######## design 1 ########
==> design_1/layer_met3.png <==
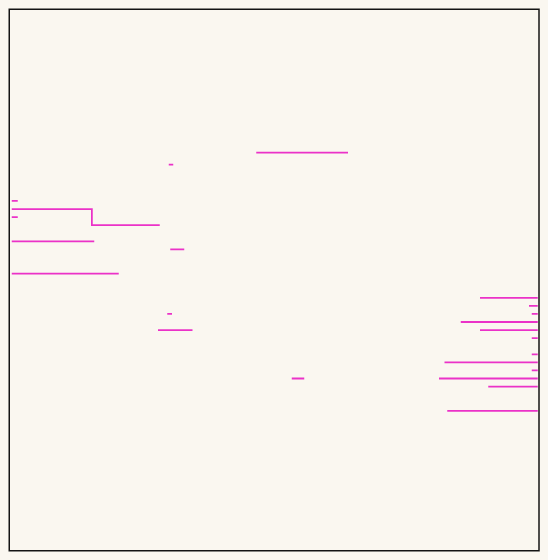

File: src/rtl/rr_mux41_arbiter_pkg.sv
// Shared constants, state encoding and round-robin search helper for the
// 4-requester mux arbiter.
package rr_mux41_arbiter_pkg;

   localparam int unsigned NREQ  = 4;
   localparam int unsigned IDX_W = 2;

   typedef enum logic {
      IDLE = 1'b0,
      OWN  = 1'b1
   } state_e;

   typedef struct packed {
      logic             found;
      logic [IDX_W-1:0] idx;
   } pick_t;

   // First set bit of req, searching from last+1 and wrapping back to last.
   function automatic pick_t next_rr(input logic [NREQ-1:0]  req,
                                     input logic [IDX_W-1:0] last);
      pick_t            p;
      logic [IDX_W-1:0] cand;
      p = '0;
      for (int unsigned k = 1; k <= NREQ; k++) begin
         cand = last + IDX_W'(k);
         if (!p.found && req[cand]) begin
            p.found = 1'b1;
            p.idx   = cand;
         end
      end
      return p;
   endfunction

endpackage

File: src/rtl/mux41_sel.sv
// Combinational single-bit 4:1 mux; din[{s1,s0}] drives y_o.
module mux41_sel (
   input  logic [3:0] din_i,
   input  logic       s1_i,
   input  logic       s0_i,
   output logic       y_o
);

   always_comb begin
      y_o = 1'b0;
      case ({s1_i, s0_i})
         2'b00:   y_o = din_i[0];
         2'b01:   y_o = din_i[1];
         2'b10:   y_o = din_i[2];
         default: y_o = din_i[3];
      endcase
   end

endmodule

File: src/rtl/rr_mux41_arbiter.sv
// Round-robin arbiter owning a shared 4:1 single-bit mux; an owner keeps the
// mux for at most MAX_HOLD consecutive cycles while anyone else is waiting.
module rr_mux41_arbiter
   import rr_mux41_arbiter_pkg::*;
#(
   parameter int unsigned MAX_HOLD = 4,
   parameter int unsigned CW       = 3
) (
   input  logic            clk,
   input  logic            rst,
   input  logic [NREQ-1:0] req_i,
   input  logic [NREQ-1:0] din_i,
   output logic [NREQ-1:0] gnt_o,
   output logic            s1_o,
   output logic            s0_o,
   output logic            busy_o,
   output logic            out_o
);

   state_e           state_q, state_d;
   logic [NREQ-1:0]  gnt_q, gnt_d;
   logic [IDX_W-1:0] sel_q, sel_d;
   logic             busy_q, busy_d;
   logic [CW-1:0]    hold_q, hold_d;
   logic [IDX_W-1:0] last_q, last_d;

   logic [NREQ-1:0]  own_mask;
   logic             own_req;
   logic             hold_full;
   pick_t            pick_idle;
   pick_t            pick_rot;
   logic             grant_en;
   logic [IDX_W-1:0] grant_idx;
   logic             mux_y;

   assign own_mask  = NREQ'(1) << sel_q;
   assign own_req   = req_i[sel_q];
   assign hold_full = (hold_q == CW'(MAX_HOLD));
   assign pick_idle = next_rr(req_i, last_q);
   // Owner is masked so a forced rotation can never re-pick the current owner.
   assign pick_rot  = next_rr(req_i & ~own_mask, sel_q);

   always_ff @(posedge clk) begin
      if (rst) begin
         state_q <= IDLE;
         gnt_q   <= '0;
         sel_q   <= '0;
         busy_q  <= 1'b0;
         hold_q  <= '0;
         last_q  <= IDX_W'(NREQ - 1);
      end else begin
         state_q <= state_d;
         gnt_q   <= gnt_d;
         sel_q   <= sel_d;
         busy_q  <= busy_d;
         hold_q  <= hold_d;
         last_q  <= last_d;
      end
   end

   always_comb begin
      state_d   = state_q;
      gnt_d     = gnt_q;
      sel_d     = sel_q;
      busy_d    = busy_q;
      hold_d    = hold_q;
      last_d    = last_q;
      grant_en  = 1'b0;
      grant_idx = '0;

      case (state_q)
         IDLE: begin
            if (pick_idle.found) begin
               grant_en  = 1'b1;
               grant_idx = pick_idle.idx;
            end
         end
         OWN: begin
            // A drop coinciding with hold expiry falls into the same branch.
            if (!own_req || hold_full) begin
               if (pick_rot.found) begin
                  grant_en  = 1'b1;
                  grant_idx = pick_rot.idx;
               end else if (!own_req) begin
                  state_d = IDLE;
                  gnt_d   = '0;
                  busy_d  = 1'b0;
                  hold_d  = '0;
               end
            end else begin
               hold_d = hold_q + CW'(1);
            end
         end
         default: begin
            state_d = IDLE;
            gnt_d   = '0;
            busy_d  = 1'b0;
         end
      endcase

      if (grant_en) begin
         state_d = OWN;
         gnt_d   = NREQ'(1) << grant_idx;
         sel_d   = grant_idx;
         busy_d  = 1'b1;
         hold_d  = CW'(1);
         last_d  = grant_idx;
      end
   end

   mux41_sel u_mux (
      .din_i (din_i),
      .s1_i  (sel_q[1]),
      .s0_i  (sel_q[0]),
      .y_o   (mux_y)
   );

   assign gnt_o  = gnt_q;
   assign s1_o   = sel_q[1];
   assign s0_o   = sel_q[0];
   assign busy_o = busy_q;
   assign out_o  = busy_q & mux_y;

endmodule

File: config.mk
export PLATFORM = sky130hd
export DESIGN_NAME = rr_mux41_arbiter
export DESIGN_NICKNAME = d
export VERILOG_FILES = /design/src/rtl/rr_mux41_arbiter_pkg.sv /design/src/rtl/mux41_sel.sv /design/src/rtl/rr_mux41_arbiter.sv
export SDC_FILE = /design/constraint.sdc
export NUM_CORES = 1
export LEC_CHECK = 0
export ABC_AREA = 1
export CAP_MARGIN = 15
export CORE_AREA = 8 8 81 83
export DETAILED_ROUTE_END_ITERATION = 10
export DIE_AREA = 0 0 89 91
export GPL_TIMING_DRIVEN = 0
export PLACE_DENSITY = 0.49
export REMOVE_ABC_BUFFERS = 1
export SYNTH_ARGS = -nofsm -noshare
export SYNTH_HDL_FRONTEND = slang
export SYNTH_SLANG_ARGS = --single-unit
File: constraint.sdc
create_clock -name clk -period 5.1 [get_ports clk]
set_input_delay 1.02 -clock clk [delete_from_list [all_inputs] [get_ports clk]]
set_output_delay 1.02 -clock clk [all_outputs]
set_load 0.005 [all_outputs]
######## design 2 ########
File: config.mk
export PLATFORM = sky130hd
export DESIGN_NAME = clk_prescaler
export DESIGN_NICKNAME = d
export VERILOG_FILES = /design/src/rtl/clk_prescaler.sv
export SDC_FILE = /design/constraint.sdc
export NUM_CORES = 1
export LEC_CHECK = 0
export CAP_MARGIN = 20
export CORE_ASPECT_RATIO = 2
export CORE_MARGIN = 5
export CORE_UTILIZATION = 36
export CTS_CLUSTER_DIAMETER = 30
export CTS_CLUSTER_SIZE = 16
export DETAILED_ROUTE_END_ITERATION = 12
export SLEW_MARGIN = 10
export SYNTH_ARGS = -nofsm -noshare
export SYNTH_HDL_FRONTEND = slang
export SYNTH_SLANG_ARGS = --single-unit
File: constraint.sdc
create_clock -name clk -period 3.6 [get_ports clk]
set_input_delay 0.72 -clock clk [delete_from_list [all_inputs] [get_ports clk]]
set_output_delay 0.72 -clock clk [all_outputs]
set_load 0.02 [all_outputs]
File: src/rtl/clk_prescaler.sv
// Table-driven clock-enable prescaler: fetches a divide value from an external
// ROM, then emits a one-cycle tick every div_cur+1 enabled cycles.
//
//   state | meaning
//   ------+-------------------------------------------------------------
//   FETCH | one cycle; rom_ad presents sel_reg, div_cur loaded at its end
//   RUN   | counting; requests accepted, tick at terminal count
module clk_prescaler #(
    parameter int DIV_W = 24,
    parameter int SEL_W = 4
) (
    input  logic             clk,
    input  logic             rst,
    input  logic [SEL_W-1:0] sel,
    input  logic             sel_valid,
    output logic             sel_ready,
    input  logic             en,
    output logic [SEL_W-1:0] rom_ad,
    input  logic [DIV_W-1:0] rom_dout,
    output logic             tick,
    output logic [DIV_W-1:0] div_cur,
    output logic             loaded
);

    typedef enum logic {
        FETCH = 1'b0,
        RUN   = 1'b1
    } state_t;

    state_t           state;
    state_t           state_nx;
    logic [SEL_W-1:0] sel_reg;
    logic [DIV_W-1:0] cnt;
    logic             accept;
    logic             at_tc;

    // The ROM address is the latched index register itself.
    assign rom_ad = sel_reg;

    always_comb begin
        state_nx  = state;
        sel_ready = 1'b0;
        tick      = 1'b0;
        accept    = 1'b0;
        at_tc     = (cnt == div_cur);
        case (state)
            FETCH: state_nx = RUN;
            RUN: begin
                sel_ready = 1'b1;
                tick      = en && at_tc;
                accept    = sel_valid;
                if (accept)
                    state_nx = FETCH;
            end
            default: state_nx = FETCH;
        endcase
    end

    always_ff @(posedge clk) begin
        if (rst) begin
            state   <= FETCH;
            sel_reg <= '0;
            cnt     <= '0;
            div_cur <= '0;
            loaded  <= 1'b0;
        end else begin
            state  <= state_nx;
            loaded <= (state == FETCH);
            if (state == FETCH) begin
                div_cur <= rom_dout;
                cnt     <= '0;
            end else if (accept) begin
                // Count is restarted by the following FETCH, so it is left as is.
                sel_reg <= sel;
            end else if (en) begin
                cnt <= at_tc ? '0 : cnt + 1'b1;
            end
        end
    end

endmodule

######## design 3 ########
--- src/rtl/kbd_pkg.sv ---
// Shared types and constants for the PS/2 keyboard event decoder.
package kbd_pkg;

  localparam int unsigned CODE_W = 8;
  localparam int unsigned KEY_W  = 9;
  localparam int unsigned EVT_W  = 10;

  localparam logic [CODE_W-1:0] PS2_EXT = 8'hE0;
  localparam logic [CODE_W-1:0] PS2_BRK = 8'hF0;

  // Byte-handshake FSM states
  typedef enum logic [1:0] {
    ST_IDLE = 2'd0,
    ST_ACK  = 2'd1,
    ST_DEC  = 2'd2
  } kbd_state_t;

  // Event record, MSB first: {ext, brk, code}
  typedef struct packed {
    logic              ext;
    logic              brk;
    logic [CODE_W-1:0] code;
  } kbd_evt_t;

  // Key identity used for repeat and release matching: {ext, code}
  function automatic logic [KEY_W-1:0] key_of(input kbd_evt_t evt);
    return {evt.ext, evt.code};
  endfunction

  // Prefix bytes modify the next event rather than producing one
  function automatic logic is_prefix(input logic [CODE_W-1:0] b);
    return (b == PS2_EXT) || (b == PS2_BRK);
  endfunction

endpackage

--- src/rtl/kbd_evt_fifo.sv ---
// Small synchronous FIFO holding decoded key events; head is visible combinationally.
module kbd_evt_fifo
  import kbd_pkg::*;
#(
  parameter int unsigned DEPTH = 4
) (
  input  logic     clk,
  input  logic     resetn,
  input  logic     push,
  input  kbd_evt_t push_data,
  input  logic     pop,
  output kbd_evt_t pop_data,
  output logic     full,
  output logic     empty
);

  localparam int unsigned AW = (DEPTH > 1) ? $clog2(DEPTH) : 1;
  localparam int unsigned PW = AW + 1;

  kbd_evt_t        mem [DEPTH];
  logic [PW-1:0]   wr_ptr;
  logic [PW-1:0]   rd_ptr;
  logic            do_pop;
  logic            do_push;

  // Status and effective handshakes; a pop frees the slot a same-cycle push needs
  always_comb begin
    empty    = (wr_ptr == rd_ptr);
    full     = (wr_ptr[AW] != rd_ptr[AW]) && (wr_ptr[AW-1:0] == rd_ptr[AW-1:0]);
    do_pop   = pop && !empty;
    do_push  = push && (!full || do_pop);
    pop_data = mem[rd_ptr[AW-1:0]];
  end

  // Storage array, no reset needed since empty masks stale entries
  always_ff @(posedge clk) begin
    if (do_push) begin
      mem[wr_ptr[AW-1:0]] <= push_data;
    end
  end

  // Read and write pointers with wrap bit
  always_ff @(posedge clk or negedge resetn) begin
    if (!resetn) begin
      wr_ptr <= '0;
      rd_ptr <= '0;
    end else begin
      if (do_push) begin
        wr_ptr <= wr_ptr + PW'(1);
      end
      if (do_pop) begin
        rd_ptr <= rd_ptr + PW'(1);
      end
    end
  end

endmodule

--- src/rtl/kbd_event_decoder.sv ---
// Turns raw PS/2 scancode bytes into make/break events, tracks the held key and counts presses.
module kbd_event_decoder
  import kbd_pkg::*;
#(
  parameter int unsigned FIFO_DEPTH   = 4,
  parameter int unsigned CNT_W        = 8,
  parameter int unsigned SUPPRESS_RPT = 1
) (
  input  logic              clk,
  input  logic              resetn,
  input  logic [CODE_W-1:0] ps2_data,
  input  logic              ps2_ready,
  input  logic              ps2_overflow,
  output logic              ps2_nextdata_n,
  output logic              ev_valid,
  input  logic              ev_ready,
  output logic [CODE_W-1:0] ev_code,
  output logic              ev_ext,
  output logic              ev_brk,
  output logic              key_down,
  output logic [KEY_W-1:0]  last_code,
  output logic [CNT_W-1:0]  press_cnt,
  output logic              drop_err,
  output logic              ovf_err
);

  kbd_state_t        state;
  logic              run_q;
  logic [CODE_W-1:0] byte_q;
  logic              ext_pend;
  logic              brk_pend;

  kbd_evt_t          evt_c;
  kbd_evt_t          head_c;
  logic              in_dec_c;
  logic              ev_byte_c;
  logic              match_c;
  logic              repeat_c;
  logic              push_c;
  logic              count_c;
  logic              release_c;
  logic              pop_c;
  logic              drop_c;
  logic              fifo_full;
  logic              fifo_empty;

  // Reset-release synchroniser: FSM may start sampling on the second edge after deassertion
  always_ff @(posedge clk or negedge resetn) begin
    if (!resetn) begin
      run_q <= 1'b0;
    end else begin
      run_q <= 1'b1;
    end
  end

  // Byte handshake FSM: latch byte, pop it from the keyboard FIFO, then decode
  always_ff @(posedge clk or negedge resetn) begin
    if (!resetn) begin
      state          <= ST_IDLE;
      ps2_nextdata_n <= 1'b1;
      byte_q         <= '0;
    end else begin
      case (state)
        ST_IDLE: begin
          ps2_nextdata_n <= 1'b1;
          if (run_q && ps2_ready) begin
            byte_q         <= ps2_data;
            state          <= ST_ACK;
            ps2_nextdata_n <= 1'b0;
          end
        end
        ST_ACK: begin
          state          <= ST_DEC;
          ps2_nextdata_n <= 1'b1;
        end
        ST_DEC: begin
          state          <= ST_IDLE;
          ps2_nextdata_n <= 1'b1;
        end
        default: begin
          state          <= ST_IDLE;
          ps2_nextdata_n <= 1'b1;
        end
      endcase
    end
  end

  // Event classification for the byte being decoded
  always_comb begin
    in_dec_c  = (state == ST_DEC);
    evt_c     = '{ext: ext_pend, brk: brk_pend, code: byte_q};
    match_c   = (key_of(evt_c) == last_code);
    ev_byte_c = in_dec_c && !is_prefix(byte_q);
    repeat_c  = ev_byte_c && !brk_pend && key_down && match_c;
    count_c   = ev_byte_c && !brk_pend && !repeat_c;
    release_c = ev_byte_c && brk_pend && match_c;
    push_c    = ev_byte_c && (brk_pend || !repeat_c || (SUPPRESS_RPT == 0));
    pop_c     = ev_ready && !fifo_empty;
    drop_c    = push_c && fifo_full && !pop_c;
  end

  // Prefix flags collect E0/F0 and are consumed by the next real scancode
  always_ff @(posedge clk or negedge resetn) begin
    if (!resetn) begin
      ext_pend <= 1'b0;
      brk_pend <= 1'b0;
    end else if (in_dec_c) begin
      if (byte_q == PS2_EXT) begin
        ext_pend <= 1'b1;
      end else if (byte_q == PS2_BRK) begin
        brk_pend <= 1'b1;
      end else begin
        ext_pend <= 1'b0;
        brk_pend <= 1'b0;
      end
    end
  end

  // Held-key tracking and press counter; updates even if the event itself is dropped
  always_ff @(posedge clk or negedge resetn) begin
    if (!resetn) begin
      key_down  <= 1'b0;
      last_code <= '0;
      press_cnt <= '0;
    end else begin
      if (count_c) begin
        key_down  <= 1'b1;
        last_code <= key_of(evt_c);
        press_cnt <= press_cnt + CNT_W'(1);
      end else if (release_c) begin
        key_down  <= 1'b0;
      end
    end
  end

  // Sticky error flags, cleared only by reset
  always_ff @(posedge clk or negedge resetn) begin
    if (!resetn) begin
      drop_err <= 1'b0;
      ovf_err  <= 1'b0;
    end else begin
      if (drop_c) begin
        drop_err <= 1'b1;
      end
      if (ps2_overflow) begin
        ovf_err <= 1'b1;
      end
    end
  end

  kbd_evt_fifo #(
    .DEPTH (FIFO_DEPTH)
  ) u_fifo (
    .clk       (clk),
    .resetn    (resetn),
    .push      (push_c),
    .push_data (evt_c),
    .pop       (pop_c),
    .pop_data  (head_c),
    .full      (fifo_full),
    .empty     (fifo_empty)
  );

  // Consumer-facing view of the FIFO head
  always_comb begin
    ev_valid = !fifo_empty;
    ev_code  = head_c.code;
    ev_ext   = head_c.ext;
    ev_brk   = head_c.brk;
  end

endmodule

--- config.mk ---
export PLATFORM = sky130hd
export DESIGN_NAME = kbd_event_decoder
export DESIGN_NICKNAME = d
export VERILOG_FILES = /design/src/rtl/kbd_pkg.sv /design/src/rtl/kbd_evt_fifo.sv /design/src/rtl/kbd_event_decoder.sv
export SDC_FILE = /design/constraint.sdc
export NUM_CORES = 1
export LEC_CHECK = 0
export ABC_AREA = 1
export CAP_MARGIN = 5
export CORE_ASPECT_RATIO = 1.25
export CORE_UTILIZATION = 45
export DETAILED_ROUTE_END_ITERATION = 10
export PLACE_DENSITY = 0.8
export SLEW_MARGIN = 5
export SYNTH_ARGS = -nofsm -noshare
export SYNTH_HDL_FRONTEND = slang
export SYNTH_SLANG_ARGS = --single-unit
export TNS_END_PERCENT = 50
--- constraint.sdc ---
create_clock -name clk -period 2.2 [get_ports clk]
set_input_delay 0.33 -clock clk [delete_from_list [all_inputs] [get_ports clk]]
set_output_delay 0.33 -clock clk [all_outputs]
set_load 0.02 [all_outputs]
######## design 4 ########
$ cat src/rtl/piezo_tone_decoder_if.sv
// Tone-in bundle between a tone source and the decoder: enable and tone line in, note/period out.
// Ports: enable, tone_in (source side); note, note_valid, note_change, period (decoder side).
// Modports: master = source/observer, slave = piezo_tone_decoder.
interface piezo_tone_decoder_if;
    logic        enable;
    logic        tone_in;
    logic [7:0]  note;
    logic        note_valid;
    logic        note_change;
    logic [12:0] period;

    modport master (
        output enable,
        output tone_in,
        input  note,
        input  note_valid,
        input  note_change,
        input  period
    );

    modport slave (
        input  enable,
        input  tone_in,
        output note,
        output note_valid,
        output note_change,
        output period
    );
endinterface

$ cat src/rtl/piezo_tone_decoder.sv
// Recovers the one-hot note code C2..C3 from a square-wave tone by period measurement.
// Latency: state/note/period update 2 clocks after tone_in is first sampled high; lock needs 3 rising edges.
// No backpressure: tone_in is free-running; outputs are registered levels plus a one-cycle change pulse.
// Ports: clock, reset (async, active-high); bus (slave modport): enable, tone_in in; note,
//        note_valid, note_change, period out.
module piezo_tone_decoder #(
    parameter int TIMEOUT = 4200
) (
    input  logic                 clock,
    input  logic                 reset,
    piezo_tone_decoder_if.slave  bus
);

    localparam logic [12:0] CNT_MAX = 13'h1FFF;
    localparam logic [12:0] TO_VAL  = 13'(TIMEOUT);

    typedef enum logic [1:0] {
        IDLE = 2'd0,
        ARM  = 2'd1,
        CAND = 2'd2,
        LOCK = 2'd3
    } state_t;

    state_t      state, state_n;
    logic        s1, s2, s2_d;
    logic        rise;
    logic [12:0] cnt;
    logic [12:0] period_q;
    logic        seen;
    logic [7:0]  note_q, note_n;
    logic [7:0]  cand, cand_n;
    logic        valid_q, change_q;
    logic [7:0]  cls;
    logic        cls_ok;

    // Window edges sit midway between neighbouring generator periods.
    function automatic logic [7:0] classify(input logic [12:0] p);
        logic [7:0] c;
        c = 8'h00;
        if      (p >= 13'd3617 && p <= 13'd4095) c = 8'h01;
        else if (p >= 13'd3221 && p <= 13'd3616) c = 8'h02;
        else if (p >= 13'd2953 && p <= 13'd3220) c = 8'h04;
        else if (p >= 13'd2709 && p <= 13'd2952) c = 8'h08;
        else if (p >= 13'd2413 && p <= 13'd2708) c = 8'h10;
        else if (p >= 13'd2152 && p <= 13'd2412) c = 8'h20;
        else if (p >= 13'd1972 && p <= 13'd2151) c = 8'h40;
        else if (p >= 13'd1800 && p <= 13'd1971) c = 8'h80;
        return c;
    endfunction

    assign rise   = s2 & ~s2_d;
    assign cls    = classify(cnt);
    assign cls_ok = |cls;

    always_ff @(posedge clock or posedge reset) begin
        if (reset) begin
            s1   <= 1'b0;
            s2   <= 1'b0;
            s2_d <= 1'b0;
        end else begin
            s1   <= bus.tone_in;
            s2   <= s1;
            s2_d <= s2;
        end
    end

    // Loaded with 1 on an edge so that its value at the next edge equals the period.
    always_ff @(posedge clock or posedge reset) begin
        if (reset) begin
            cnt <= 13'd0;
        end else if (!bus.enable) begin
            cnt <= 13'd0;
        end else if (rise) begin
            cnt <= 13'd1;
        end else if (cnt != CNT_MAX) begin
            cnt <= cnt + 13'd1;
        end
    end

    // The first edge after reset/enable has no preceding edge, so it reports no period.
    always_ff @(posedge clock or posedge reset) begin
        if (reset) begin
            seen     <= 1'b0;
            period_q <= 13'd0;
        end else if (!bus.enable) begin
            seen     <= 1'b0;
        end else if (rise) begin
            seen     <= 1'b1;
            if (seen) begin
                period_q <= cnt;
            end
        end
    end

    always_comb begin
        state_n = state;
        note_n  = note_q;
        cand_n  = cand;
        if (!bus.enable) begin
            state_n = IDLE;
            note_n  = 8'h00;
            cand_n  = 8'h00;
        end else if (rise) begin
            // An edge takes priority over a coincident timeout.
            case (state)
                IDLE: state_n = ARM;
                ARM: begin
                    if (cls_ok) begin
                        state_n = CAND;
                        cand_n  = cls;
                    end
                end
                CAND: begin
                    if (!cls_ok) begin
                        state_n = ARM;
                    end else if (cls == cand) begin
                        state_n = LOCK;
                        note_n  = cls;
                    end else begin
                        cand_n  = cls;
                    end
                end
                LOCK: begin
                    if (!cls_ok) begin
                        state_n = ARM;
                        note_n  = 8'h00;
                    end else if (cls != note_q) begin
                        // Old note holds until the new one is confirmed twice.
                        state_n = CAND;
                        cand_n  = cls;
                    end
                end
                default: state_n = IDLE;
            endcase
        end else if (state != IDLE && cnt == TO_VAL) begin
            state_n = IDLE;
            note_n  = 8'h00;
            cand_n  = 8'h00;
        end
    end

    always_ff @(posedge clock or posedge reset) begin
        if (reset) begin
            state    <= IDLE;
            note_q   <= 8'h00;
            cand     <= 8'h00;
            valid_q  <= 1'b0;
            change_q <= 1'b0;
        end else begin
            state    <= state_n;
            note_q   <= note_n;
            cand     <= cand_n;
            valid_q  <= |note_n;
            change_q <= (note_n != note_q);
        end
    end

    assign bus.note        = note_q;
    assign bus.note_valid  = valid_q;
    assign bus.note_change = change_q;
    assign bus.period      = period_q;

endmodule

$ cat src/flat_wrapper.sv
// flat-port wrapper written by rule: the top's interface ports become plain ports
module piezo_tone_decoder_flat 
#(
    parameter int TIMEOUT = 4200
)
  (clock, reset, bus_enable, bus_tone_in, bus_note, bus_note_valid, bus_note_change, bus_period);
  piezo_tone_decoder_if bus_i ();
  input  logic clock;
  input  logic reset;
  input wire logic [$bits(bus_i.enable)-1:0] bus_enable;
  input wire logic [$bits(bus_i.tone_in)-1:0] bus_tone_in;
  output wire logic [$bits(bus_i.note)-1:0] bus_note;
  output wire logic [$bits(bus_i.note_valid)-1:0] bus_note_valid;
  output wire logic [$bits(bus_i.note_change)-1:0] bus_note_change;
  output wire logic [$bits(bus_i.period)-1:0] bus_period;
  assign bus_i.enable = bus_enable;
  assign bus_i.tone_in = bus_tone_in;
  assign bus_note = bus_i.note;
  assign bus_note_valid = bus_i.note_valid;
  assign bus_note_change = bus_i.note_change;
  assign bus_period = bus_i.period;
  piezo_tone_decoder #(.TIMEOUT(TIMEOUT)) u_core (.clock(clock), .reset(reset), .bus(bus_i));
endmodule
$ cat config.mk
export PLATFORM = sky130hd
export DESIGN_NAME = piezo_tone_decoder_flat
export DESIGN_NICKNAME = d
export VERILOG_FILES = /design/src/rtl/piezo_tone_decoder_if.sv /design/src/rtl/piezo_tone_decoder.sv /design/src/flat_wrapper.sv
export SDC_FILE = /design/constraint.sdc
export NUM_CORES = 1
export LEC_CHECK = 0
export ABC_AREA = 1
export CORE_MARGIN = 5
export CORE_UTILIZATION = 50
export DETAILED_ROUTE_END_ITERATION = 8
export GPL_TIMING_DRIVEN = 0
export PLACE_DENSITY = 0.69
export SYNTH_ARGS = -nofsm -noshare
export SYNTH_HDL_FRONTEND = slang
export SYNTH_SLANG_ARGS = --single-unit
export TNS_END_PERCENT = 20
$ cat constraint.sdc
create_clock -name clock -period 3.6 [get_ports clock]
set_input_delay 0.72 -clock clock [delete_from_list [all_inputs] [get_ports clock]]
set_output_delay 0.72 -clock clock [all_outputs]
set_load 0.01 [all_outputs]
######## design 5 ########
File: src/rtl/encoder_rr_queue.sv
// encoder_rr_queue: holds a multi-hot request vector and emits the index of each set bit,
// one per handshake beat, using fixed or round-robin priority.
module encoder_rr_queue #(
   parameter int IN_W  = 8,
   parameter int OUT_W = $clog2(IN_W),
   parameter int MODE  = 0
) (
   input  logic             clk,
   input  logic             rst,
   input  logic             in_valid,
   output logic             in_ready,
   input  logic [IN_W-1:0]  in,
   output logic             out_valid,
   input  logic             out_ready,
   output logic [OUT_W-1:0] out,
   output logic             out_last,
   output logic [IN_W-1:0]  pending
);
   logic [OUT_W-1:0] ptr, lo_idx, hi_idx, sel;
   logic hi_hit, pop, load;
   // Descending scan so the last hit is the lowest index in each class.
   always_comb begin
      lo_idx = '0;
      hi_idx = '0;
      hi_hit = 1'b0;
      for (int i = IN_W - 1; i >= 0; i--) begin
         if (pending[i]) lo_idx = OUT_W'(i);
         if (pending[i] && i >= int'(ptr)) begin
            hi_idx = OUT_W'(i);
            hi_hit = 1'b1;
         end
      end
   end
   assign sel       = (MODE == 1 && hi_hit) ? hi_idx : lo_idx;
   assign out       = sel;
   assign out_valid = |pending;
   assign out_last  = out_valid && ((pending & (pending - IN_W'(1))) == '0);
   assign pop       = out_valid && out_ready;
   assign in_ready  = !out_valid || (pop && out_last);
   assign load      = in_valid && in_ready;
   always_ff @(posedge clk or posedge rst) begin
      if (rst) begin
         pending <= '0;
         ptr     <= '0;
      end else begin
         if (load) pending <= in;
         else if (pop) pending <= pending & ~(IN_W'(1) << sel);
         if (pop && MODE == 1) ptr <= (sel == OUT_W'(IN_W - 1)) ? '0 : sel + 1'b1;
      end
   end
endmodule

File: config.mk
export PLATFORM = sky130hd
export DESIGN_NAME = encoder_rr_queue
export DESIGN_NICKNAME = d
export VERILOG_FILES = /design/src/rtl/encoder_rr_queue.sv
export SDC_FILE = /design/constraint.sdc
export NUM_CORES = 1
export LEC_CHECK = 0
export CORE_UTILIZATION = 38
export CTS_CLUSTER_SIZE = 14
export DETAILED_ROUTE_END_ITERATION = 8
export HOLD_SLACK_MARGIN = 0.15
export MAX_ROUTING_LAYER = met4
export PLACE_DENSITY_LB_ADDON = 0.25
export SETUP_SLACK_MARGIN = 0.4
export SKIP_CTS_REPAIR_TIMING = 1
export SLEW_MARGIN = 20
export SYNTH_ARGS = -nofsm -noshare
export SYNTH_HDL_FRONTEND = slang
export SYNTH_SLANG_ARGS = --single-unit
File: constraint.sdc
create_clock -name clk -period 1.9 [get_ports clk]
set_input_delay 0.38 -clock clk [delete_from_list [all_inputs] [get_ports clk]]
set_output_delay 0.38 -clock clk [all_outputs]
set_load 0.05 [all_outputs]
==> design_5/power_grid.png <==
Scale bar: 10 um. Pins as bars on the die edge.
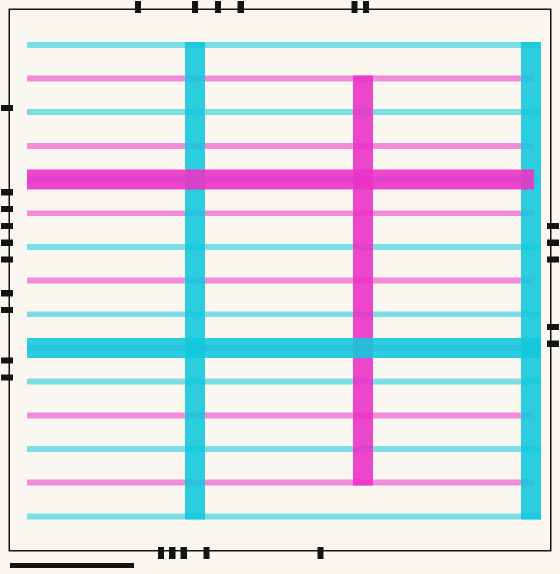
| net | color |
|---|---|
| VSS | cyan |
| VDD | magenta |
met4 straps: 3
met5 straps: 2

==> design_5/layer_met2.png <==
Scale bar: 10 um.
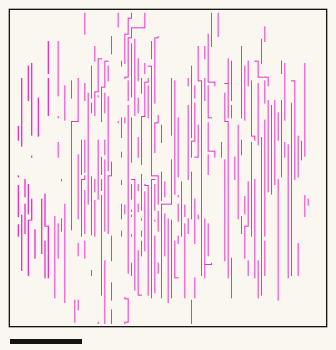
longest straight run: 26.9 um
share of all routed wire: 51%
wire length on this layer: 1,250 um
main direction: vertical
nets with wire on the layer: 131

==> notes.md, design 5 <==
Entry: Yosys synthesis followed by OpenROAD place and route.

Outcome:
- The flow ran to the end, but the final reports show violations.
- The final reports fail on DRC, setup timing.

Layout:
- In the layout the commonest cells are 29 x sky130_fd_sc_hd__buf_4, 11 x sky130_fd_sc_hd__clkdlybuf4s50_1, 10 x sky130_fd_sc_hd__nand2_1.
- The library cell used most frequently in the layout, excluding fill and tap cells, is sky130_fd_sc_hd__buf_4.
- The run puts the fraction of final layout cells with drive strength greater than 1 at 0.646.

Die:
- In the floorplan report the effective utilization is 0.422.

Synthesis:
- The run puts the number of synthesized flops with an enable pin at 0.
- The run puts the proportion of netlist area held by the largest area contributor at 0.304.
- The run puts the post-synth area from yosys stat at 658 um^2.

STA:
- The run puts the slew at the pin closest to its max-slew limit at 0.337 ns.
- The run puts the final count of negative-setup-slack endpoints at 6.
- The run gives the count of pins over their slew limit as 0.
- The run gives the setup slack of the critical path after layout as -0.389 ns.
- The run gives the final clock skew as 0.00221 ns.

Critical path:
- STA lists the maximum fanout along the critical path as 5.
- The run puts the cell count of the worst reg-to-reg path at 7.
- Counting both buffers and inverters, the worst setup path holds a total of 2.

Routing:
- The run gives the number of vias in the routed layout as 854.
- The run puts the final routed DRC violation total at 1.

Global route:
- The number of antenna violations at the first check in global routing came to 0.
## design 5: logic make-up after synthesis
logic type,synth area share
flip-flops,0.304
XOR/XNOR,0.0133
AND-OR/OR-AND,0.361
AND/OR/NAND/NOR,0.211
buffers and inverters,0.0951
adder cells (fa/ha/maj),0.0152
## design 5: layer usage
layer / up-vias / track usage / wire, um
li1: 395 / - / -
met2: 46 / 0.352 / 1250
met3: 4 / 0.0500 / 120
met4: 0 / 0.131 / 19
met5: - / - / 0
met1: 409 / 0.292 / 1080
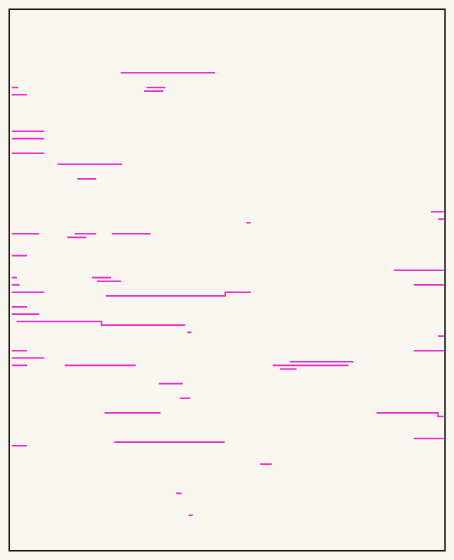
(design_3/layer_met3.png)
longest straight run: 22.1 um
wire length on this layer: 297 um

==> notes.md, design 3 <==
Entry: Yosys synthesis followed by OpenROAD place and route.

Synthesis:
- The run gives the tally of yosys warning messages as 0.
- The run gives the mean instance size in the synthesized netlist as 10.6 um^2.
- Of the synthesized area, sequential elements account for 0.632.
- The run gives the number of distinct library cells after synthesis as 30.

Critical path:
- Per the timing report, the biggest fanout along the worst path comes to 21.
- The run gives the startpoint-to-endpoint class of the critical path as flop to primary output.
- The run puts the cell count of the worst reg-to-reg path at 8.
- The most critical setup path has its startpoint at u_fifo.rd_ptr[0].

Routing:
- The run gives the number of nets with antenna violations after detailed routing as 0.
- The run puts the number of vias in the routed layout at 2,480.

Layout:
- The run gives the number of diodes added for antenna fixing as 0.
- The run gives the count of clock-net buffers in the final layout as 9.
- The run puts the buffering overhead at 0.118.
- The run gives the final design utilization as 0.572.
- The finished cells cover 4260 um^2.
- Leaving out buffers and inverters, the combinational logic in the layout accounts for 1130 um^2.

Clock network:
- The run puts the insertion delay to the later sink of the worst-skew pair at 0.35 ns.
- The post-CTS hold buffer count recorded in the log is 1.

Die:
- The run puts the die width at 80.7 um.

Outcome:
- The run finished with clean final reports.

Placed design:
- Per the gpl log, the routability congestion estimate is 0.796.

Global route:
- The run puts the number of antenna violations at the first check in global routing at 0.
design 3: per-layer routing:
metal | part of all wire | vias up
met1 | 0.44 | 1187
met3 | 0.045 | 12
met4 | 0.022 | 0
met5 | 0 | -
met2 | 0.50 | 70
li1 | - | 1211
design 3: cells by family after synthesis:
family | after synthesis | share of synthesized area
fa+ha+maj | 6 | 0.0215
flops | 80 | 0.632
buf+inv | 39 | 0.0466
simple gates | 133 | 0.171
other cells | 1 | 0.00108
xor+xnor | 15 | 0.0377
compound gates | 54 | 0.0904
==> design_1/power_grid.png <==
Scale bar: 20 um. Pins as bars on the die edge.
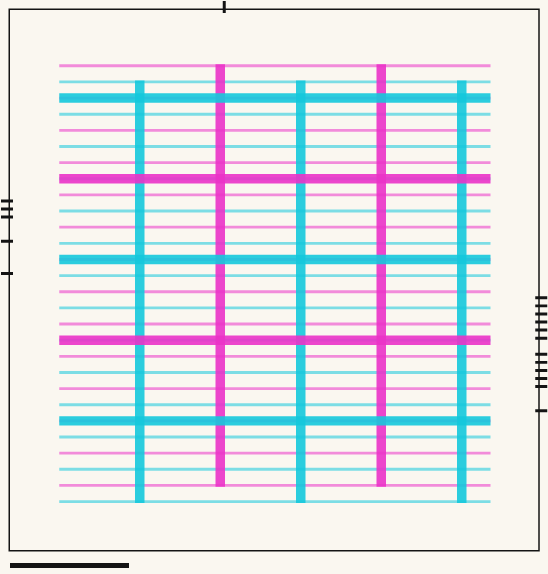
| net | color |
|---|---|
| VDD | magenta |
| VSS | cyan |
signal pins: 18
met1 rails: 28
met5 straps: 5
height of the die: 91 um
x dimension of the die: 89 um

==> design_1/layer_met2.png <==
Scale bar: 20 um.
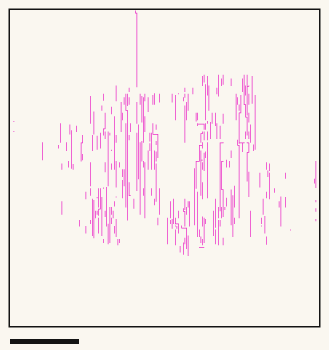
share of all routed wire: 39%
main direction: vertical
nets with wire on the layer: 173
longest straight run: 31.7 um

Notes on design_1/layer_met3.png above:
share of all routed wire: 5.7%
nets with wire on the layer: 21
longest straight run: 17.7 um
main direction: horizontal
routed via count: 1,240
final WL: 3090 um
met3 track demand over resource: 0.0171

==> notes.md, design 1 <==
Entry: Yosys synthesis followed by OpenROAD place and route.

Outcome:
- The run finished with clean final reports.

Layout:
- The run puts the fraction of area in registers at 0.169.
- The run puts the count of sequential standard cells at 13.
- The run gives the post-layout net count as 239.

Critical path:
- Data on the critical path is required at its endpoint by 4.08 ns.
- Per STA, the library cell used most along the worst path is sky130_fd_sc_hd__clkdlybuf4s50_1.
- Together, buffers and inverters on the worst path number 2.
- The worst setup path is of the input port to primary output kind.

Synthesis:
- In this run, the synthesized area fraction spent on and/or/nand/nor cells is recorded as 0.499.
- The run gives the post-synth area from yosys stat as 1270 um^2.

Placed design:
- Per the placement report, the placed cell count is 290.
- After its last routability iteration, the placer logged a weighted congestion of 0.769.
- The run puts the placed cell area at 1500 um^2.

Routing:
- The run puts the number of nets with antenna violations after detailed routing at 0.
- The first TritonRoute pass finished after 4 iterations.

Global route:
- Recorded from the global router log, the overflow total was 0.

STA:
- The run puts the clock period minus final worst setup slack at 3.25 ns.

Clock network:
- The run gives the CTS tree as yes.

Die:
- The run gives the tap cell instance count as 72.
- The run puts the core box area at 5340 um^2.

Worst hold path:
- The run gives the type of the most critical hold path as flop to flop.

Job:
- The run gives the warning total across the stage logs as 29.
-- design 1: registers in the layout (all words and copies together) (netlist names) --
signal / cells
state_q: 1
gnt_o: 4
sel_q: 2
hold_q: 3
last_q: 2
busy_o: 1
-- design 1: stage by stage --
step | utilization
3_5_place_dp | 0.280
6_report | 0.289
4_1_cts | 0.289
3_3_place_gp | 0.280
2_1_floorplan | -
5_1_grt | 0.289
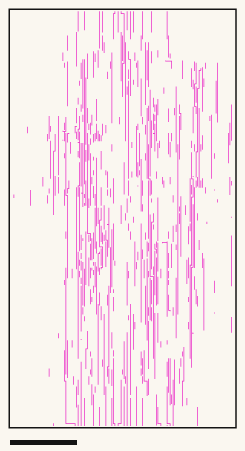
(design_2/layer_met2.png)
Scale bar: 20 um.
longest straight run: 51.0 um
nets with wire on the layer: 287
main direction: vertical
final WL: 5710 um
routed via count: 1,907
global-route met2 utilization: 0.262

==> notes.md, design 2 <==
Entry: Yosys synthesis followed by OpenROAD place and route.

Layout:
- The run gives the area of all sequential standard cells as 1080 um^2.
- After routing the design area is 3200 um^2.
- In this run the layout overhead on the synthesized area is reported as 34.0%.
- The layout report lists the clock-cell share of area as 0.0461.
- The run puts the count of clock-net buffers in the final layout at 7.
- The run puts the count of sequential standard cells at 54.

STA:
- The worst path needs 2.95 ns of the cycle, external delays included.
- The run gives the final count of negative-setup-slack endpoints as 0.

Routing:
- The run gives the number of nets with antenna violations after detailed routing as 0.
- The run gives the number of DRC markers in iteration 0 as 58.

Synthesis:
- The run gives the share of synthesized area occupied by flip-flops and latches as 0.453.
- The run gives the cell area after technology mapping as 2390 um^2.
- After technology mapping, the gate count stands at 251.
- Sorting the synthesized cells by how often they occur yields 54 x sky130_fd_sc_hd__dfxtp_1, 51 x sky130_fd_sc_hd__nor2_1, 43 x sky130_fd_sc_hd__xor2_1, 25 x sky130_fd_sc_hd__mux2i_1.

Global route:
- met2 is the most crowded layer.
- The run gives the number of antenna violations at the first check in global routing as 0.

Outcome:
- The run finished with clean final reports.

Placed design:
- The run puts the count of input and output buffers at 62.

Clock network:
- The run gives the sink count of the clock tree as 54.
- CTS reports a maximum clock tree buffer depth of 2.

Critical path:
- Listed in order, past its start point the critical path passes xor2_1, nor4_1, nand4_1, nor2_1, clkdlybuf4s50_1.
- The timing report attributes the biggest portion of critical-path delay to simple AND/OR/NAND/NOR gates.
- The run gives the startpoint of the worst setup timing path as cnt[12].

Worst hold path:
- The run puts the instance count along the most critical hold path at 2.
## design 2: cell usage in the layout, fill, tap and decap left out, drive strengths merged
cell           count
o21ai              1
and4               3
nor2              52
nor3               1
buf                2
a21boi             1
nand3             13
inv                1
clkdlybuf4s50     62
nand2              9
clkinv             1
dfxtp             54
clkbuf             7
nor2b              1
and3               4
a21oi              5
xnor2              4
xor2              43
nand4             13
and2               1
ha                 1
nor4               6
mux2i             25
## design 2: flip-flops by register name, summed over array words and instances (netlist names)
name / cells
cnt: 24
state: 1
loaded: 1
rom_ad: 4
div_cur: 24
==> design_4/layer_met3.png <==
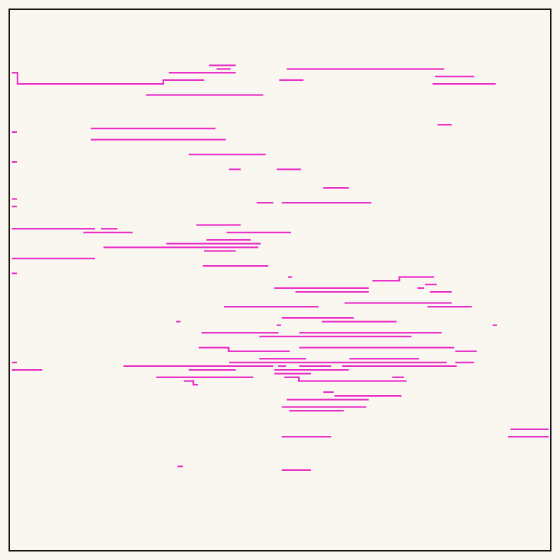
wire length on this layer: 869 um
main direction: horizontal
met3 track demand over resource: 0.0382
final WL: 11,600 um

==> design_4/layer_met2.png <==
Scale bar: 20 um.
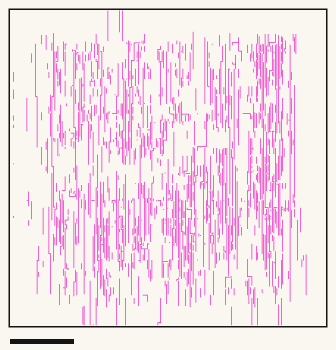
nets with wire on the layer: 488
longest straight run: 80.2 um
main direction: vertical
routed via count: 4,087
global-route met2 utilization: 0.357

==> notes.md, design 4 <==
Entry: Yosys synthesis followed by OpenROAD place and route.

Worst hold path:
- In the hold report, the worst path ends at u_core.s2.
- The path class of the tightest hold or removal check is flop to flop.

Synthesis:
- Of all flip-flops after synthesis, the portion carrying an async set or reset was 1.00.
- The run puts the simple-gate share of the synthesized area at 0.444.
- The run puts the register bit total from synthesis at 50.
- The run gives the library cell with the largest summed area after synthesis as sky130_fd_sc_hd__dfrtp_1.
- After synthesis, the largest family of logic cells by area is simple AND/OR/NAND/NOR gates.
- The most used flip-flop cell after synthesis is sky130_fd_sc_hd__dfrtp_1.

Global route:
- The run gives the global routing usage summed across all routing layers as 0.241.
- The run gives the number of antenna violations at the first check in global routing as 0.
- The run gives the wire length of the first global-routing pass as 19,300 um.

Clock network:
- Per the repair_timing log after CTS, setup buffers inserted total 0.
- In this run, post-CTS hold repair placed 0 buffers.
- The run puts the number of buffers inserted during clock tree synthesis at 5.

Critical path:
- The run gives the kind of start point of the critical path as a flop.
- The run gives the path length in cells of the critical path as 19.

Die:
- The run gives the core box area as 7730 um^2.

Layout:
- In the final layout, excluding clock inverters the inverter count is 67.
- After the flow finishes, the layout carries non-filler instances totaling 740.

STA:
- The run gives the setup slack of the critical path after layout as 0.418 ns.
- Counting endpoints that fail hold in the final report gives 0.
- Endpoints with negative setup slack in the final report add up to 0.
- Setup repair after global routing left no endpoint under its margin.

Outcome:
- The run finished with clean final reports.

Placed design:
- Detailed placement ended at an HPWL of 9050 um.
[design 4: layer usage]
layer,GRT usage,up-vias,part of all wire
li1,-,2039,-
met1,0.368,1878,0.49
met2,0.357,156,0.42
met3,0.0382,14,0.075
met4,0.0515,0,0.015
met5,0,-,0
[design 4: flip-flops by register name (all words and copies together), names as in the netlist]
name,cells
u_core.cnt,13
u_core.bus.note_valid,1
u_core.seen,1
u_core.bus.period,13
u_core.s1,1
u_core.state,2
u_core.s2,1
u_core.bus.note_change,1
u_core.cand,8
u_core.s2_d,1
u_core.bus.note,8

######## design 6 ########
<file path="src/rtl/cond_logic.sv">
// Conditional execute logic: gates execute-stage writes on the condition
// result, holds the flag register and squashes wrong-path work after a taken branch.
module cond_logic #(
  parameter int unsigned FLUSH_CYCLES = 2
) (
  input  logic       clk,
  input  logic       rst,
  input  logic       ValidE,
  input  logic       StallE,
  input  logic       CondEx,
  input  logic [3:0] ALUFlags,
  input  logic [1:0] FlagWriteE,
  input  logic       RegWriteE,
  input  logic       MemWriteE,
  input  logic       BranchE,
  output logic [3:0] Flags,
  output logic       RegWriteG,
  output logic       MemWriteG,
  output logic       BranchTakenE,
  output logic       FlushD,
  output logic       FlushE,
  output logic       SquashBusy
);

  typedef enum logic {
    IDLE   = 1'b0,
    SQUASH = 1'b1
  } state_e;

  localparam logic [2:0] CntInit = 3'(FLUSH_CYCLES - 1);

  state_e     state_q, state_d;
  logic [2:0] cnt_q, cnt_d;
  logic [3:0] flags_q, flags_d;
  logic       commit;

  // An instruction retires only when valid, condition-passed, unstalled,
  // outside the squash window and not under reset.
  always_comb begin
    commit = ValidE & CondEx & ~StallE & (state_q == IDLE) & ~rst;
  end

  // Gated execute controls and branch redirect.
  always_comb begin
    RegWriteG    = RegWriteE & commit;
    MemWriteG    = MemWriteE & commit;
    BranchTakenE = BranchE & commit;
    FlushD       = BranchTakenE;
    FlushE       = BranchTakenE;
    SquashBusy   = (state_q == SQUASH);
    Flags        = flags_q;
  end

  // Flag pairs update independently on a committing instruction.
  always_comb begin
    flags_d = flags_q;
    if (commit && FlagWriteE[1]) begin
      flags_d[1:0] = ALUFlags[1:0];
    end
    if (commit && FlagWriteE[0]) begin
      flags_d[3:2] = ALUFlags[3:2];
    end
  end

  // Squash window sequencing; stalls freeze the countdown.
  always_comb begin
    state_d = state_q;
    cnt_d   = cnt_q;
    unique case (state_q)
      IDLE: begin
        if (BranchTakenE) begin
          state_d = SQUASH;
          cnt_d   = CntInit;
        end
      end
      SQUASH: begin
        if (!StallE) begin
          if (cnt_q == 3'd0) begin
            state_d = IDLE;
          end else begin
            cnt_d = cnt_q - 3'd1;
          end
        end
      end
      default: begin
        state_d = IDLE;
        cnt_d   = 3'd0;
      end
    endcase
  end

  // State, counter and flag registers with synchronous reset.
  always_ff @(posedge clk) begin
    if (rst) begin
      state_q <= IDLE;
      cnt_q   <= 3'd0;
      flags_q <= 4'b0000;
    end else begin
      state_q <= state_d;
      cnt_q   <= cnt_d;
      flags_q <= flags_d;
    end
  end

endmodule

</file>
<file path="config.mk">
export PLATFORM = sky130hd
export DESIGN_NAME = cond_logic
export DESIGN_NICKNAME = d
export VERILOG_FILES = /design/src/rtl/cond_logic.sv
export SDC_FILE = /design/constraint.sdc
export NUM_CORES = 1
export LEC_CHECK = 0
export CAP_MARGIN = 25
export CORE_MARGIN = 4
export CORE_UTILIZATION = 30
export DETAILED_ROUTE_END_ITERATION = 12
export PLACE_DENSITY = 0.7
export SYNTH_ARGS = -nofsm -noshare
export SYNTH_HDL_FRONTEND = slang
export SYNTH_SLANG_ARGS = --single-unit
</file>
<file path="constraint.sdc">
create_clock -name clk -period 2 [get_ports clk]
set_input_delay 0.6 -clock clk [delete_from_list [all_inputs] [get_ports clk]]
set_output_delay 0.6 -clock clk [all_outputs]
set_load 0.03 [all_outputs]
</file>
######## design 7 ########
==> config.mk <==
export PLATFORM = sky130hd
export DESIGN_NAME = uart_tx_scheduler
export DESIGN_NICKNAME = d
export VERILOG_FILES = /design/src/rtl/uart_tx_scheduler.sv
export SDC_FILE = /design/constraint.sdc
export NUM_CORES = 1
export LEC_CHECK = 0
export CAP_MARGIN = 10
export CORE_AREA = 2 2 63 65
export DETAILED_ROUTE_END_ITERATION = 7
export DIE_AREA = 0 0 65 67
export PLACE_DENSITY = 0.75
export SLEW_MARGIN = 20
export SYNTH_ARGS = -nofsm -noshare
export SYNTH_HDL_FRONTEND = slang
export SYNTH_SLANG_ARGS = --single-unit
==> constraint.sdc <==
create_clock -name clk -period 3.2 [get_ports clk]
set_input_delay 0.32 -clock clk [delete_from_list [all_inputs] [get_ports clk]]
set_output_delay 0.32 -clock clk [all_outputs]
set_load 0.02 [all_outputs]
==> src/rtl/uart_tx_scheduler.sv <==
// uart_tx_scheduler: round-robin arbiter feeding bytes from two requesters into a UART transmitter,
// with a start timeout on the transmitter handshake and a completed-byte counter.
module uart_tx_scheduler #(
    parameter int START_TIMEOUT = 64,
    parameter int CNT_W         = 16
) (
    input  logic             clk,
    input  logic             rst,
    input  logic             req0,
    input  logic [7:0]       data0,
    output logic             ack0,
    input  logic             req1,
    input  logic [7:0]       data1,
    output logic             ack1,
    output logic [7:0]       tx_data,
    output logic             tx_send,
    input  logic             tx_tip,
    output logic             busy,
    output logic             grant_id,
    output logic             err_timeout,
    output logic [CNT_W-1:0] sent_count
);
    typedef enum logic [1:0] {IDLE, SEND, WAIT_DONE} state_t;
    state_t           state_q, state_d;
    logic [7:0]       tx_data_q, tx_data_d, tmo_q, tmo_d;
    logic             tx_send_q, tx_send_d, ack0_q, ack0_d, ack1_q, ack1_d;
    logic             grant_q, grant_d, err_q, err_d, rr_q, rr_d;
    logic [CNT_W-1:0] cnt_q, cnt_d;
    logic             start, sel, timeout, done;
    // rr_q names the requester that wins a simultaneous request
    assign sel     = (req0 & req1) ? rr_q : req1;
    assign start   = (state_q == IDLE) & ~tx_tip & (req0 | req1);
    assign timeout = (state_q == SEND) & ~tx_tip & (tmo_q == 8'(START_TIMEOUT - 1));
    assign done    = (state_q == WAIT_DONE) & ~tx_tip;
    always_ff @(posedge clk) begin
        if (rst) begin
            state_q   <= IDLE;
            tx_data_q <= 8'h00;
            tmo_q     <= 8'h00;
            tx_send_q <= 1'b0;
            ack0_q    <= 1'b0;
            ack1_q    <= 1'b0;
            grant_q   <= 1'b0;
            err_q     <= 1'b0;
            rr_q      <= 1'b0;
            cnt_q     <= '0;
        end else begin
            state_q   <= state_d;
            tx_data_q <= tx_data_d;
            tmo_q     <= tmo_d;
            tx_send_q <= tx_send_d;
            ack0_q    <= ack0_d;
            ack1_q    <= ack1_d;
            grant_q   <= grant_d;
            err_q     <= err_d;
            rr_q      <= rr_d;
            cnt_q     <= cnt_d;
        end
    end
    always_comb begin
        state_d = state_q;
        case (state_q)
            IDLE:      state_d = start ? SEND : IDLE;
            SEND:      state_d = tx_tip ? WAIT_DONE : (timeout ? IDLE : SEND);
            WAIT_DONE: state_d = tx_tip ? WAIT_DONE : IDLE;
            default:   state_d = IDLE;
        endcase
    end
    always_comb begin
        tx_data_d = start ? (sel ? data1 : data0) : tx_data_q;
        grant_d   = start ? sel : grant_q;
        ack0_d    = start & ~sel;
        ack1_d    = start & sel;
        tx_send_d = state_d == SEND;
        err_d     = timeout;
        tmo_d     = start ? 8'h00 : (state_q == SEND ? tmo_q + 8'h01 : tmo_q);
        cnt_d     = cnt_q + CNT_W'(done);
        rr_d      = done ? ~grant_q : rr_q;
    end
    assign tx_data     = tx_data_q;
    assign tx_send     = tx_send_q;
    assign ack0        = ack0_q;
    assign ack1        = ack1_q;
    assign grant_id    = grant_q;
    assign err_timeout = err_q;
    assign sent_count  = cnt_q;
    assign busy        = state_q != IDLE;
endmodule
######## design 8 ########
<file path="src/rtl/edge_detect_unit.sv">
// edge_detect_unit: per-lane rise/fall/toggle pulses plus sticky flags; optional 2-flop input synchronizer via EDGE_DET_SYNC_EN
module edge_detect_unit #(
    parameter int WIDTH = 1,
    parameter logic [WIDTH-1:0] RESET_VAL = '0
) (
    input  logic             clk,
    input  logic             reset,
    input  logic [WIDTH-1:0] in,
    input  logic [WIDTH-1:0] clr,
    output logic [WIDTH-1:0] prev,
    output logic [WIDTH-1:0] rise,
    output logic [WIDTH-1:0] fall,
    output logic [WIDTH-1:0] toggle,
    output logic [WIDTH-1:0] rise_seen,
    output logic [WIDTH-1:0] fall_seen
);
    logic [WIDTH-1:0] det_in;
`ifdef EDGE_DET_SYNC_EN
    logic [WIDTH-1:0] s1, s2;
    // two-stage synchronizer ahead of detection
    always_ff @(posedge clk) begin
        if (reset) begin
            s1 <= RESET_VAL;
            s2 <= RESET_VAL;
        end else begin
            s1 <= in;
            s2 <= s1;
        end
    end
    assign det_in = s2;
`else
    assign det_in = in;
`endif
    // previous sample of the detection input
    always_ff @(posedge clk) begin
        prev <= reset ? RESET_VAL : det_in;
    end
    // edge pulses, suppressed while reset is held
    always_comb begin
        rise   = reset ? '0 : det_in & ~prev;
        fall   = reset ? '0 : ~det_in & prev;
        toggle = rise | fall;
    end
    // sticky flags; a clear wins over a coincident edge
    always_ff @(posedge clk) begin
        if (reset) begin
            rise_seen <= '0;
            fall_seen <= '0;
        end else begin
            rise_seen <= (rise_seen | rise) & ~clr;
            fall_seen <= (fall_seen | fall) & ~clr;
        end
    end
endmodule

</file>
<file path="config.mk">
export PLATFORM = sky130hd
export DESIGN_NAME = edge_detect_unit
export DESIGN_NICKNAME = d
export VERILOG_FILES = /design/src/rtl/edge_detect_unit.sv
export SDC_FILE = /design/constraint.sdc
export NUM_CORES = 1
export LEC_CHECK = 0
export CORE_AREA = 2 2 39 41
export DETAILED_ROUTE_END_ITERATION = 8
export DIE_AREA = 0 0 41 43
export PLACE_DENSITY = 0.33
export SLEW_MARGIN = 10
export SYNTH_ARGS = -nofsm -noshare
export SYNTH_HDL_FRONTEND = slang
export SYNTH_SLANG_ARGS = --single-unit
</file>
<file path="constraint.sdc">
create_clock -name clk -period 1 [get_ports clk]
set_input_delay 0.1 -clock clk [delete_from_list [all_inputs] [get_ports clk]]
set_output_delay 0.1 -clock clk [all_outputs]
set_load 0.02 [all_outputs]
</file>
==> design_6/power_grid.png <==
Scale bar: 10 um. Pins as bars on the die edge.
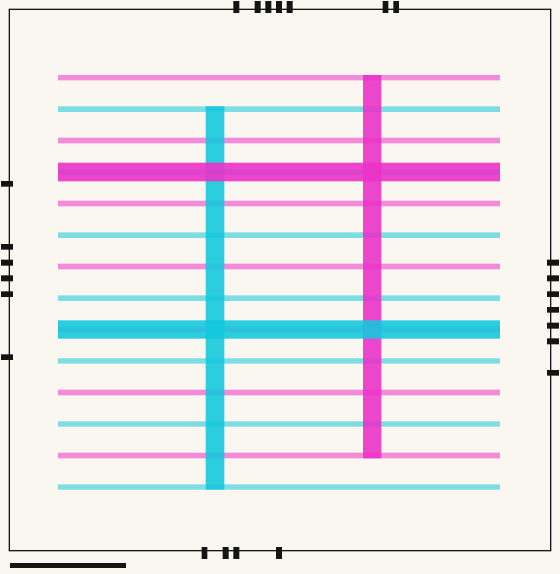
| net | color |
|---|---|
| VDD | magenta |
| VSS | cyan |
met5 straps: 2
met4 straps: 2
area of the placeable core: 1350 um^2
height of the die: 46.6 um
Max VDD drop: 319 uV
x dimension of the die: 46.6 um

==> notes.md, design 6 <==
Entry: Yosys synthesis followed by OpenROAD place and route.

Critical path:
- Counting buffers and inverters, the worst setup path is 5 cells deep.
- At the worst endpoint, the required time is 1.40 ns.

Pwr:
- The run gives the highest-power group as registers.
- The run gives the power spent charging and discharging nets as 92.3 uW.
- The run gives the fraction of power consumed by the clock network as 0.349.

STA:
- The run gives the final count of negative-setup-slack endpoints as 0.
- The run puts the final clock skew at 0.00418 ns.
- The run gives the setup slack of the critical path after layout as 0.00426 ns.

Layout:
- Measured on the finished design, the core utilization comes to 0.610.
- The final antenna diode tally reported by the flow is 0.
- The run puts the post-layout net count at 104.
- Per the cell usage report, the commonest logic cells after layout are 13 x sky130_fd_sc_hd__clkdlybuf4s50_1, 11 x sky130_fd_sc_hd__buf_4, 7 x sky130_fd_sc_hd__dfxtp_1, 7 x sky130_fd_sc_hd__inv_1, 7 x sky130_fd_sc_hd__buf_6.

Global route:
- The global route stage reports its total congestion overflow as 0.

Synthesis:
- The run puts the number of synthesized flops with an enable pin at 0.
- The run gives the biggest combinational cell group after synthesis as simple AND/OR/NAND/NOR gates.
- The run puts the count of instantiated cells in the yosys netlist at 50.
- In the synthesis report, Yosys lists the chip area as 448 um^2.
- Yosys reported a register bit count of 8.

Routing:
- The run puts the detailed-router iteration count before antenna repair at 4.

Placed design:
- The run puts the post-placement setup slack at -0.360 ns.
- The run puts the count of input and output buffers at 23.

Outcome:
- The run finished with clean final reports.

Die:
- The run gives the initial standard-cell utilization of the core as 0.332.
- The flow inserted 15 tap cells.
## design 6: layer usage
metal  global-route usage  part of all wire
met2                0.220              0.53
met3               0.0859             0.080
met5                    0                 0
met1                0.125              0.39
met4               0.0497                 0
## design 6: how the worst min path moves through the flow
stage | endpoint | cells past startpoint | from
2_1_floorplan | cnt_q[1] | 2 | cnt_q[1]
3_3_place_gp | Flags[0] | 2 | Flags[0]
3_5_place_dp | Flags[1] | 2 | Flags[1]
4_1_cts | Flags[2] | 2 | Flags[2]
5_1_grt | Flags[3] | 2 | Flags[3]
6_report | Flags[2] | 2 | Flags[2]
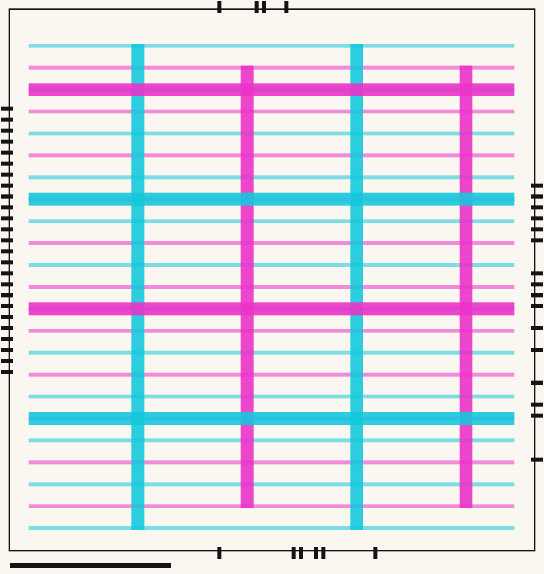
(design_7/power_grid.png)
Scale bar: 20 um. Pins as bars on the die edge.
| net | color |
|---|---|
| VDD | magenta |
| VSS | cyan |
rows: 22
signal pins: 51
met4 straps: 4
met1 rails: 23
Max VDD drop: 242 uV
height of the die: 67 um

==> notes.md, design 7 <==
Entry: Yosys synthesis followed by OpenROAD place and route.

Critical path:
- The run puts the top fanout value on the critical path at 8.
- The run gives the type of element capturing the critical path as a flop.
- The run gives the required time of the worst setup path as 3.37 ns.
- The run gives the largest stage delay on the critical path as 0.45 ns.

Clock network:
- Looking at the clock tree report, the maximum root-to-sink buffer count equals 2.

Routing:
- The run puts the detailed-router iteration count before antenna repair at 4.
- The run gives the number of vias in the routed layout as 1,447.
- Signal routing reaches up to met4.
- The detailed router reported a total wirelength of 3720 um.

Die:
- The run gives the standard-cell row count as 22.
- In this run the count of I/O pins placed on the die edge is 51.

Pwr:
- The run gives the fraction of power consumed by the clock network as 0.391.
- The run gives the power spent charging and discharging nets as 234 uW.

Synthesis:
- Yosys shows that the main logic family after synthesis is simple AND/OR/NAND/NOR gates.
- Sorting the synthesis cell report by count puts at the top sky130_fd_sc_hd__dfxtp_1.
- The cell-mix breakdown from Yosys lists the compound-gate area share as 0.109.

Placed design:
- The run puts the post-placement setup slack at 0.895 ns.
- The run puts the final weighted congestion in routability-driven placement at 0.830.
- The HPWL after detailed placement is 2770 um.
- The placed instances occupy a cell area of 2220 um^2.

Global route:
- met3 track demand over resource after global routing is 0.0659.
- The run gives the number of antenna violations at the first check in global routing as 0.
- The run puts the largest net degree at the start of global routing at 26.
- The run gives the met2 capacity usage during global routing as 0.341.

STA:
- The run gives the tightest hold margin as 0.488 ns.
- The run gives the final count of negative-setup-slack endpoints as 0.

Outcome:
- The flow ran to the end, and the final reports show no timing, DRC or antenna violations.

Layout:
- Per the final report, the share of cell area in non-clock buffers is 0.218.
==> design 7: critical path: cells and delay by family (launching register included) <==
family	cells	cell delay, ns
buf+inv	1	0.10
simple gates	4	0.85
fa+ha+maj	2	0.52
xor+xnor	1	0.16
flops	1	0.45
==> design 7: sequential cells by signal (all words and copies together) (netlist names) <==
register,count
tx_data,8
state_q,2
ack0,1
err_timeout,1
sent_count,16
rr_q,1
ack1,1
tx_send,1
tmo_q,8
grant_id,1
==> design_8/wires.png <==
Scale bar: 10 um. Two of the layers only.
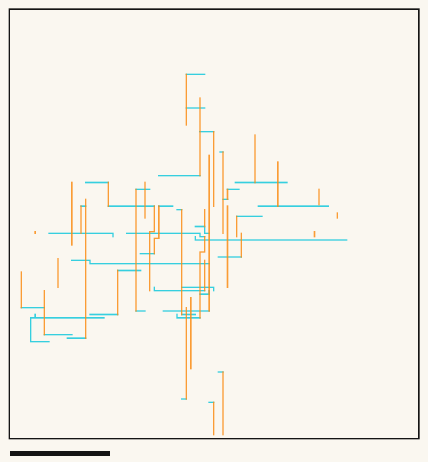
| layer | color | wire length |
|---|---|---|
| metal 1 | cyan | 132 um |
| metal 2 | orange | 190 um |

==> notes.md, design 8 <==
Entry: Yosys synthesis followed by OpenROAD place and route.

Outcome:
- The run finished, with violations left.
- The checks that failed: setup timing.

Layout:
- The run puts the count of sequential standard cells at 3.
- At the end of the flow, the number of nets in the layout was 36.

STA:
- The run gives the final count of negative-setup-slack endpoints as 2.
- Setup slack on the critical path of the routed design comes to -0.105 ns.
- The most critical hold endpoint after final layout shows a slack of 0.0757 ns.
- The run gives the final count of hold timing violations as 0.

Critical path:
- Per the timing report, the most critical flop-to-flop path originates at prev.
- Max fanout on the critical path was recorded as 3.
- The run puts the path length in cells of the critical path at 3.
- The cell sequence reported for the critical path is buf_6, and2b_1, buf_6.

Worst hold path:
- The run gives the instance count along the most critical hold path as 2.

Die:
- The run puts the die width at 41 um.
- In this run the count of I/O pins placed on the die edge is 10.

Pwr:
- The power report puts the leakage power at 0.157 nW.
- The run puts the worst voltage drop across the vdd grid at 337 uV.
- The power report lists cell-internal power as 323 uW.

Job:
- The run gives the warning total across the stage logs as 28.

Synthesis:
- The gate-level netlist out of Yosys references 9 unique cell types.
- The run gives the cell with the most instances after synthesis as sky130_fd_sc_hd__dfxtp_1.
==> design 8: state kept, by name, summed over array words and instances, names as in the netlist <==
| name | count |
|---|---|
| rise_seen | 1 |
| fall_seen | 1 |
| prev | 1 |
==> design 8: stage by stage <==
step / setup TNS, ns / instances / worst slack [ns]
after floorplan: 0 / 14 / 0.0239
after global placement: -1.89 / 43 / -0.558
after detailed placement: -1.94 / 43 / -0.569
after CTS: -0.324 / 47 / -0.123
after global routing: -0.296 / 47 / -0.144
final: -0.194 / 47 / -0.105

######## design 9 ########
==> design_9/wires.png <==
Scale bar: 20 um. Two of the layers only.
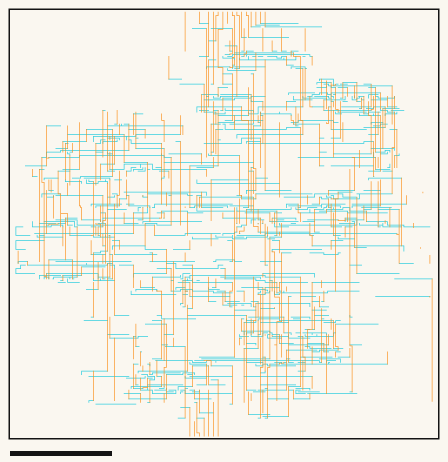

### src/rtl/safe_key_arb_if.sv
// rtl/safe_key_arb_if.sv - requester key handshake bundle for safe_key_arb
interface safe_key_arb_if;
    logic       req0_valid_i;
    logic [2:0] req0_key_i;
    logic       req0_ready_o;
    logic       req1_valid_i;
    logic [2:0] req1_key_i;
    logic       req1_ready_o;

    modport slave (
        input  req0_valid_i, req0_key_i, req1_valid_i, req1_key_i,
        output req0_ready_o, req1_ready_o
    );

    modport master (
        output req0_valid_i, req0_key_i, req1_valid_i, req1_key_i,
        input  req0_ready_o, req1_ready_o
    );
endinterface

### src/rtl/safe_key_arb.sv
// rtl/safe_key_arb.sv - two-requester keypad arbiter with ownership, fail counting and lockout
module safe_key_arb #(
    parameter int GAP_CYCLES     = 1,
    parameter int MAX_FAILS      = 3,
    parameter int LOCKOUT_CYCLES = 1000,
    parameter int OWNER_IDLE     = 2000
) (
    input  logic                  clk_i,
    input  logic                  arst_n_i,
    safe_key_arb_if.slave         req_if,
    output logic                  KEY_0,
    output logic                  KEY_1,
    output logic                  KEY_2,
    output logic                  KEY_3,
    output logic                  KEY_OK,
    output logic                  KEY_CLEAR,
    output logic                  DOOR_SEALED,
    input  logic [2:0]            safe_out_i,
    input  logic                  safe_out_valid_i,
    output logic                  owner_valid_o,
    output logic                  owner_o,
    output logic                  lockout_o,
    output logic [2:0]            fail_cnt_o,
    output logic                  bad_key_o
);
    localparam logic [1:0] S_IDLE  = 2'd0;
    localparam logic [1:0] S_PULSE = 2'd1;
    localparam logic [1:0] S_GAP   = 2'd2;

    localparam logic [2:0] ST_PASS_OK   = 3'd3;
    localparam logic [2:0] ST_PASS_FAIL = 3'd4;
    localparam logic [2:0] ST_TIMEOUT   = 3'd5;
    localparam logic [2:0] ST_CLOSE     = 3'd6;
    localparam logic [2:0] KEY_BAD      = 3'd7;

    localparam int LW = $clog2(LOCKOUT_CYCLES + 1);
    localparam int IW = $clog2(OWNER_IDLE + 1);

    localparam logic [2:0]    MAX_F     = 3'(MAX_FAILS);
    localparam logic [3:0]    GAP_LOAD  = 4'(GAP_CYCLES - 1);
    localparam logic [LW-1:0] LOCK_LOAD = LW'(LOCKOUT_CYCLES);
    localparam logic [IW-1:0] IDLE_LAST = IW'(OWNER_IDLE - 1);

    logic [1:0]    state_q, state_d;
    logic [2:0]    key_q, key_d;
    logic [3:0]    gap_q, gap_d;
    logic          last_q, last_d;
    logic          owner_valid_q, owner_valid_d;
    logic          owner_q, owner_d;
    logic [IW-1:0] idle_q, idle_d;
    logic [2:0]    fail_q, fail_d;
    logic          lockout_q, lockout_d;
    logic [LW-1:0] lock_q, lock_d;
    logic          bad_key_q, bad_key_d;

    logic       accepting, want0, want1, gnt0, gnt1, xfer, xfer_idx;
    logic [2:0] xfer_key;
    logic       st_fail, st_ok, st_release, trip, release_own;

    // Only the owner competes while a session is held; otherwise round-robin on last grant.
    always_comb begin
        accepting = arst_n_i && (state_q == S_IDLE) && !lockout_q;
        want0     = req_if.req0_valid_i && (!owner_valid_q || !owner_q);
        want1     = req_if.req1_valid_i && (!owner_valid_q ||  owner_q);
        gnt0      = accepting && want0 && (!want1 ||  last_q);
        gnt1      = accepting && want1 && (!want0 || !last_q);
        xfer      = gnt0 || gnt1;
        xfer_idx  = gnt1;
        xfer_key  = gnt1 ? req_if.req1_key_i : req_if.req0_key_i;
    end

    assign req_if.req0_ready_o = gnt0;
    assign req_if.req1_ready_o = gnt1;

    always_comb begin
        st_fail     = safe_out_valid_i && (safe_out_i == ST_PASS_FAIL);
        st_ok       = safe_out_valid_i && (safe_out_i == ST_PASS_OK);
        st_release  = safe_out_valid_i && ((safe_out_i == ST_PASS_FAIL) ||
                      (safe_out_i == ST_TIMEOUT) || (safe_out_i == ST_CLOSE));
        trip        = (fail_q == MAX_F);
        release_own = st_release || trip ||
                      (owner_valid_q && (idle_q == IDLE_LAST) && !xfer);
    end

    always_comb begin
        state_d       = state_q;
        key_d         = key_q;
        gap_d         = gap_q;
        last_d        = last_q;
        owner_valid_d = owner_valid_q;
        owner_d       = owner_q;
        idle_d        = idle_q;
        fail_d        = fail_q;
        lockout_d     = lockout_q;
        lock_d        = lock_q;
        bad_key_d     = 1'b0;

        case (state_q)
            S_IDLE: begin
                if (xfer) begin
                    if (xfer_key == KEY_BAD) begin
                        bad_key_d = 1'b1;
                    end else begin
                        key_d   = xfer_key;
                        state_d = S_PULSE;
                    end
                end
            end
            S_PULSE: begin
                state_d = S_GAP;
                gap_d   = GAP_LOAD;
            end
            S_GAP: begin
                if (gap_q == 4'd0) state_d = S_IDLE;
                else               gap_d   = gap_q - 4'd1;
            end
            default: state_d = S_IDLE;
        endcase

        if (xfer) last_d = xfer_idx;

        if (trip)                            fail_d = 3'd0;
        else if (st_fail && (fail_q < MAX_F)) fail_d = fail_q + 3'd1;
        else if (st_ok)                      fail_d = 3'd0;

        if (trip) begin
            lockout_d = 1'b1;
            lock_d    = LOCK_LOAD;
        end else if (lockout_q) begin
            if (lock_q <= LW'(1)) begin
                lockout_d = 1'b0;
                lock_d    = '0;
            end else begin
                lock_d = lock_q - LW'(1);
            end
        end

        // Release outranks a same-cycle owner-taking accept.
        if (owner_valid_q) begin
            if (release_own) begin
                owner_valid_d = 1'b0;
                owner_d       = 1'b0;
                idle_d        = '0;
            end else if (xfer) begin
                idle_d = '0;
            end else begin
                idle_d = idle_q + 1'b1;
            end
        end else if (xfer && !xfer_key[2] && !release_own) begin
            owner_valid_d = 1'b1;
            owner_d       = xfer_idx;
            idle_d        = '0;
        end
    end

    always_ff @(posedge clk_i or negedge arst_n_i) begin
        if (!arst_n_i) begin
            state_q       <= S_IDLE;
            key_q         <= 3'd0;
            gap_q         <= 4'd0;
            last_q        <= 1'b1;
            owner_valid_q <= 1'b0;
            owner_q       <= 1'b0;
            idle_q        <= '0;
            fail_q        <= 3'd0;
            lockout_q     <= 1'b0;
            lock_q        <= '0;
            bad_key_q     <= 1'b0;
        end else begin
            state_q       <= state_d;
            key_q         <= key_d;
            gap_q         <= gap_d;
            last_q        <= last_d;
            owner_valid_q <= owner_valid_d;
            owner_q       <= owner_d;
            idle_q        <= idle_d;
            fail_q        <= fail_d;
            lockout_q     <= lockout_d;
            lock_q        <= lock_d;
            bad_key_q     <= bad_key_d;
        end
    end

    logic pulse;
    assign pulse       = (state_q == S_PULSE);
    assign KEY_0       = pulse && (key_q == 3'd0);
    assign KEY_1       = pulse && (key_q == 3'd1);
    assign KEY_2       = pulse && (key_q == 3'd2);
    assign KEY_3       = pulse && (key_q == 3'd3);
    assign KEY_OK      = pulse && (key_q == 3'd4);
    assign KEY_CLEAR   = pulse && (key_q == 3'd5);
    assign DOOR_SEALED = pulse && (key_q == 3'd6);

    assign owner_valid_o = owner_valid_q;
    assign owner_o       = owner_q;
    assign lockout_o     = lockout_q;
    assign fail_cnt_o    = fail_q;
    assign bad_key_o     = bad_key_q;
endmodule

### src/flat_wrapper.sv
// flat-port wrapper written by rule: the top's interface ports become plain ports
module safe_key_arb_flat 
#(
    parameter int GAP_CYCLES     = 1,
    parameter int MAX_FAILS      = 3,
    parameter int LOCKOUT_CYCLES = 1000,
    parameter int OWNER_IDLE     = 2000
)
  (clk_i, arst_n_i, KEY_0, KEY_1, KEY_2, KEY_3, KEY_OK, KEY_CLEAR, DOOR_SEALED, safe_out_i, safe_out_valid_i, owner_valid_o, owner_o, lockout_o, fail_cnt_o, bad_key_o, req_if_req0_valid_i, req_if_req0_key_i, req_if_req1_valid_i, req_if_req1_key_i, req_if_req0_ready_o, req_if_req1_ready_o);
  safe_key_arb_if req_if_i ();
  input  logic clk_i;
  input  logic arst_n_i;
  output logic KEY_0;
  output logic KEY_1;
  output logic KEY_2;
  output logic KEY_3;
  output logic KEY_OK;
  output logic KEY_CLEAR;
  output logic DOOR_SEALED;
  input  logic [2:0] safe_out_i;
  input  logic safe_out_valid_i;
  output logic owner_valid_o;
  output logic owner_o;
  output logic lockout_o;
  output logic [2:0] fail_cnt_o;
  output logic bad_key_o;
  input wire logic [$bits(req_if_i.req0_valid_i)-1:0] req_if_req0_valid_i;
  input wire logic [$bits(req_if_i.req0_key_i)-1:0] req_if_req0_key_i;
  input wire logic [$bits(req_if_i.req1_valid_i)-1:0] req_if_req1_valid_i;
  input wire logic [$bits(req_if_i.req1_key_i)-1:0] req_if_req1_key_i;
  output wire logic [$bits(req_if_i.req0_ready_o)-1:0] req_if_req0_ready_o;
  output wire logic [$bits(req_if_i.req1_ready_o)-1:0] req_if_req1_ready_o;
  assign req_if_i.req0_valid_i = req_if_req0_valid_i;
  assign req_if_i.req0_key_i = req_if_req0_key_i;
  assign req_if_i.req1_valid_i = req_if_req1_valid_i;
  assign req_if_i.req1_key_i = req_if_req1_key_i;
  assign req_if_req0_ready_o = req_if_i.req0_ready_o;
  assign req_if_req1_ready_o = req_if_i.req1_ready_o;
  safe_key_arb #(.GAP_CYCLES(GAP_CYCLES), .MAX_FAILS(MAX_FAILS), .LOCKOUT_CYCLES(LOCKOUT_CYCLES), .OWNER_IDLE(OWNER_IDLE)) u_core (.clk_i(clk_i), .arst_n_i(arst_n_i), .req_if(req_if_i), .KEY_0(KEY_0), .KEY_1(KEY_1), .KEY_2(KEY_2), .KEY_3(KEY_3), .KEY_OK(KEY_OK), .KEY_CLEAR(KEY_CLEAR), .DOOR_SEALED(DOOR_SEALED), .safe_out_i(safe_out_i), .safe_out_valid_i(safe_out_valid_i), .owner_valid_o(owner_valid_o), .owner_o(owner_o), .lockout_o(lockout_o), .fail_cnt_o(fail_cnt_o), .bad_key_o(bad_key_o));
endmodule
### config.mk
export PLATFORM = sky130hd
export DESIGN_NAME = safe_key_arb_flat
export DESIGN_NICKNAME = d
export VERILOG_FILES = /design/src/rtl/safe_key_arb_if.sv /design/src/rtl/safe_key_arb.sv /design/src/flat_wrapper.sv
export SDC_FILE = /design/constraint.sdc
export NUM_CORES = 1
export LEC_CHECK = 0
export CORE_MARGIN = 1
export CORE_UTILIZATION = 33
export DETAILED_ROUTE_END_ITERATION = 6
export PLACE_DENSITY = 0.59
export SLEW_MARGIN = 0
export SYNTH_ARGS = -nofsm -noshare
export SYNTH_HDL_FRONTEND = slang
export SYNTH_SLANG_ARGS = --single-unit
export TNS_END_PERCENT = 20
### constraint.sdc
create_clock -name clk_i -period 5.95 [get_ports clk_i]
set_clock_uncertainty 0.05 [all_clocks]
set_input_delay 1.4875 -clock clk_i [delete_from_list [all_inputs] [get_ports clk_i]]
set_output_delay 1.4875 -clock clk_i [all_outputs]
set_load 0.03 [all_outputs]
######## design 10 ########
File: config.mk
export PLATFORM = sky130hd
export DESIGN_NAME = ins_fetch
export DESIGN_NICKNAME = d
export VERILOG_FILES = /design/src/rtl/ins_fetch.sv
export SDC_FILE = /design/constraint.sdc
export NUM_CORES = 1
export LEC_CHECK = 0
export CORE_AREA = 10 10 159 161
export CTS_BUF_LIST = sky130_fd_sc_hd__clkbuf_2
export DETAILED_ROUTE_END_ITERATION = 6
export DIE_AREA = 0 0 169 171
export GPL_ROUTABILITY_DRIVEN = 1
export HOLD_SLACK_MARGIN = 0.02
export PLACE_DENSITY = 0.75
export SLEW_MARGIN = 25
export SYNTH_ARGS = -nofsm -noshare
export SYNTH_HDL_FRONTEND = slang
export SYNTH_SLANG_ARGS = --single-unit
File: constraint.sdc
create_clock -name clk -period 9.3 [get_ports clk]
set_clock_uncertainty 0.1 [all_clocks]
set_input_delay 2.325 -clock clk [delete_from_list [all_inputs] [get_ports clk]]
set_output_delay 2.325 -clock clk [all_outputs]
set_load 0.02 [all_outputs]
File: src/rtl/ins_fetch.sv
// Instruction fetch stage: PC, credit-limited word reads to a synchronous imem, head-registered output FIFO.
// Optional INS_FETCH_PERF_EN adds perf_fetched / perf_squashed counters.
module ins_fetch #(
    parameter logic [31:0] PC_RESET   = 32'h0000_0000,
    parameter int          FIFO_DEPTH = 2
) (
    input  logic        clk,
    input  logic        reset,
    output logic        imem_req,
    output logic [31:0] imem_addr,
    input  logic [31:0] imem_rdata,
    input  logic        redirect,
    input  logic [31:0] redirect_pc,
    output logic [31:0] instruction,
    output logic [31:0] p_count,
    output logic        ins_valid,
    input  logic        ins_ready
`ifdef INS_FETCH_PERF_EN
    ,
    output logic [31:0] perf_fetched,
    output logic [31:0] perf_squashed
`endif
);

    localparam int CW = $clog2(FIFO_DEPTH + 1);

    typedef enum logic [1:0] {BOOT, RUN, HOLD} state_t;

    state_t        state, state_n;
    logic [31:0]   fetch_pc;
    logic          rsp_vld;
    logic [31:0]   rsp_pc;
    logic [CW-1:0] count, count_n, wr_idx;
    logic [31:0]   data_q [FIFO_DEPTH];
    logic [31:0]   pc_q   [FIFO_DEPTH];
    logic [31:0]   data_n [FIFO_DEPTH];
    logic [31:0]   pc_n   [FIFO_DEPTH];
    logic          pop, push, issue;
    logic [CW:0]   pend;
    logic [31:0]   tgt;

    // Shift FIFO: entry 0 is the head and drives the outputs directly.
    always_comb begin
        pop    = ins_valid & ins_ready;
        push   = rsp_vld & ~redirect;
        tgt    = redirect_pc & ~32'd3;
        wr_idx = count - CW'(pop);
        data_n = data_q;
        pc_n   = pc_q;
        if (pop) begin
            for (int i = 0; i < FIFO_DEPTH - 1; i++) begin
                data_n[i] = data_q[i+1];
                pc_n[i]   = pc_q[i+1];
            end
        end
        if (push) begin
            for (int i = 0; i < FIFO_DEPTH; i++) begin
                if (wr_idx == CW'(i)) begin
                    data_n[i] = imem_rdata;
                    pc_n[i]   = rsp_pc;
                end
            end
        end
        count_n = redirect ? '0 : wr_idx + CW'(push);
        // Words that will occupy the FIFO once the current request returns.
        pend  = {1'b0, count_n} + (CW+1)'(imem_req);
        issue = ~redirect && (state != BOOT) && (pend < (CW+1)'(FIFO_DEPTH));
        if (redirect || state == BOOT)
            state_n = RUN;
        else if (pend + (CW+1)'(issue) == (CW+1)'(FIFO_DEPTH))
            state_n = HOLD;
        else
            state_n = RUN;
    end

    always_ff @(posedge clk or posedge reset) begin
        if (reset) begin
            state     <= BOOT;
            fetch_pc  <= PC_RESET;
            imem_req  <= 1'b0;
            imem_addr <= PC_RESET;
            rsp_vld   <= 1'b0;
            rsp_pc    <= '0;
            count     <= '0;
            ins_valid <= 1'b0;
            for (int i = 0; i < FIFO_DEPTH; i++) begin
                data_q[i] <= '0;
                pc_q[i]   <= '0;
            end
        end else begin
            state     <= state_n;
            count     <= count_n;
            ins_valid <= (count_n != '0);
            data_q    <= data_n;
            pc_q      <= pc_n;
            // A redirect squashes the response that would arrive next cycle.
            rsp_vld   <= imem_req & ~redirect;
            rsp_pc    <= imem_addr + 32'd4;
            if (redirect) begin
                imem_req  <= 1'b1;
                imem_addr <= tgt;
                fetch_pc  <= tgt + 32'd4;
            end else begin
                imem_req <= issue;
                if (issue) begin
                    imem_addr <= fetch_pc;
                    fetch_pc  <= fetch_pc + 32'd4;
                end
            end
        end
    end

    assign instruction = data_q[0];
    assign p_count     = pc_q[0];

`ifdef INS_FETCH_PERF_EN
    // Squashed = buffered entries left after an accepted handshake plus both pipeline stages.
    always_ff @(posedge clk or posedge reset) begin
        if (reset) begin
            perf_fetched  <= '0;
            perf_squashed <= '0;
        end else begin
            if (push)
                perf_fetched <= perf_fetched + 32'd1;
            if (redirect)
                perf_squashed <= perf_squashed + 32'(wr_idx) + 32'(rsp_vld) + 32'(imem_req);
        end
    end
`endif

endmodule

######## design 11 ########
File: src/rtl/async_hs_pkg.sv
// Shared types and defaults for the 4-phase bundled-data link to the C-element pipeline.
package async_hs_pkg;

  typedef enum logic [1:0] {
    IDLE   = 2'd0,
    SETUP  = 2'd1,
    REQ_HI = 2'd2,
    REQ_LO = 2'd3
  } hs_state_e;

  localparam int DEF_DATA_W      = 4;
  localparam int DEF_SYNC_STAGES = 2;

endpackage

File: src/rtl/hs_sync.sv
// Multi-flop synchronizer for a single asynchronous level; STAGES edges of latency, no backpressure.
module hs_sync
  import async_hs_pkg::*;
#(
  parameter int STAGES = DEF_SYNC_STAGES
) (
  input  logic clock,
  input  logic rst_n,
  input  logic d_i,
  output logic q_o
);

  logic [STAGES-1:0] sync_q;
  logic [STAGES-1:0] sync_d;

  always_comb begin
    sync_d = {sync_q[STAGES-2:0], d_i};
  end

  always_ff @(posedge clock) begin
    if (!rst_n) begin
      sync_q <= '0;
    end else begin
      sync_q <= sync_d;
    end
  end

  assign q_o = sync_q[STAGES-1];

endmodule

File: src/rtl/async_hs_tx.sv
// Valid/ready to 4-phase bundled-data initiator: data_o one cycle after push, req_o after two.
// Backpressure: in_ready drops when the FIFO is full; the FSM stalls on the synchronized ack.
module async_hs_tx
  import async_hs_pkg::*;
#(
  parameter int DATA_W      = DEF_DATA_W,
  parameter int FIFO_DEPTH  = 4,
  parameter int SYNC_STAGES = DEF_SYNC_STAGES,
  parameter int CNT_W       = 8
) (
  input  logic              clock,
  input  logic              rst_n,
  input  logic              in_valid,
  input  logic [DATA_W-1:0] in_data,
  output logic              in_ready,
  output logic              req_o,
  output logic [DATA_W-1:0] data_o,
  input  logic              ack_i,
  output logic              busy,
  output logic              proto_err,
  output logic [CNT_W-1:0]  tx_count
);

  localparam int AW = $clog2(FIFO_DEPTH);
  localparam int CW = AW + 1;
  localparam logic [CW-1:0] FULL_CNT = CW'(FIFO_DEPTH);

  logic ack_s;

  hs_sync #(.STAGES(SYNC_STAGES)) u_ack_sync (
    .clock (clock),
    .rst_n (rst_n),
    .d_i   (ack_i),
    .q_o   (ack_s)
  );

  logic [DATA_W-1:0] mem_q [FIFO_DEPTH];
  logic [DATA_W-1:0] mem_d [FIFO_DEPTH];
  logic [AW-1:0]     wr_ptr_q, wr_ptr_d;
  logic [AW-1:0]     rd_ptr_q, rd_ptr_d;
  logic [CW-1:0]     count_q, count_d;
  logic              push;
  logic              pop;

  hs_state_e         state_q, state_d;
  logic              req_q, req_d;
  logic [DATA_W-1:0] data_q, data_d;
  logic              err_q, err_d;
  logic [CNT_W-1:0]  cnt_q, cnt_d;

  // Both flags come from registered state only, so a push can never meet its own pop.
  assign in_ready = (count_q != FULL_CNT);
  assign push     = in_valid & in_ready;
  assign pop      = (state_q == IDLE) && (count_q != '0);

  always_comb begin
    mem_d    = mem_q;
    wr_ptr_d = wr_ptr_q;
    rd_ptr_d = rd_ptr_q;
    count_d  = count_q;
    if (push) begin
      mem_d[wr_ptr_q] = in_data;
      wr_ptr_d        = wr_ptr_q + AW'(1);
    end
    if (pop) begin
      rd_ptr_d = rd_ptr_q + AW'(1);
    end
    case ({push, pop})
      2'b10:   count_d = count_q + CW'(1);
      2'b01:   count_d = count_q - CW'(1);
      default: count_d = count_q;
    endcase
  end

  always_ff @(posedge clock) begin
    if (!rst_n) begin
      wr_ptr_q <= '0;
      rd_ptr_q <= '0;
      count_q  <= '0;
    end else begin
      wr_ptr_q <= wr_ptr_d;
      rd_ptr_q <= rd_ptr_d;
      count_q  <= count_d;
    end
  end

  always_ff @(posedge clock) begin
    mem_q <= mem_d;
  end

  always_ff @(posedge clock) begin
    if (!rst_n) begin
      state_q <= IDLE;
      req_q   <= 1'b0;
      data_q  <= '0;
      err_q   <= 1'b0;
      cnt_q   <= '0;
    end else begin
      state_q <= state_d;
      req_q   <= req_d;
      data_q  <= data_d;
      err_q   <= err_d;
      cnt_q   <= cnt_d;
    end
  end

  always_comb begin
    state_d = state_q;
    case (state_q)
      IDLE:    if (count_q != '0) state_d = SETUP;
      SETUP:   state_d = REQ_HI;
      REQ_HI:  if (ack_s) state_d = REQ_LO;
      REQ_LO:  if (!ack_s) state_d = IDLE;
      default: state_d = IDLE;
    endcase
  end

  // req is registered from the next state so the async side only ever sees a flop output.
  always_comb begin
    req_d  = (state_d == REQ_HI);
    data_d = pop ? mem_q[rd_ptr_q] : data_q;
    err_d  = err_q | (ack_s && ((state_q == IDLE) || (state_q == SETUP)));
    cnt_d  = ((state_q == REQ_LO) && !ack_s) ? cnt_q + CNT_W'(1) : cnt_q;
  end

  assign req_o     = req_q;
  assign data_o    = data_q;
  assign proto_err = err_q;
  assign tx_count  = cnt_q;
  assign busy      = (state_q != IDLE) || (count_q != '0);

endmodule

File: config.mk
export PLATFORM = sky130hd
export DESIGN_NAME = async_hs_tx
export DESIGN_NICKNAME = d
export VERILOG_FILES = /design/src/rtl/async_hs_pkg.sv /design/src/rtl/hs_sync.sv /design/src/rtl/async_hs_tx.sv
export SDC_FILE = /design/constraint.sdc
export NUM_CORES = 1
export LEC_CHECK = 0
export CAP_MARGIN = 15
export CORE_MARGIN = 2
export CORE_UTILIZATION = 35
export CTS_BUF_LIST = sky130_fd_sc_hd__clkbuf_16
export DETAILED_ROUTE_END_ITERATION = 10
export PLACE_DENSITY_LB_ADDON = 0.08
export SETUP_SLACK_MARGIN = 0.1
export SKIP_CTS_REPAIR_TIMING = 1
export SLEW_MARGIN = 0
export SYNTH_ARGS = -nofsm -noshare
export SYNTH_HDL_FRONTEND = slang
export SYNTH_SLANG_ARGS = --single-unit
export TNS_END_PERCENT = 1
File: constraint.sdc
create_clock -name clock -period 2.7 [get_ports clock]
set_clock_uncertainty 0.1 [all_clocks]
set_input_delay 0.27 -clock clock [delete_from_list [all_inputs] [get_ports clock]]
set_output_delay 0.27 -clock clock [all_outputs]
set_load 0.01 [all_outputs]
######## design 12 ########
--- src/rtl/l1d_sched_pkg.sv ---
// Shared types and helpers for the L1D data-array port scheduler.
package l1d_sched_pkg;

    localparam int L1D_WIDTH      = 128;
    localparam int L1D_NBYTES     = 16;
    // Buffered store addresses are held at this fixed width and zero-extended
    // from the user module's LG_DEPTH, so one struct type serves every depth.
    localparam int L1D_ADDR_W_MAX = 16;

    typedef enum logic {
        INIT = 1'b0,
        RUN  = 1'b1
    } state_t;

    typedef struct packed {
        logic [L1D_ADDR_W_MAX-1:0] addr;
        logic [L1D_WIDTH-1:0]      data;
        logic [L1D_NBYTES-1:0]     byte_en;
    } st_entry_t;

    // Per-byte select: bytes with mask set come from new_data, the rest from old_data.
    function automatic logic [L1D_WIDTH-1:0] byte_merge(
        input logic [L1D_WIDTH-1:0]  new_data,
        input logic [L1D_WIDTH-1:0]  old_data,
        input logic [L1D_NBYTES-1:0] mask
    );
        logic [L1D_WIDTH-1:0] res;
        for (int b = 0; b < L1D_NBYTES; b++) begin
            res[b*8 +: 8] = mask[b] ? new_data[b*8 +: 8] : old_data[b*8 +: 8];
        end
        return res;
    endfunction

endpackage

--- src/rtl/l1d_data_port_sched_st_buf.sv ---
// Small in-order store buffer: ring of SB_ENTRIES slots with per-slot valid,
// exposing the head entry and an address-match vector over the valid slots.
module l1d_st_buf
    import l1d_sched_pkg::*;
#(
    parameter int LG_DEPTH   = 6,
    parameter int SB_ENTRIES = 2
) (
    input  logic                  clk,
    input  logic                  reset_n,
    input  logic                  push,
    input  st_entry_t             push_entry,
    input  logic                  pop,
    output st_entry_t             head,
    output logic                  full,
    output logic                  empty,
    input  logic [LG_DEPTH-1:0]   match_addr,
    output logic [SB_ENTRIES-1:0] match_vec
);

    localparam int PW = (SB_ENTRIES > 1) ? $clog2(SB_ENTRIES) : 1;

    st_entry_t             slots [SB_ENTRIES];
    logic [SB_ENTRIES-1:0] valid;
    logic [PW-1:0]         wr_ptr;
    logic [PW-1:0]         rd_ptr;

    // Occupancy and pointers; a push after a pop of the same slot wins.
    always_ff @(posedge clk or negedge reset_n) begin
        if (!reset_n) begin
            valid  <= '0;
            wr_ptr <= '0;
            rd_ptr <= '0;
        end else begin
            if (pop) begin
                valid[rd_ptr] <= 1'b0;
                rd_ptr        <= rd_ptr + 1'b1;
            end
            if (push) begin
                valid[wr_ptr] <= 1'b1;
                wr_ptr        <= wr_ptr + 1'b1;
            end
        end
    end

    // Payload storage needs no reset: slots are only read while valid.
    always_ff @(posedge clk) begin
        if (push) begin
            slots[wr_ptr] <= push_entry;
        end
    end

    assign head  = slots[rd_ptr];
    assign full  = &valid;
    assign empty = ~|valid;

    // Address hit against every valid slot, including one being popped now.
    always_comb begin
        match_vec = '0;
        for (int i = 0; i < SB_ENTRIES; i++) begin
            match_vec[i] = valid[i] && (slots[i].addr == L1D_ADDR_W_MAX'(match_addr));
        end
    end

endmodule

--- src/rtl/l1d_data_port_sched.sv ---
// L1D data-array port scheduler: zero-fills the array after reset, then
// arbitrates the write port between refills and buffered stores, drives the
// read port for loads and forwards same-cycle writes into load responses.
//
// state | meaning
// INIT  | zero-filling entry init_ptr; no traffic admitted
// RUN   | normal operation; fill > store buffer head on the write port
module l1d_data_port_sched
    import l1d_sched_pkg::*;
#(
    parameter int LG_DEPTH   = 6,
    parameter int SB_ENTRIES = 2
) (
    input  logic                  clk,
    input  logic                  reset_n,
    output logic                  init_done,
    input  logic                  ld_valid,
    input  logic [LG_DEPTH-1:0]   ld_addr,
    output logic                  ld_ready,
    output logic                  ld_rsp_valid,
    output logic [L1D_WIDTH-1:0]  ld_rsp_data,
    input  logic                  st_valid,
    input  logic [LG_DEPTH-1:0]   st_addr,
    input  logic [L1D_WIDTH-1:0]  st_data,
    input  logic [L1D_NBYTES-1:0] st_byte_en,
    output logic                  st_ready,
    input  logic                  fill_valid,
    input  logic [LG_DEPTH-1:0]   fill_addr,
    input  logic [L1D_WIDTH-1:0]  fill_data,
    output logic [LG_DEPTH-1:0]   ram_rd_addr,
    output logic                  ram_wr_en,
    output logic [LG_DEPTH-1:0]   ram_wr_addr,
    output logic [L1D_WIDTH-1:0]  ram_wr_data,
    output logic [L1D_NBYTES-1:0] ram_wr_byte_en,
    input  logic [L1D_WIDTH-1:0]  ram_rd_data
);

    state_t                state;
    state_t                state_nxt;
    logic [LG_DEPTH-1:0]   init_ptr;
    logic                  run;

    logic                  sb_push;
    logic                  sb_pop;
    st_entry_t             sb_push_entry;
    st_entry_t             sb_head;
    logic                  sb_full;
    logic                  sb_empty;
    logic [SB_ENTRIES-1:0] sb_match;

    logic                  ld_accept;
    logic [LG_DEPTH-1:0]   rd_addr_q;
    logic [L1D_WIDTH-1:0]  fwd_data;
    logic [L1D_NBYTES-1:0] fwd_mask;

    // State register.
    always_ff @(posedge clk or negedge reset_n) begin
        if (!reset_n) begin
            state <= INIT;
        end else begin
            state <= state_nxt;
        end
    end

    // Next state: leave INIT once the last entry is being zeroed.
    always_comb begin
        state_nxt = state;
        if (state == INIT && init_ptr == {LG_DEPTH{1'b1}}) begin
            state_nxt = RUN;
        end
    end

    // Zero-fill pointer walks the whole array once per reset.
    always_ff @(posedge clk or negedge reset_n) begin
        if (!reset_n) begin
            init_ptr <= '0;
        end else if (state == INIT) begin
            init_ptr <= init_ptr + 1'b1;
        end
    end

    // Write-port outputs: zero-fill in INIT, then fill over store buffer head.
    always_comb begin
        ram_wr_en      = 1'b0;
        ram_wr_addr    = '0;
        ram_wr_data    = '0;
        ram_wr_byte_en = '0;
        sb_pop         = 1'b0;
        unique case (state)
            INIT: begin
                ram_wr_en      = 1'b1;
                ram_wr_addr    = init_ptr;
                ram_wr_byte_en = '1;
            end
            RUN: begin
                if (fill_valid) begin
                    ram_wr_en      = 1'b1;
                    ram_wr_addr    = fill_addr;
                    ram_wr_data    = fill_data;
                    ram_wr_byte_en = '1;
                end else if (!sb_empty) begin
                    ram_wr_en      = 1'b1;
                    ram_wr_addr    = LG_DEPTH'(sb_head.addr);
                    ram_wr_data    = sb_head.data;
                    ram_wr_byte_en = sb_head.byte_en;
                    sb_pop         = 1'b1;
                end
            end
            default: ;
        endcase
    end

    assign run       = (state == RUN);
    assign init_done = run;
    assign st_ready  = run && !sb_full;
    assign sb_push   = st_valid && st_ready;

    // A load waits while any buffered store targets its index; a store
    // arriving in the same cycle is not yet buffered, so the load sees old data.
    assign ld_ready  = run && !(|sb_match);
    assign ld_accept = ld_valid && ld_ready;

    assign sb_push_entry = '{addr:    L1D_ADDR_W_MAX'(st_addr),
                             data:    st_data,
                             byte_en: st_byte_en};

    l1d_st_buf #(
        .LG_DEPTH   (LG_DEPTH),
        .SB_ENTRIES (SB_ENTRIES)
    ) u_st_buf (
        .clk        (clk),
        .reset_n    (reset_n),
        .push       (sb_push),
        .push_entry (sb_push_entry),
        .pop        (sb_pop),
        .head       (sb_head),
        .full       (sb_full),
        .empty      (sb_empty),
        .match_addr (ld_addr),
        .match_vec  (sb_match)
    );

    assign ram_rd_addr = ld_accept ? ld_addr : rd_addr_q;

    // Load response tracking and capture of a colliding same-cycle write,
    // since the array returns pre-write data on a read/write collision.
    always_ff @(posedge clk or negedge reset_n) begin
        if (!reset_n) begin
            rd_addr_q    <= '0;
            ld_rsp_valid <= 1'b0;
            fwd_data     <= '0;
            fwd_mask     <= '0;
        end else begin
            ld_rsp_valid <= ld_accept;
            if (ld_accept) begin
                rd_addr_q <= ld_addr;
                fwd_data  <= ram_wr_data;
                fwd_mask  <= (ram_wr_en && ram_wr_addr == ld_addr) ? ram_wr_byte_en : '0;
            end
        end
    end

    assign ld_rsp_data = byte_merge(fwd_data, ram_rd_data, fwd_mask);

    // Refills are not admitted while the array is being zeroed.
    a_no_fill_in_init : assert property (@(posedge clk) disable iff (!reset_n)
        !(fill_valid && state == INIT));

endmodule

--- config.mk ---
export PLATFORM = sky130hd
export DESIGN_NAME = l1d_data_port_sched
export DESIGN_NICKNAME = d
export VERILOG_FILES = /design/src/rtl/l1d_sched_pkg.sv /design/src/rtl/l1d_data_port_sched_st_buf.sv /design/src/rtl/l1d_data_port_sched.sv
export SDC_FILE = /design/constraint.sdc
export NUM_CORES = 1
export LEC_CHECK = 0
export CORE_AREA = 2 2 278 280
export CTS_CLUSTER_DIAMETER = 60
export CTS_CLUSTER_SIZE = 24
export DETAILED_ROUTE_END_ITERATION = 6
export DIE_AREA = 0 0 280 282
export GPL_ROUTABILITY_DRIVEN = 0
export PLACE_DENSITY = 0.6
export SYNTH_ARGS = -nofsm -noshare
export SYNTH_HDL_FRONTEND = slang
export SYNTH_SLANG_ARGS = --single-unit
--- constraint.sdc ---
create_clock -name clk -period 9.45 [get_ports clk]
set_input_delay 1.4175 -clock clk [delete_from_list [all_inputs] [get_ports clk]]
set_output_delay 1.4175 -clock clk [all_outputs]
set_load 0.02 [all_outputs]

==> gallery <==
Clock nets.
(a)
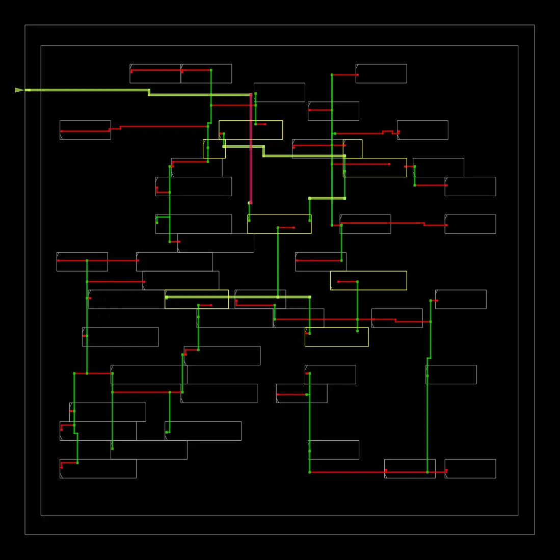
(b)
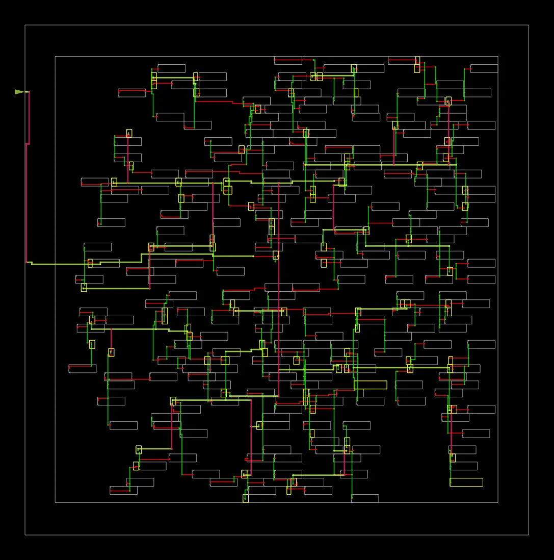
(c)
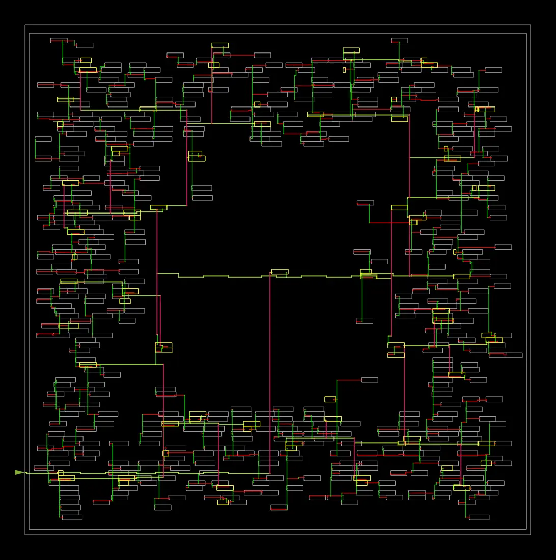
(d)
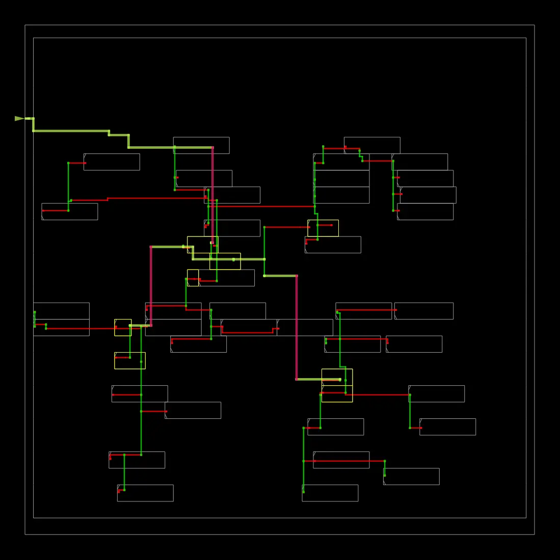
- most clock buffers: (b)
- most sequential cells: (c)
For design 11, see (a).
For design 10, see (b).
For design 12, see (c).
For design 9, see (d).

==> design_12/wires.png <==
Scale bar: 100 um. Two of the layers only.
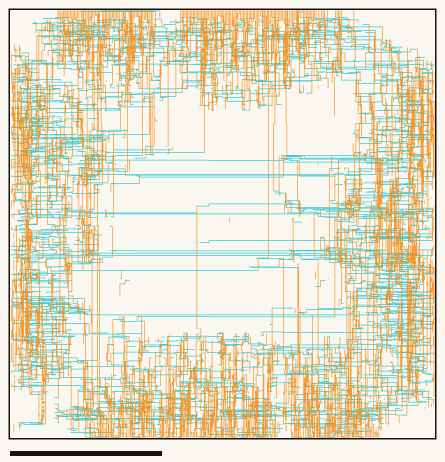
| layer | color | wire length |
|---|---|---|
| metal 2 | orange | 33.4 mm |
| metal 1 | cyan | 25.8 mm |

==> notes.md, design 12 <==
Entry: Yosys synthesis followed by OpenROAD place and route.

Layout:
- The run gives the area of all sequential standard cells as 13,100 um^2.
- The run puts the count of clock-net buffers in the final layout at 47.
- The run gives the final design utilization as 0.391.
- The run puts the count of sequential standard cells at 462.

Outcome:
- The run finished with clean final reports.

STA:
- The run puts the tightest hold margin at 0.491 ns.
- The run gives the final count of negative-setup-slack endpoints as 0.

Die:
- In this run the standard cell core region covers 75,700 um^2.

Critical path:
- The slowest stage of the critical path is the sky130_fd_sc_hd__buf_4 cell.
- Per STA, the worst path accumulates the most delay in the family buffers and inverters.
- The run gives the startpoint-to-endpoint class of the critical path as input port to primary output.
- The run puts the setup slack of the worst register-to-register path at 5.42 ns.

Global route:
- The run puts the wire length of the first global-routing pass at 94,100 um.

Worst hold path:
- Hold analysis lists the worst path endpoint as init_ptr[2].
- The run gives the instance count along the most critical hold path as 1.

Pwr:
- The flow reports power dissipated in the clock network as 1.92 mW.
- The run gives the power of the sequential group as 2.15 mW.
- The design draws 4.40 mW.
- The run gives the internal power as 3.39 mW.

Synthesis:
- The run puts the register bit total from synthesis at 462.
- The run puts the mean instance size in the synthesized netlist at 15.0 um^2.

Clock network:
- The run gives the clock input transition at the sequential cells of the worst setup and hold paths as 0.06 ns.
-- design 12: registers in the layout, indices dropped and copies added (netlist names) --
| signal | flops |
|---|---|
| fwd_data | 128 |
| fwd_mask | 16 |
| init_done | 1 |
| init_ptr | 6 |
| ld_rsp_valid | 1 |
| rd_addr_q | 6 |
| u_st_buf.rd_ptr | 1 |
| u_st_buf.slots | 300 |
| u_st_buf.valid | 2 |
| u_st_buf.wr_ptr | 1 |
-- design 12: metal layers --
layer / GRT usage / wire (um)
met5: 0 / 69
met4: 0.0514 / 1710
met3: 0.0435 / 4620
met2: 0.284 / 33400
met1: 0.187 / 25800
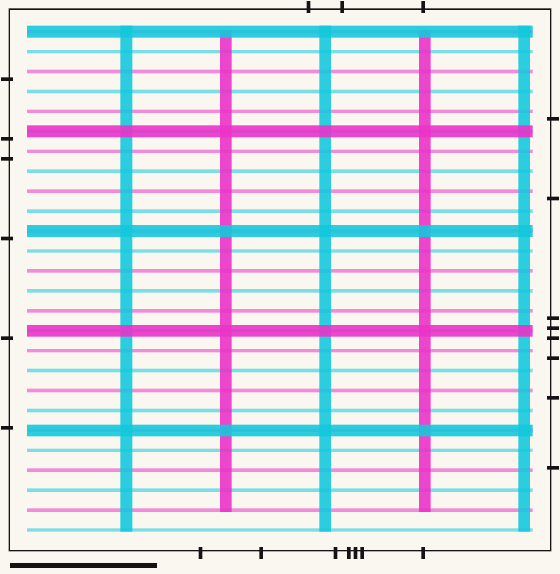
(design_11/power_grid.png)
Scale bar: 20 um. Pins as bars on the die edge.
| net | color |
|---|---|
| VSS | cyan |
| VDD | magenta |
met4 straps: 5
met5 straps: 5
height of the die: 73.7 um
Max VDD drop: 342 uV
area of the placeable core: 4690 um^2
x dimension of the die: 73.7 um

==> design_11/layer_met3.png <==
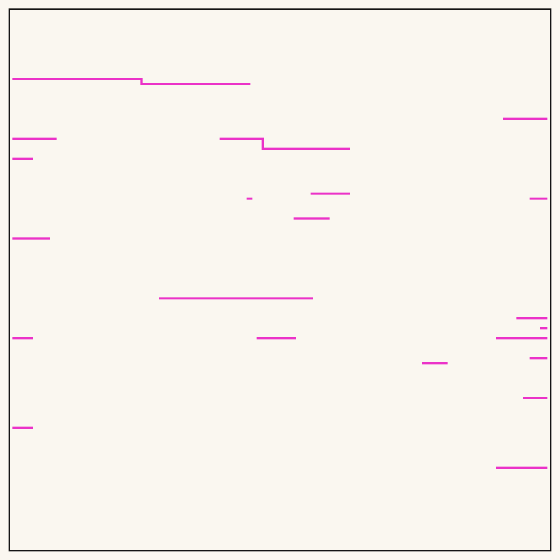
share of all routed wire: 4.6%
wire length on this layer: 140 um
main direction: horizontal

==> notes.md, design 11 <==
Entry: Yosys synthesis followed by OpenROAD place and route.

Outcome:
- The flow ran to the end, and the final reports show no timing, DRC or antenna violations.

Pwr:
- The run puts the total power per unit cell area at 977 nW/um^2.
- The leakage component of the power was reported as 0.814 nW.
- The run puts the proportion of power drawn by flip-flops and latches at 0.397.
- The run puts the internal power at 1.51 mW.
- The run puts the net switching share of the total power at 0.289.
- The run gives the combinational power share as 0.285.

Worst hold path:
- The path with the worst hold slack has its endpoint at u_ack_sync.sync_q[1].
- The run gives the instance count along the most critical hold path as 1.

Synthesis:
- In this run, the synthesized area fraction spent on xor and xnor cells is recorded as 0.0206.
- The run gives the simple-gate share of the synthesized area as 0.163.
- Measured against the total synthesized area, the mux share comes to 0.0707.
- After synthesis, the design contains 141 cells according to Yosys.

Layout:
- For this run, the number of standard cells in the final layout without fillers is 225.
- The run puts the fraction of area in registers at 0.450.
- Compared with the post-synthesis result, the final layout area differs by 28.2%.

Clock network:
- The run gives the maximum count of clock buffers along a single path as 2.
- The run gives the CTS tree as yes.

Placed design:
- As logged by OpenROAD, the buffers inserted on ports number 23.
- The run puts the final weighted congestion in routability-driven placement at 0.757.

Routing:
- The first detailed-routing pass took 4 iterations.
- The run gives the highest metal layer used by the detailed router as met4.
- The run puts the number of nets with antenna violations after detailed routing at 0.
- The run gives the mean routed wirelength per cell as 13.6 um.

Critical path:
- The critical path endpoint has a required time of 2.81 ns.
- STA lists the startpoint of the worst register-to-register path as count_q[1].

Die:
- The run gives the number of top-level design ports as 24.

Global route:
- The run gives the wire length of the first global-routing pass as 5200 um.

STA:
- Of the available clock period, the critical path in the final layout requires 0.806.
- The smallest clock period supported by the final layout is computed as 2.18 ns.
==> design 11: stage by stage <==
step | power [mW] | hold slack, ns | cell area [um^2] | setup slack, ns | utilization
2_1_floorplan | 1.21 | 0.269 | 1700 | 0.467 | -
3_3_place_gp | 1.45 | 0.316 | 2010 | 0.398 | 0.428
3_5_place_dp | 1.47 | 0.318 | 2010 | 0.298 | 0.428
4_1_cts | 2.16 | 0.331 | 2180 | 0.512 | 0.464
5_1_grt | 2.26 | 0.377 | 2180 | 0.373 | 0.464
6_report | 2.13 | 0.332 | 2180 | 0.524 | 0.464
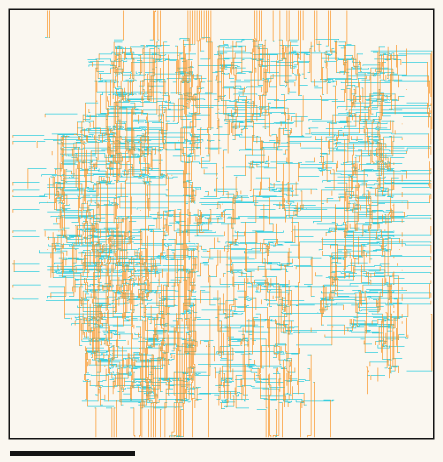
(design_10/wires.png)
Scale bar: 50 um. Two of the layers only.
| layer | color | wire length |
|---|---|---|
| metal 1 | cyan | 11,200 um |
| metal 2 | orange | 11,600 um |

==> design_10/power_grid.png <==
Scale bar: 50 um. Pins as bars on the die edge.
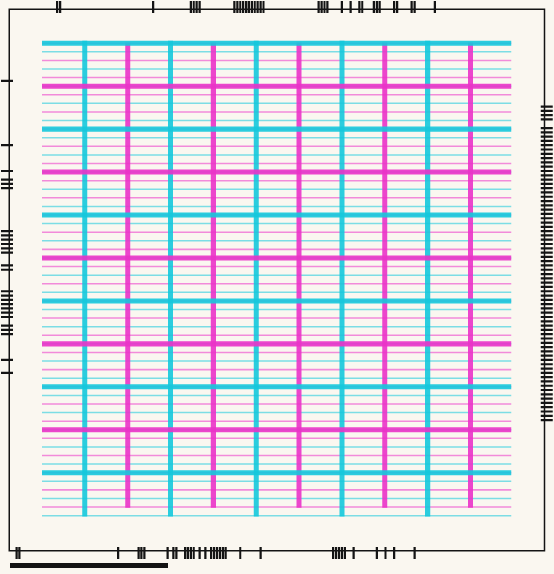
| net | color |
|---|---|
| VSS | cyan |
| VDD | magenta |
met5 straps: 11
rows: 55
signal pins: 166
met1 rails: 56
met4 straps: 10

==> notes.md, design 10 <==
Entry: Yosys synthesis followed by OpenROAD place and route.

Synthesis:
- The run gives the share of synthesized area occupied by flip-flops and latches as 0.505.

Pwr:
- The run gives the highest-power group as registers.
- The run puts the power of the sequential group at 1.53 mW.
- The run gives the power in combinational cells as 1.23 mW.
- The run gives the proportion of power drawn by flip-flops and latches as 0.448.

Routing:
- The routed design has 24,600 um of wire.
- Per the detail_route log, met3 wirelength is 1510 um.

Die:
- The report lists the number of standard-cell rows as 55.
- The run puts the die area at 28,900 um^2.

Critical path:
- The run gives the top fanout value on the critical path as 49.
- STA classifies the critical path endpoint as a flop.

Global route:
- The via count of the first global-routing pass was 7,933.
- In this run the most used layer during global routing was met2.

STA:
- The run gives the clock period minus final worst setup slack as 5.84 ns.
- From the final report, the count of setup violators was given as 0.

Outcome:
- The flow ran to the end, and the final reports show no timing, DRC or antenna violations.

Layout:
- The run puts the fraction of final layout cells with drive strength greater than 1 at 0.148.

Placed design:
- The run puts the count of input and output buffers at 161.
==> design 10: logic make-up after synthesis <==
group / synth area share
AND-OR/OR-AND: 0.0627
AND/OR/NAND/NOR: 0.125
adder cells (fa/ha/maj): 0.00861
XOR/XNOR: 0.0658
flip-flops: 0.505
multiplexers: 0.162
buffers and inverters: 0.0696
other: 0.000340
==> design 10: area by class of cell <==
type,instances,area share
antenna,1,0.000194
clock buffer,73,0.0283
multi-input combinational,673,0.366
sequential,223,0.433
timing repair buffer,168,0.130
inverter,12,0.00446
clock inverter,22,0.0111
tap,285,0.0276
==> design_9/power_grid.png <==
Scale bar: 20 um. Pins as bars on the die edge.
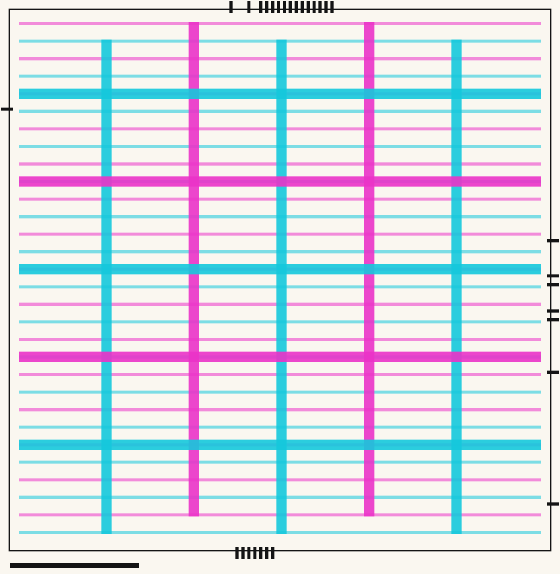
| net | color |
|---|---|
| VDD | magenta |
| VSS | cyan |
met1 rails: 30
rows: 29
signal pins: 30

==> design_9/layer_met2.png <==
Scale bar: 20 um.
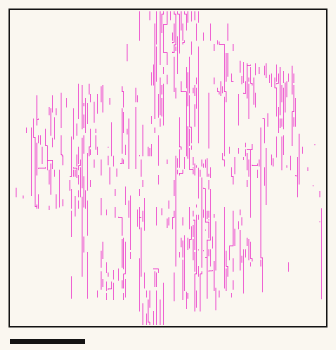
share of all routed wire: 44%
longest straight run: 34.5 um
main direction: vertical
routed via count: 1,863
final WL: 4750 um

About design_9/wires.png:
| layer | color | wire length |
|---|---|---|
| metal 2 | orange | 2,080 um |
| metal 1 | cyan | 2,490 um |

==> notes.md, design 9 <==
Entry: Yosys synthesis followed by OpenROAD place and route.

Global route:
- Across every metal layer, demand over resource in global routing totals 0.143.
- The run gives the met1 track demand over resource as 0.201.
- The via count of the first global-routing pass is 1,734.

Synthesis:
- The run puts the register bit total from synthesis at 38.
- The run gives the library cell with the largest summed area after synthesis as sky130_fd_sc_hd__dfrtp_1.
- The synthesis run shows the most used standard cells to be 37 x sky130_fd_sc_hd__dfrtp_1, 20 x sky130_fd_sc_hd__nor2_1, 18 x sky130_fd_sc_hd__nand2_1, 14 x sky130_fd_sc_hd__a21oi_1.

STA:
- The run puts the slew at the pin closest to its max-slew limit at 0.875 ns.
- The run puts the worst-case headroom to the max-slew limit at 0.417.
- The run gives the final count of hold timing violations as 0.
- The run gives the count of pins over their slew limit as 0.

Layout:
- The final layout report lists a non-clock inverter count of 13.
- The run puts the share of final layout cell area taken by clock buffers and inverters at 0.0357.
- After layout, the buffer instance count without clock buffers stands at 31.
- The run puts the combined area of the multi-input logic cells at 1170 um^2.

Critical path:
- The worst setup path is captured at a primary output.
- The run gives the family with the most delay on the worst path as buffers and inverters.
- The run gives the endpoint of the lowest-slack register-to-register path as u_core.idle_q[7].
- The run gives the largest stage delay on the critical path as 0.72 ns.
- The worst register-to-register path begins at u_core.owner_valid_o.
- The worst setup path is launched from an input port.
- All stages included, the depth of the critical timing path comes to 4.

Pwr:
- Combinational cells consume a total of 424 uW.
- The run puts the combinational power share at 0.404.
- The run puts the worst voltage drop across the vdd grid at 155 uV.

Placed design:
- The run puts the final weighted congestion in routability-driven placement at 0.787.
- Detailed placement finished with a half-perimeter wire length of 3550 um.

Clock network:
- The run puts the clock input transition at the sequential cells of the worst setup and hold paths at 0.08 ns.

Routing:
- The run gives the detail-routed via count per cell as 5.38.

Outcome:
- The flow ran to the end, and the final reports show no timing, DRC or antenna violations.
## design 9: per-stage QoR
stage | hold slack [ns] | std cells | cell area (um^2) | setup WS [ns] | utilization
after floorplan | 0.407 | 236 | 2200 | 1.64 | -
after global placement | 0.442 | 338 | 2570 | 1.11 | 0.402
after detailed placement | 0.454 | 338 | 2570 | 1.09 | 0.402
after CTS | 0.468 | 346 | 2660 | 1.09 | 0.417
after global routing | 0.482 | 346 | 2660 | 0.999 | 0.417
final | 0.460 | 346 | 2660 | 1.10 | 0.417

######## design 13 ########
===== config.mk =====
export PLATFORM = sky130hd
export DESIGN_NAME = alu_seq
export DESIGN_NICKNAME = d
export VERILOG_FILES = /design/src/rtl/alu_seq.sv
export SDC_FILE = /design/constraint.sdc
export NUM_CORES = 1
export LEC_CHECK = 0
export CAP_MARGIN = 20
export CORE_AREA = 2 2 149 151
export CTS_CLUSTER_DIAMETER = 60
export CTS_CLUSTER_SIZE = 24
export DETAILED_ROUTE_END_ITERATION = 7
export DIE_AREA = 0 0 151 153
export PLACE_DENSITY_LB_ADDON = 0.05
export SYNTH_ARGS = -nofsm -noshare
export SYNTH_HDL_FRONTEND = slang
export SYNTH_SLANG_ARGS = --single-unit
export TNS_END_PERCENT = 20

===== constraint.sdc =====
create_clock -name clk -period 9.9 [get_ports clk]
set_input_delay 1.485 -clock clk [delete_from_list [all_inputs] [get_ports clk]]
set_output_delay 1.485 -clock clk [all_outputs]
set_load 0.01 [all_outputs]

===== src/rtl/alu_seq.sv =====
// Handshaked ALU: single-cycle arithmetic/logic/shift ops, iterative unsigned MUL/DIVU/REMU.
// Results and flags are registered and held while the consumer stalls.
module alu_seq #(
    parameter int unsigned WIDTH = 8,
    parameter int unsigned SHW   = $clog2(WIDTH)
) (
    input  logic             clk,
    input  logic             rst,
    input  logic             in_valid,
    output logic             in_ready,
    input  logic [3:0]       alu_op,
    input  logic [WIDTH-1:0] operand_a,
    input  logic [WIDTH-1:0] operand_b,
    input  logic             carry_in,
    output logic             out_valid,
    input  logic             out_ready,
    output logic [WIDTH-1:0] result,
    output logic             flag_z,
    output logic             flag_n,
    output logic             flag_c,
    output logic             flag_v
);

    typedef enum logic [3:0] {
        OpAdd  = 4'h0, OpAdc  = 4'h1, OpSub  = 4'h2, OpSbc  = 4'h3,
        OpAnd  = 4'h4, OpOr   = 4'h5, OpNor  = 4'h6, OpNad  = 4'h7,
        OpXor  = 4'h8, OpCmp  = 4'h9, OpShl  = 4'hA, OpShr  = 4'hB,
        OpAsr  = 4'hC, OpMul  = 4'hD, OpDivu = 4'hE, OpRemu = 4'hF
    } alu_op_e;

    typedef enum logic [1:0] {StIdle, StBusy, StDone} state_e;

    localparam logic [SHW-1:0] CntLast = SHW'(WIDTH - 1);

    state_e           state_q, state_d;
    alu_op_e          op, op_q;
    logic             accept, long_op, last_step, load_res;
    logic [SHW-1:0]   cnt_q;
    logic [WIDTH-1:0] hi_q, hi_d, lo_q, lo_d, dsr_q;
    logic             bz_q;
    logic [WIDTH-1:0] result_q, res_d;
    logic             z_q, n_q, c_q, v_q, c_d, v_d;

    logic [WIDTH-1:0] sc_res;
    logic             sc_c, sc_v, borrow_in;
    logic [WIDTH:0]   arith, shl_w, shr_w, asr_w;
    logic [SHW-1:0]   shamt;

    logic [WIDTH:0]   mul_sum, rem_shift;
    logic [WIDTH-1:0] rem_sub;
    logic             rem_ge;

    assign op        = alu_op_e'(alu_op);
    assign long_op   = op inside {OpMul, OpDivu, OpRemu};
    assign accept    = in_valid & in_ready;
    assign last_step = (state_q == StBusy) && (cnt_q == CntLast);
    assign load_res  = (accept & ~long_op) | last_step;

    // Shifts carry one extra bit so the last bit shifted out lands in a fixed position.
    assign shamt = operand_b[SHW-1:0];
    assign shl_w = {1'b0, operand_a} << shamt;
    assign shr_w = {operand_a, 1'b0} >> shamt;
    assign asr_w = $signed({operand_a, 1'b0}) >>> shamt;

    always_comb begin
        sc_res    = '0;
        sc_c      = 1'b0;
        sc_v      = 1'b0;
        arith     = '0;
        borrow_in = carry_in & (op == OpSbc);
        unique case (op)
            OpAdd, OpAdc: begin
                arith  = {1'b0, operand_a} + {1'b0, operand_b}
                       + {{WIDTH{1'b0}}, carry_in & (op == OpAdc)};
                sc_res = arith[WIDTH-1:0];
                sc_c   = arith[WIDTH];
                sc_v   = (operand_a[WIDTH-1] == operand_b[WIDTH-1])
                       & (arith[WIDTH-1] != operand_a[WIDTH-1]);
            end
            OpSub, OpSbc, OpCmp: begin
                arith  = {1'b0, operand_a} - {1'b0, operand_b} - {{WIDTH{1'b0}}, borrow_in};
                sc_res = arith[WIDTH-1:0];
                sc_c   = arith[WIDTH];
                sc_v   = (operand_a[WIDTH-1] != operand_b[WIDTH-1])
                       & (arith[WIDTH-1] != operand_a[WIDTH-1]);
            end
            OpAnd: sc_res = operand_a & operand_b;
            OpOr:  sc_res = operand_a | operand_b;
            OpNor: sc_res = ~(operand_a | operand_b);
            OpNad: sc_res = ~(operand_a & operand_b);
            OpXor: sc_res = operand_a ^ operand_b;
            OpShl: begin
                sc_res = shl_w[WIDTH-1:0];
                sc_c   = shl_w[WIDTH];
            end
            OpShr: begin
                sc_res = shr_w[WIDTH:1];
                sc_c   = shr_w[0];
            end
            OpAsr: begin
                sc_res = asr_w[WIDTH:1];
                sc_c   = asr_w[0];
            end
            OpMul, OpDivu, OpRemu: begin
                sc_res = '0;
            end
        endcase
    end

    // One iteration: MUL shifts {hi,lo} right after a conditional add; DIV/REM shifts left
    // and keeps the trial subtraction when it does not borrow.
    always_comb begin
        mul_sum   = {1'b0, hi_q} + (lo_q[0] ? {1'b0, dsr_q} : '0);
        rem_shift = {hi_q, lo_q[WIDTH-1]};
        rem_ge    = rem_shift >= {1'b0, dsr_q};
        rem_sub   = rem_shift[WIDTH-1:0] - dsr_q;
        if (op_q == OpMul) begin
            hi_d = mul_sum[WIDTH:1];
            lo_d = {mul_sum[0], lo_q[WIDTH-1:1]};
        end else if (rem_ge) begin
            hi_d = rem_sub;
            lo_d = {lo_q[WIDTH-2:0], 1'b1};
        end else begin
            hi_d = rem_shift[WIDTH-1:0];
            lo_d = {lo_q[WIDTH-2:0], 1'b0};
        end
    end

    always_comb begin
        res_d = sc_res;
        c_d   = sc_c;
        v_d   = sc_v;
        if (state_q == StBusy) begin
            unique case (op_q)
                OpMul: begin
                    res_d = lo_d;
                    c_d   = |hi_d;
                    v_d   = 1'b0;
                end
                OpDivu: begin
                    res_d = lo_d;
                    c_d   = 1'b0;
                    v_d   = bz_q;
                end
                OpRemu: begin
                    res_d = hi_d;
                    c_d   = 1'b0;
                    v_d   = bz_q;
                end
                default: begin
                    res_d = '0;
                    c_d   = 1'b0;
                    v_d   = 1'b0;
                end
            endcase
        end
    end

    always_ff @(posedge clk) begin
        if (rst) begin
            state_q <= StIdle;
        end else begin
            state_q <= state_d;
        end
    end

    always_comb begin
        state_d = state_q;
        unique case (state_q)
            StIdle: if (accept) state_d = long_op ? StBusy : StDone;
            StBusy: if (last_step) state_d = StDone;
            StDone: begin
                if (out_ready) begin
                    if (!in_valid)    state_d = StIdle;
                    else if (long_op) state_d = StBusy;
                    else              state_d = StDone;
                end
            end
            default: state_d = StIdle;
        endcase
    end

    always_comb begin
        in_ready  = 1'b0;
        out_valid = 1'b0;
        unique case (state_q)
            StIdle: in_ready = 1'b1;
            StBusy: in_ready = 1'b0;
            StDone: begin
                out_valid = 1'b1;
                in_ready  = out_ready;
            end
            default: in_ready = 1'b0;
        endcase
    end

    always_ff @(posedge clk) begin
        if (rst) begin
            op_q     <= OpAdd;
            bz_q     <= 1'b0;
            cnt_q    <= '0;
            hi_q     <= '0;
            lo_q     <= '0;
            dsr_q    <= '0;
            result_q <= '0;
            z_q      <= 1'b0;
            n_q      <= 1'b0;
            c_q      <= 1'b0;
            v_q      <= 1'b0;
        end else begin
            if (accept && long_op) begin
                op_q  <= op;
                bz_q  <= (operand_b == '0);
                cnt_q <= '0;
                hi_q  <= '0;
                if (op == OpMul) begin
                    dsr_q <= operand_a;
                    lo_q  <= operand_b;
                end else begin
                    dsr_q <= operand_b;
                    lo_q  <= operand_a;
                end
            end else if (state_q == StBusy) begin
                hi_q  <= hi_d;
                lo_q  <= lo_d;
                cnt_q <= cnt_q + SHW'(1);
            end
            if (load_res) begin
                result_q <= res_d;
                z_q      <= (res_d == '0);
                n_q      <= res_d[WIDTH-1];
                c_q      <= c_d;
                v_q      <= v_d;
            end
        end
    end

    assign result = result_q;
    assign flag_z = z_q;
    assign flag_n = n_q;
    assign flag_c = c_q;
    assign flag_v = v_q;

endmodule

==> design_13/layer_met3.png <==
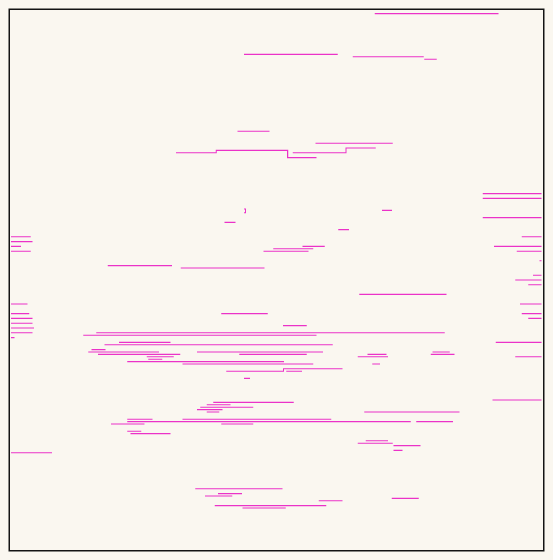
main direction: horizontal
nets with wire on the layer: 77
share of all routed wire: 6.7%
routed via count: 5,322
final WL: 20,500 um
met3 track demand over resource: 0.0337

==> design_13/clocks.png <==
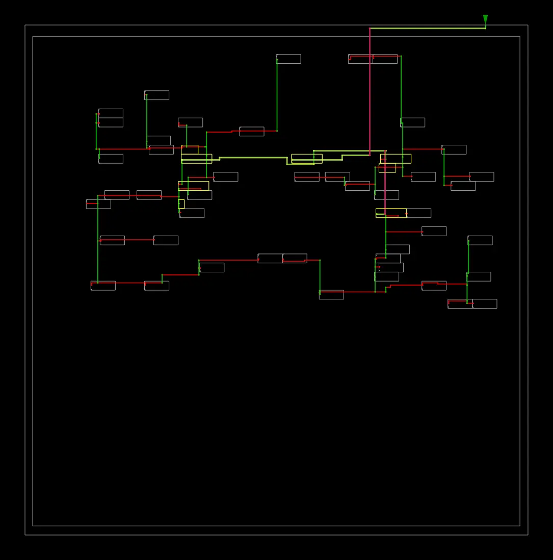
clock insertion delay at the later pin of the skew report: 0.29 ns
clock sinks: 45
clock buffer count from CTS: 5
Setup Skew: 0.00421 ns
clock buffer instance count of the final layout: 7

==> notes.md <==
Entry: Yosys synthesis followed by OpenROAD place and route.

Outcome:
- The run finished with clean final reports.

Placed design:
- The run gives the final weighted congestion in routability-driven placement as 0.863.

Critical path:
- STA classifies the critical path startpoint as an input port.
- Listed in order, past its start point the critical path passes clkdlybuf4s50_1, clkinv_1, fa_1, ha_1, o21ai_0, a32o_1, o311ai_0, a221oi_1, a211oi_1, a211oi_1, nand4b_1, o31ai_2.
- The run puts the cell count of the worst reg-to-reg path at 13.

Routing:
- The run gives the routed metal-1 wirelength as 10,100 um.
- The run gives the detailed-router iteration count before antenna repair as 6.

STA:
- The run gives the setup slack of the critical path after layout as 3.99 ns.
- Setup repair after global routing left no endpoint under its margin.
- The run puts the final count of hold timing violations at 0.

Layout:
- The repair_antennas step left the layout with diodes totalling 0.
- In the layout the commonest cells are 92 x sky130_fd_sc_hd__nor2_1, 80 x sky130_fd_sc_hd__a21oi_1, 49 x sky130_fd_sc_hd__ha_1.

Die:
- The run puts the die width at 151 um.

Synthesis:
- Of the synthesized area, sequential elements account for 0.171.
- Per the synthesis report, the AND-OR/OR-AND share of the synthesized area is 0.301.
cell type report:
class	instances	area, um^2	area share
Clock buffer	7	153	0.0253
Clock inverter	1	5.00	0.000829
Multi-Input combinational cell	582	4000	0.662
Inverter	43	161	0.0267
Tap cell	280	350	0.0581
Sequential cell	45	901	0.149
Timing Repair Buffer	50	468	0.0775
cells by family (layout without fill, tap and decap cells):
logic type	after synthesis	in the layout
buffers and inverters	93	101
AOI/OAI and AO/OA	243	243
DFF	45	45
adders and majority gates	55	55
xor gates and xnor gates	20	20
and+or+nand+nor	231	231
muxes	33	33


==> screenshots <==
Supply network.
image #1
Scale bar: 20 um. Pins as bars on the die edge.
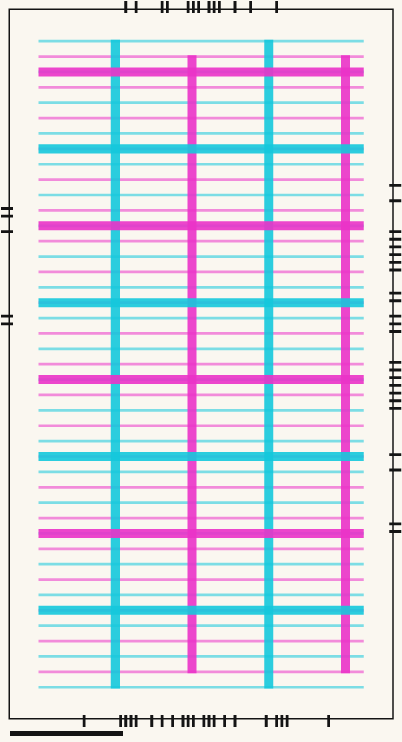
image #2
Scale bar: 50 um. Pins as bars on the die edge.
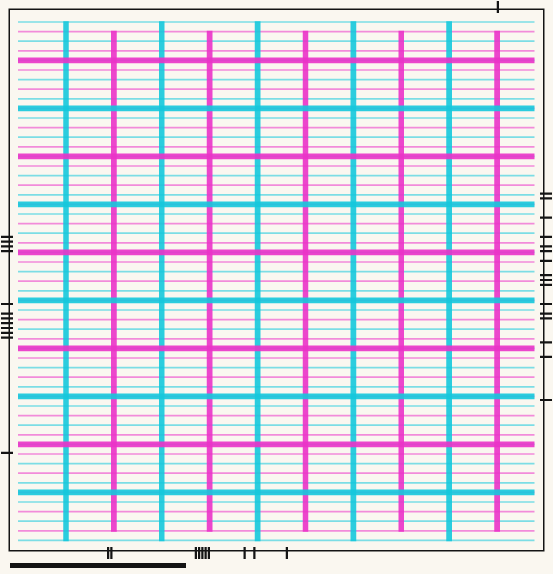
image #3
Scale bar: 10 um. Pins as bars on the die edge.
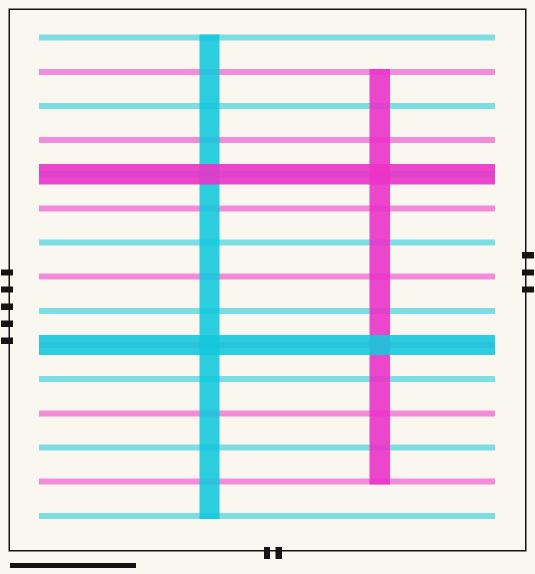
image #4
Scale bar: 20 um. Pins as bars on the die edge.
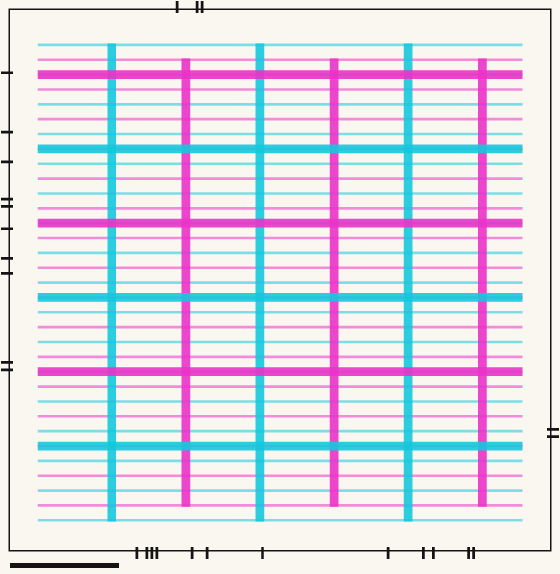
image #5
Scale bar: 20 um. Pins as bars on the die edge.
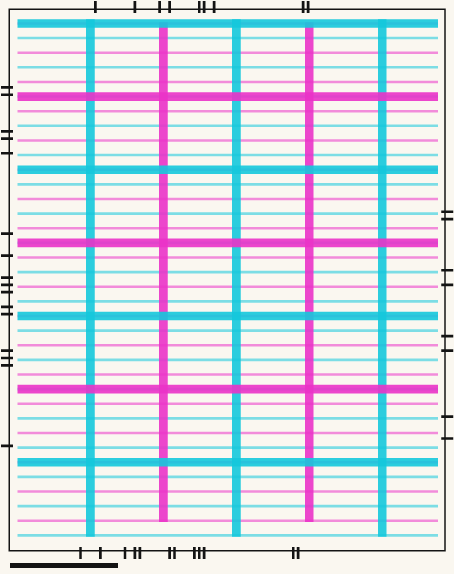
image #6
Scale bar: 100 um. Pins as bars on the die edge.
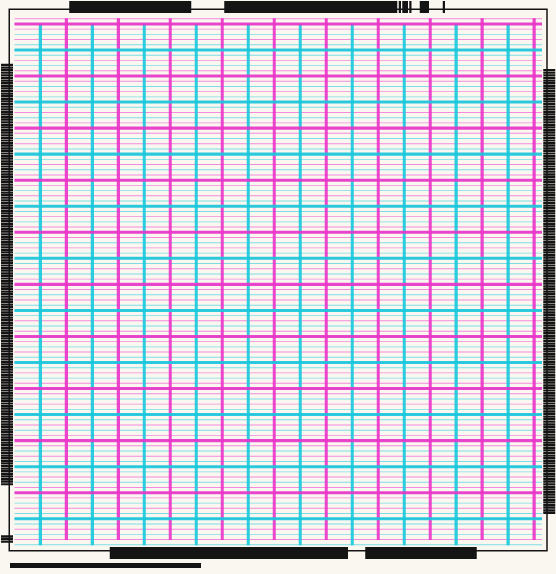
The one with the most pins is image #6.
The one with the largest die is image #6.
design 4 -> image #4
design 2 -> image #1
design 8 -> image #3
design 12 -> image #6
design 13 -> image #2
design 3 -> image #5


==> layout pictures side by side <==
Clock nets.
shot_01.png
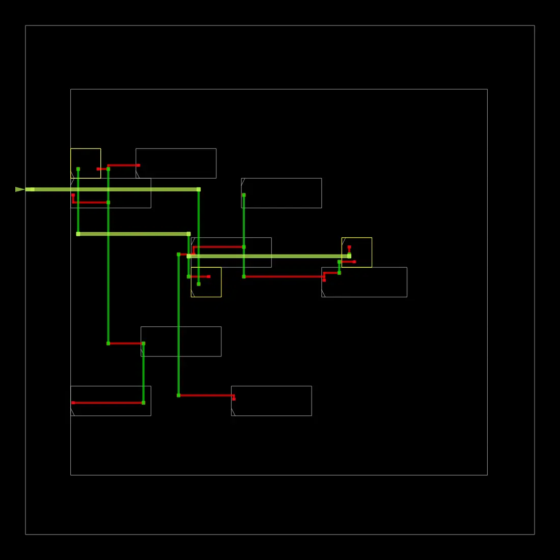
shot_02.png
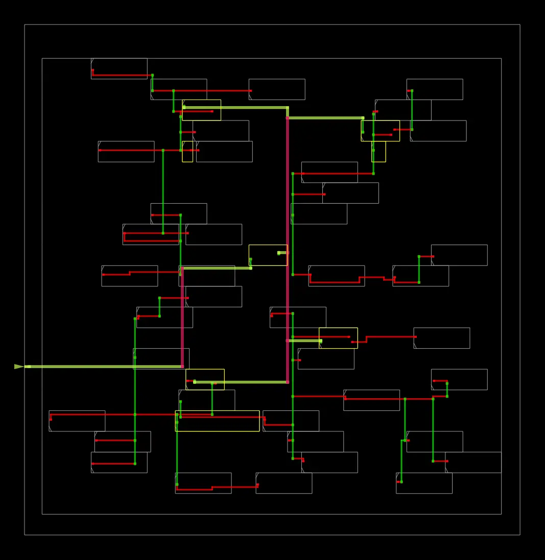
shot_03.png
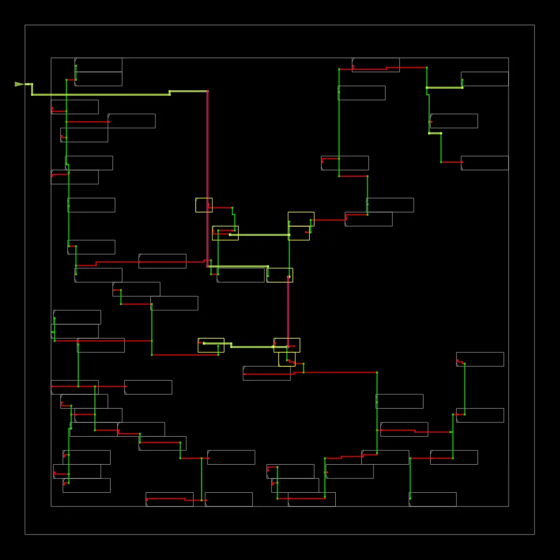
shot_02.png comes from design 7.
shot_01.png comes from design 6.
shot_03.png comes from design 4.

No activity file was given, so power comes from the tool's default toggle rates.
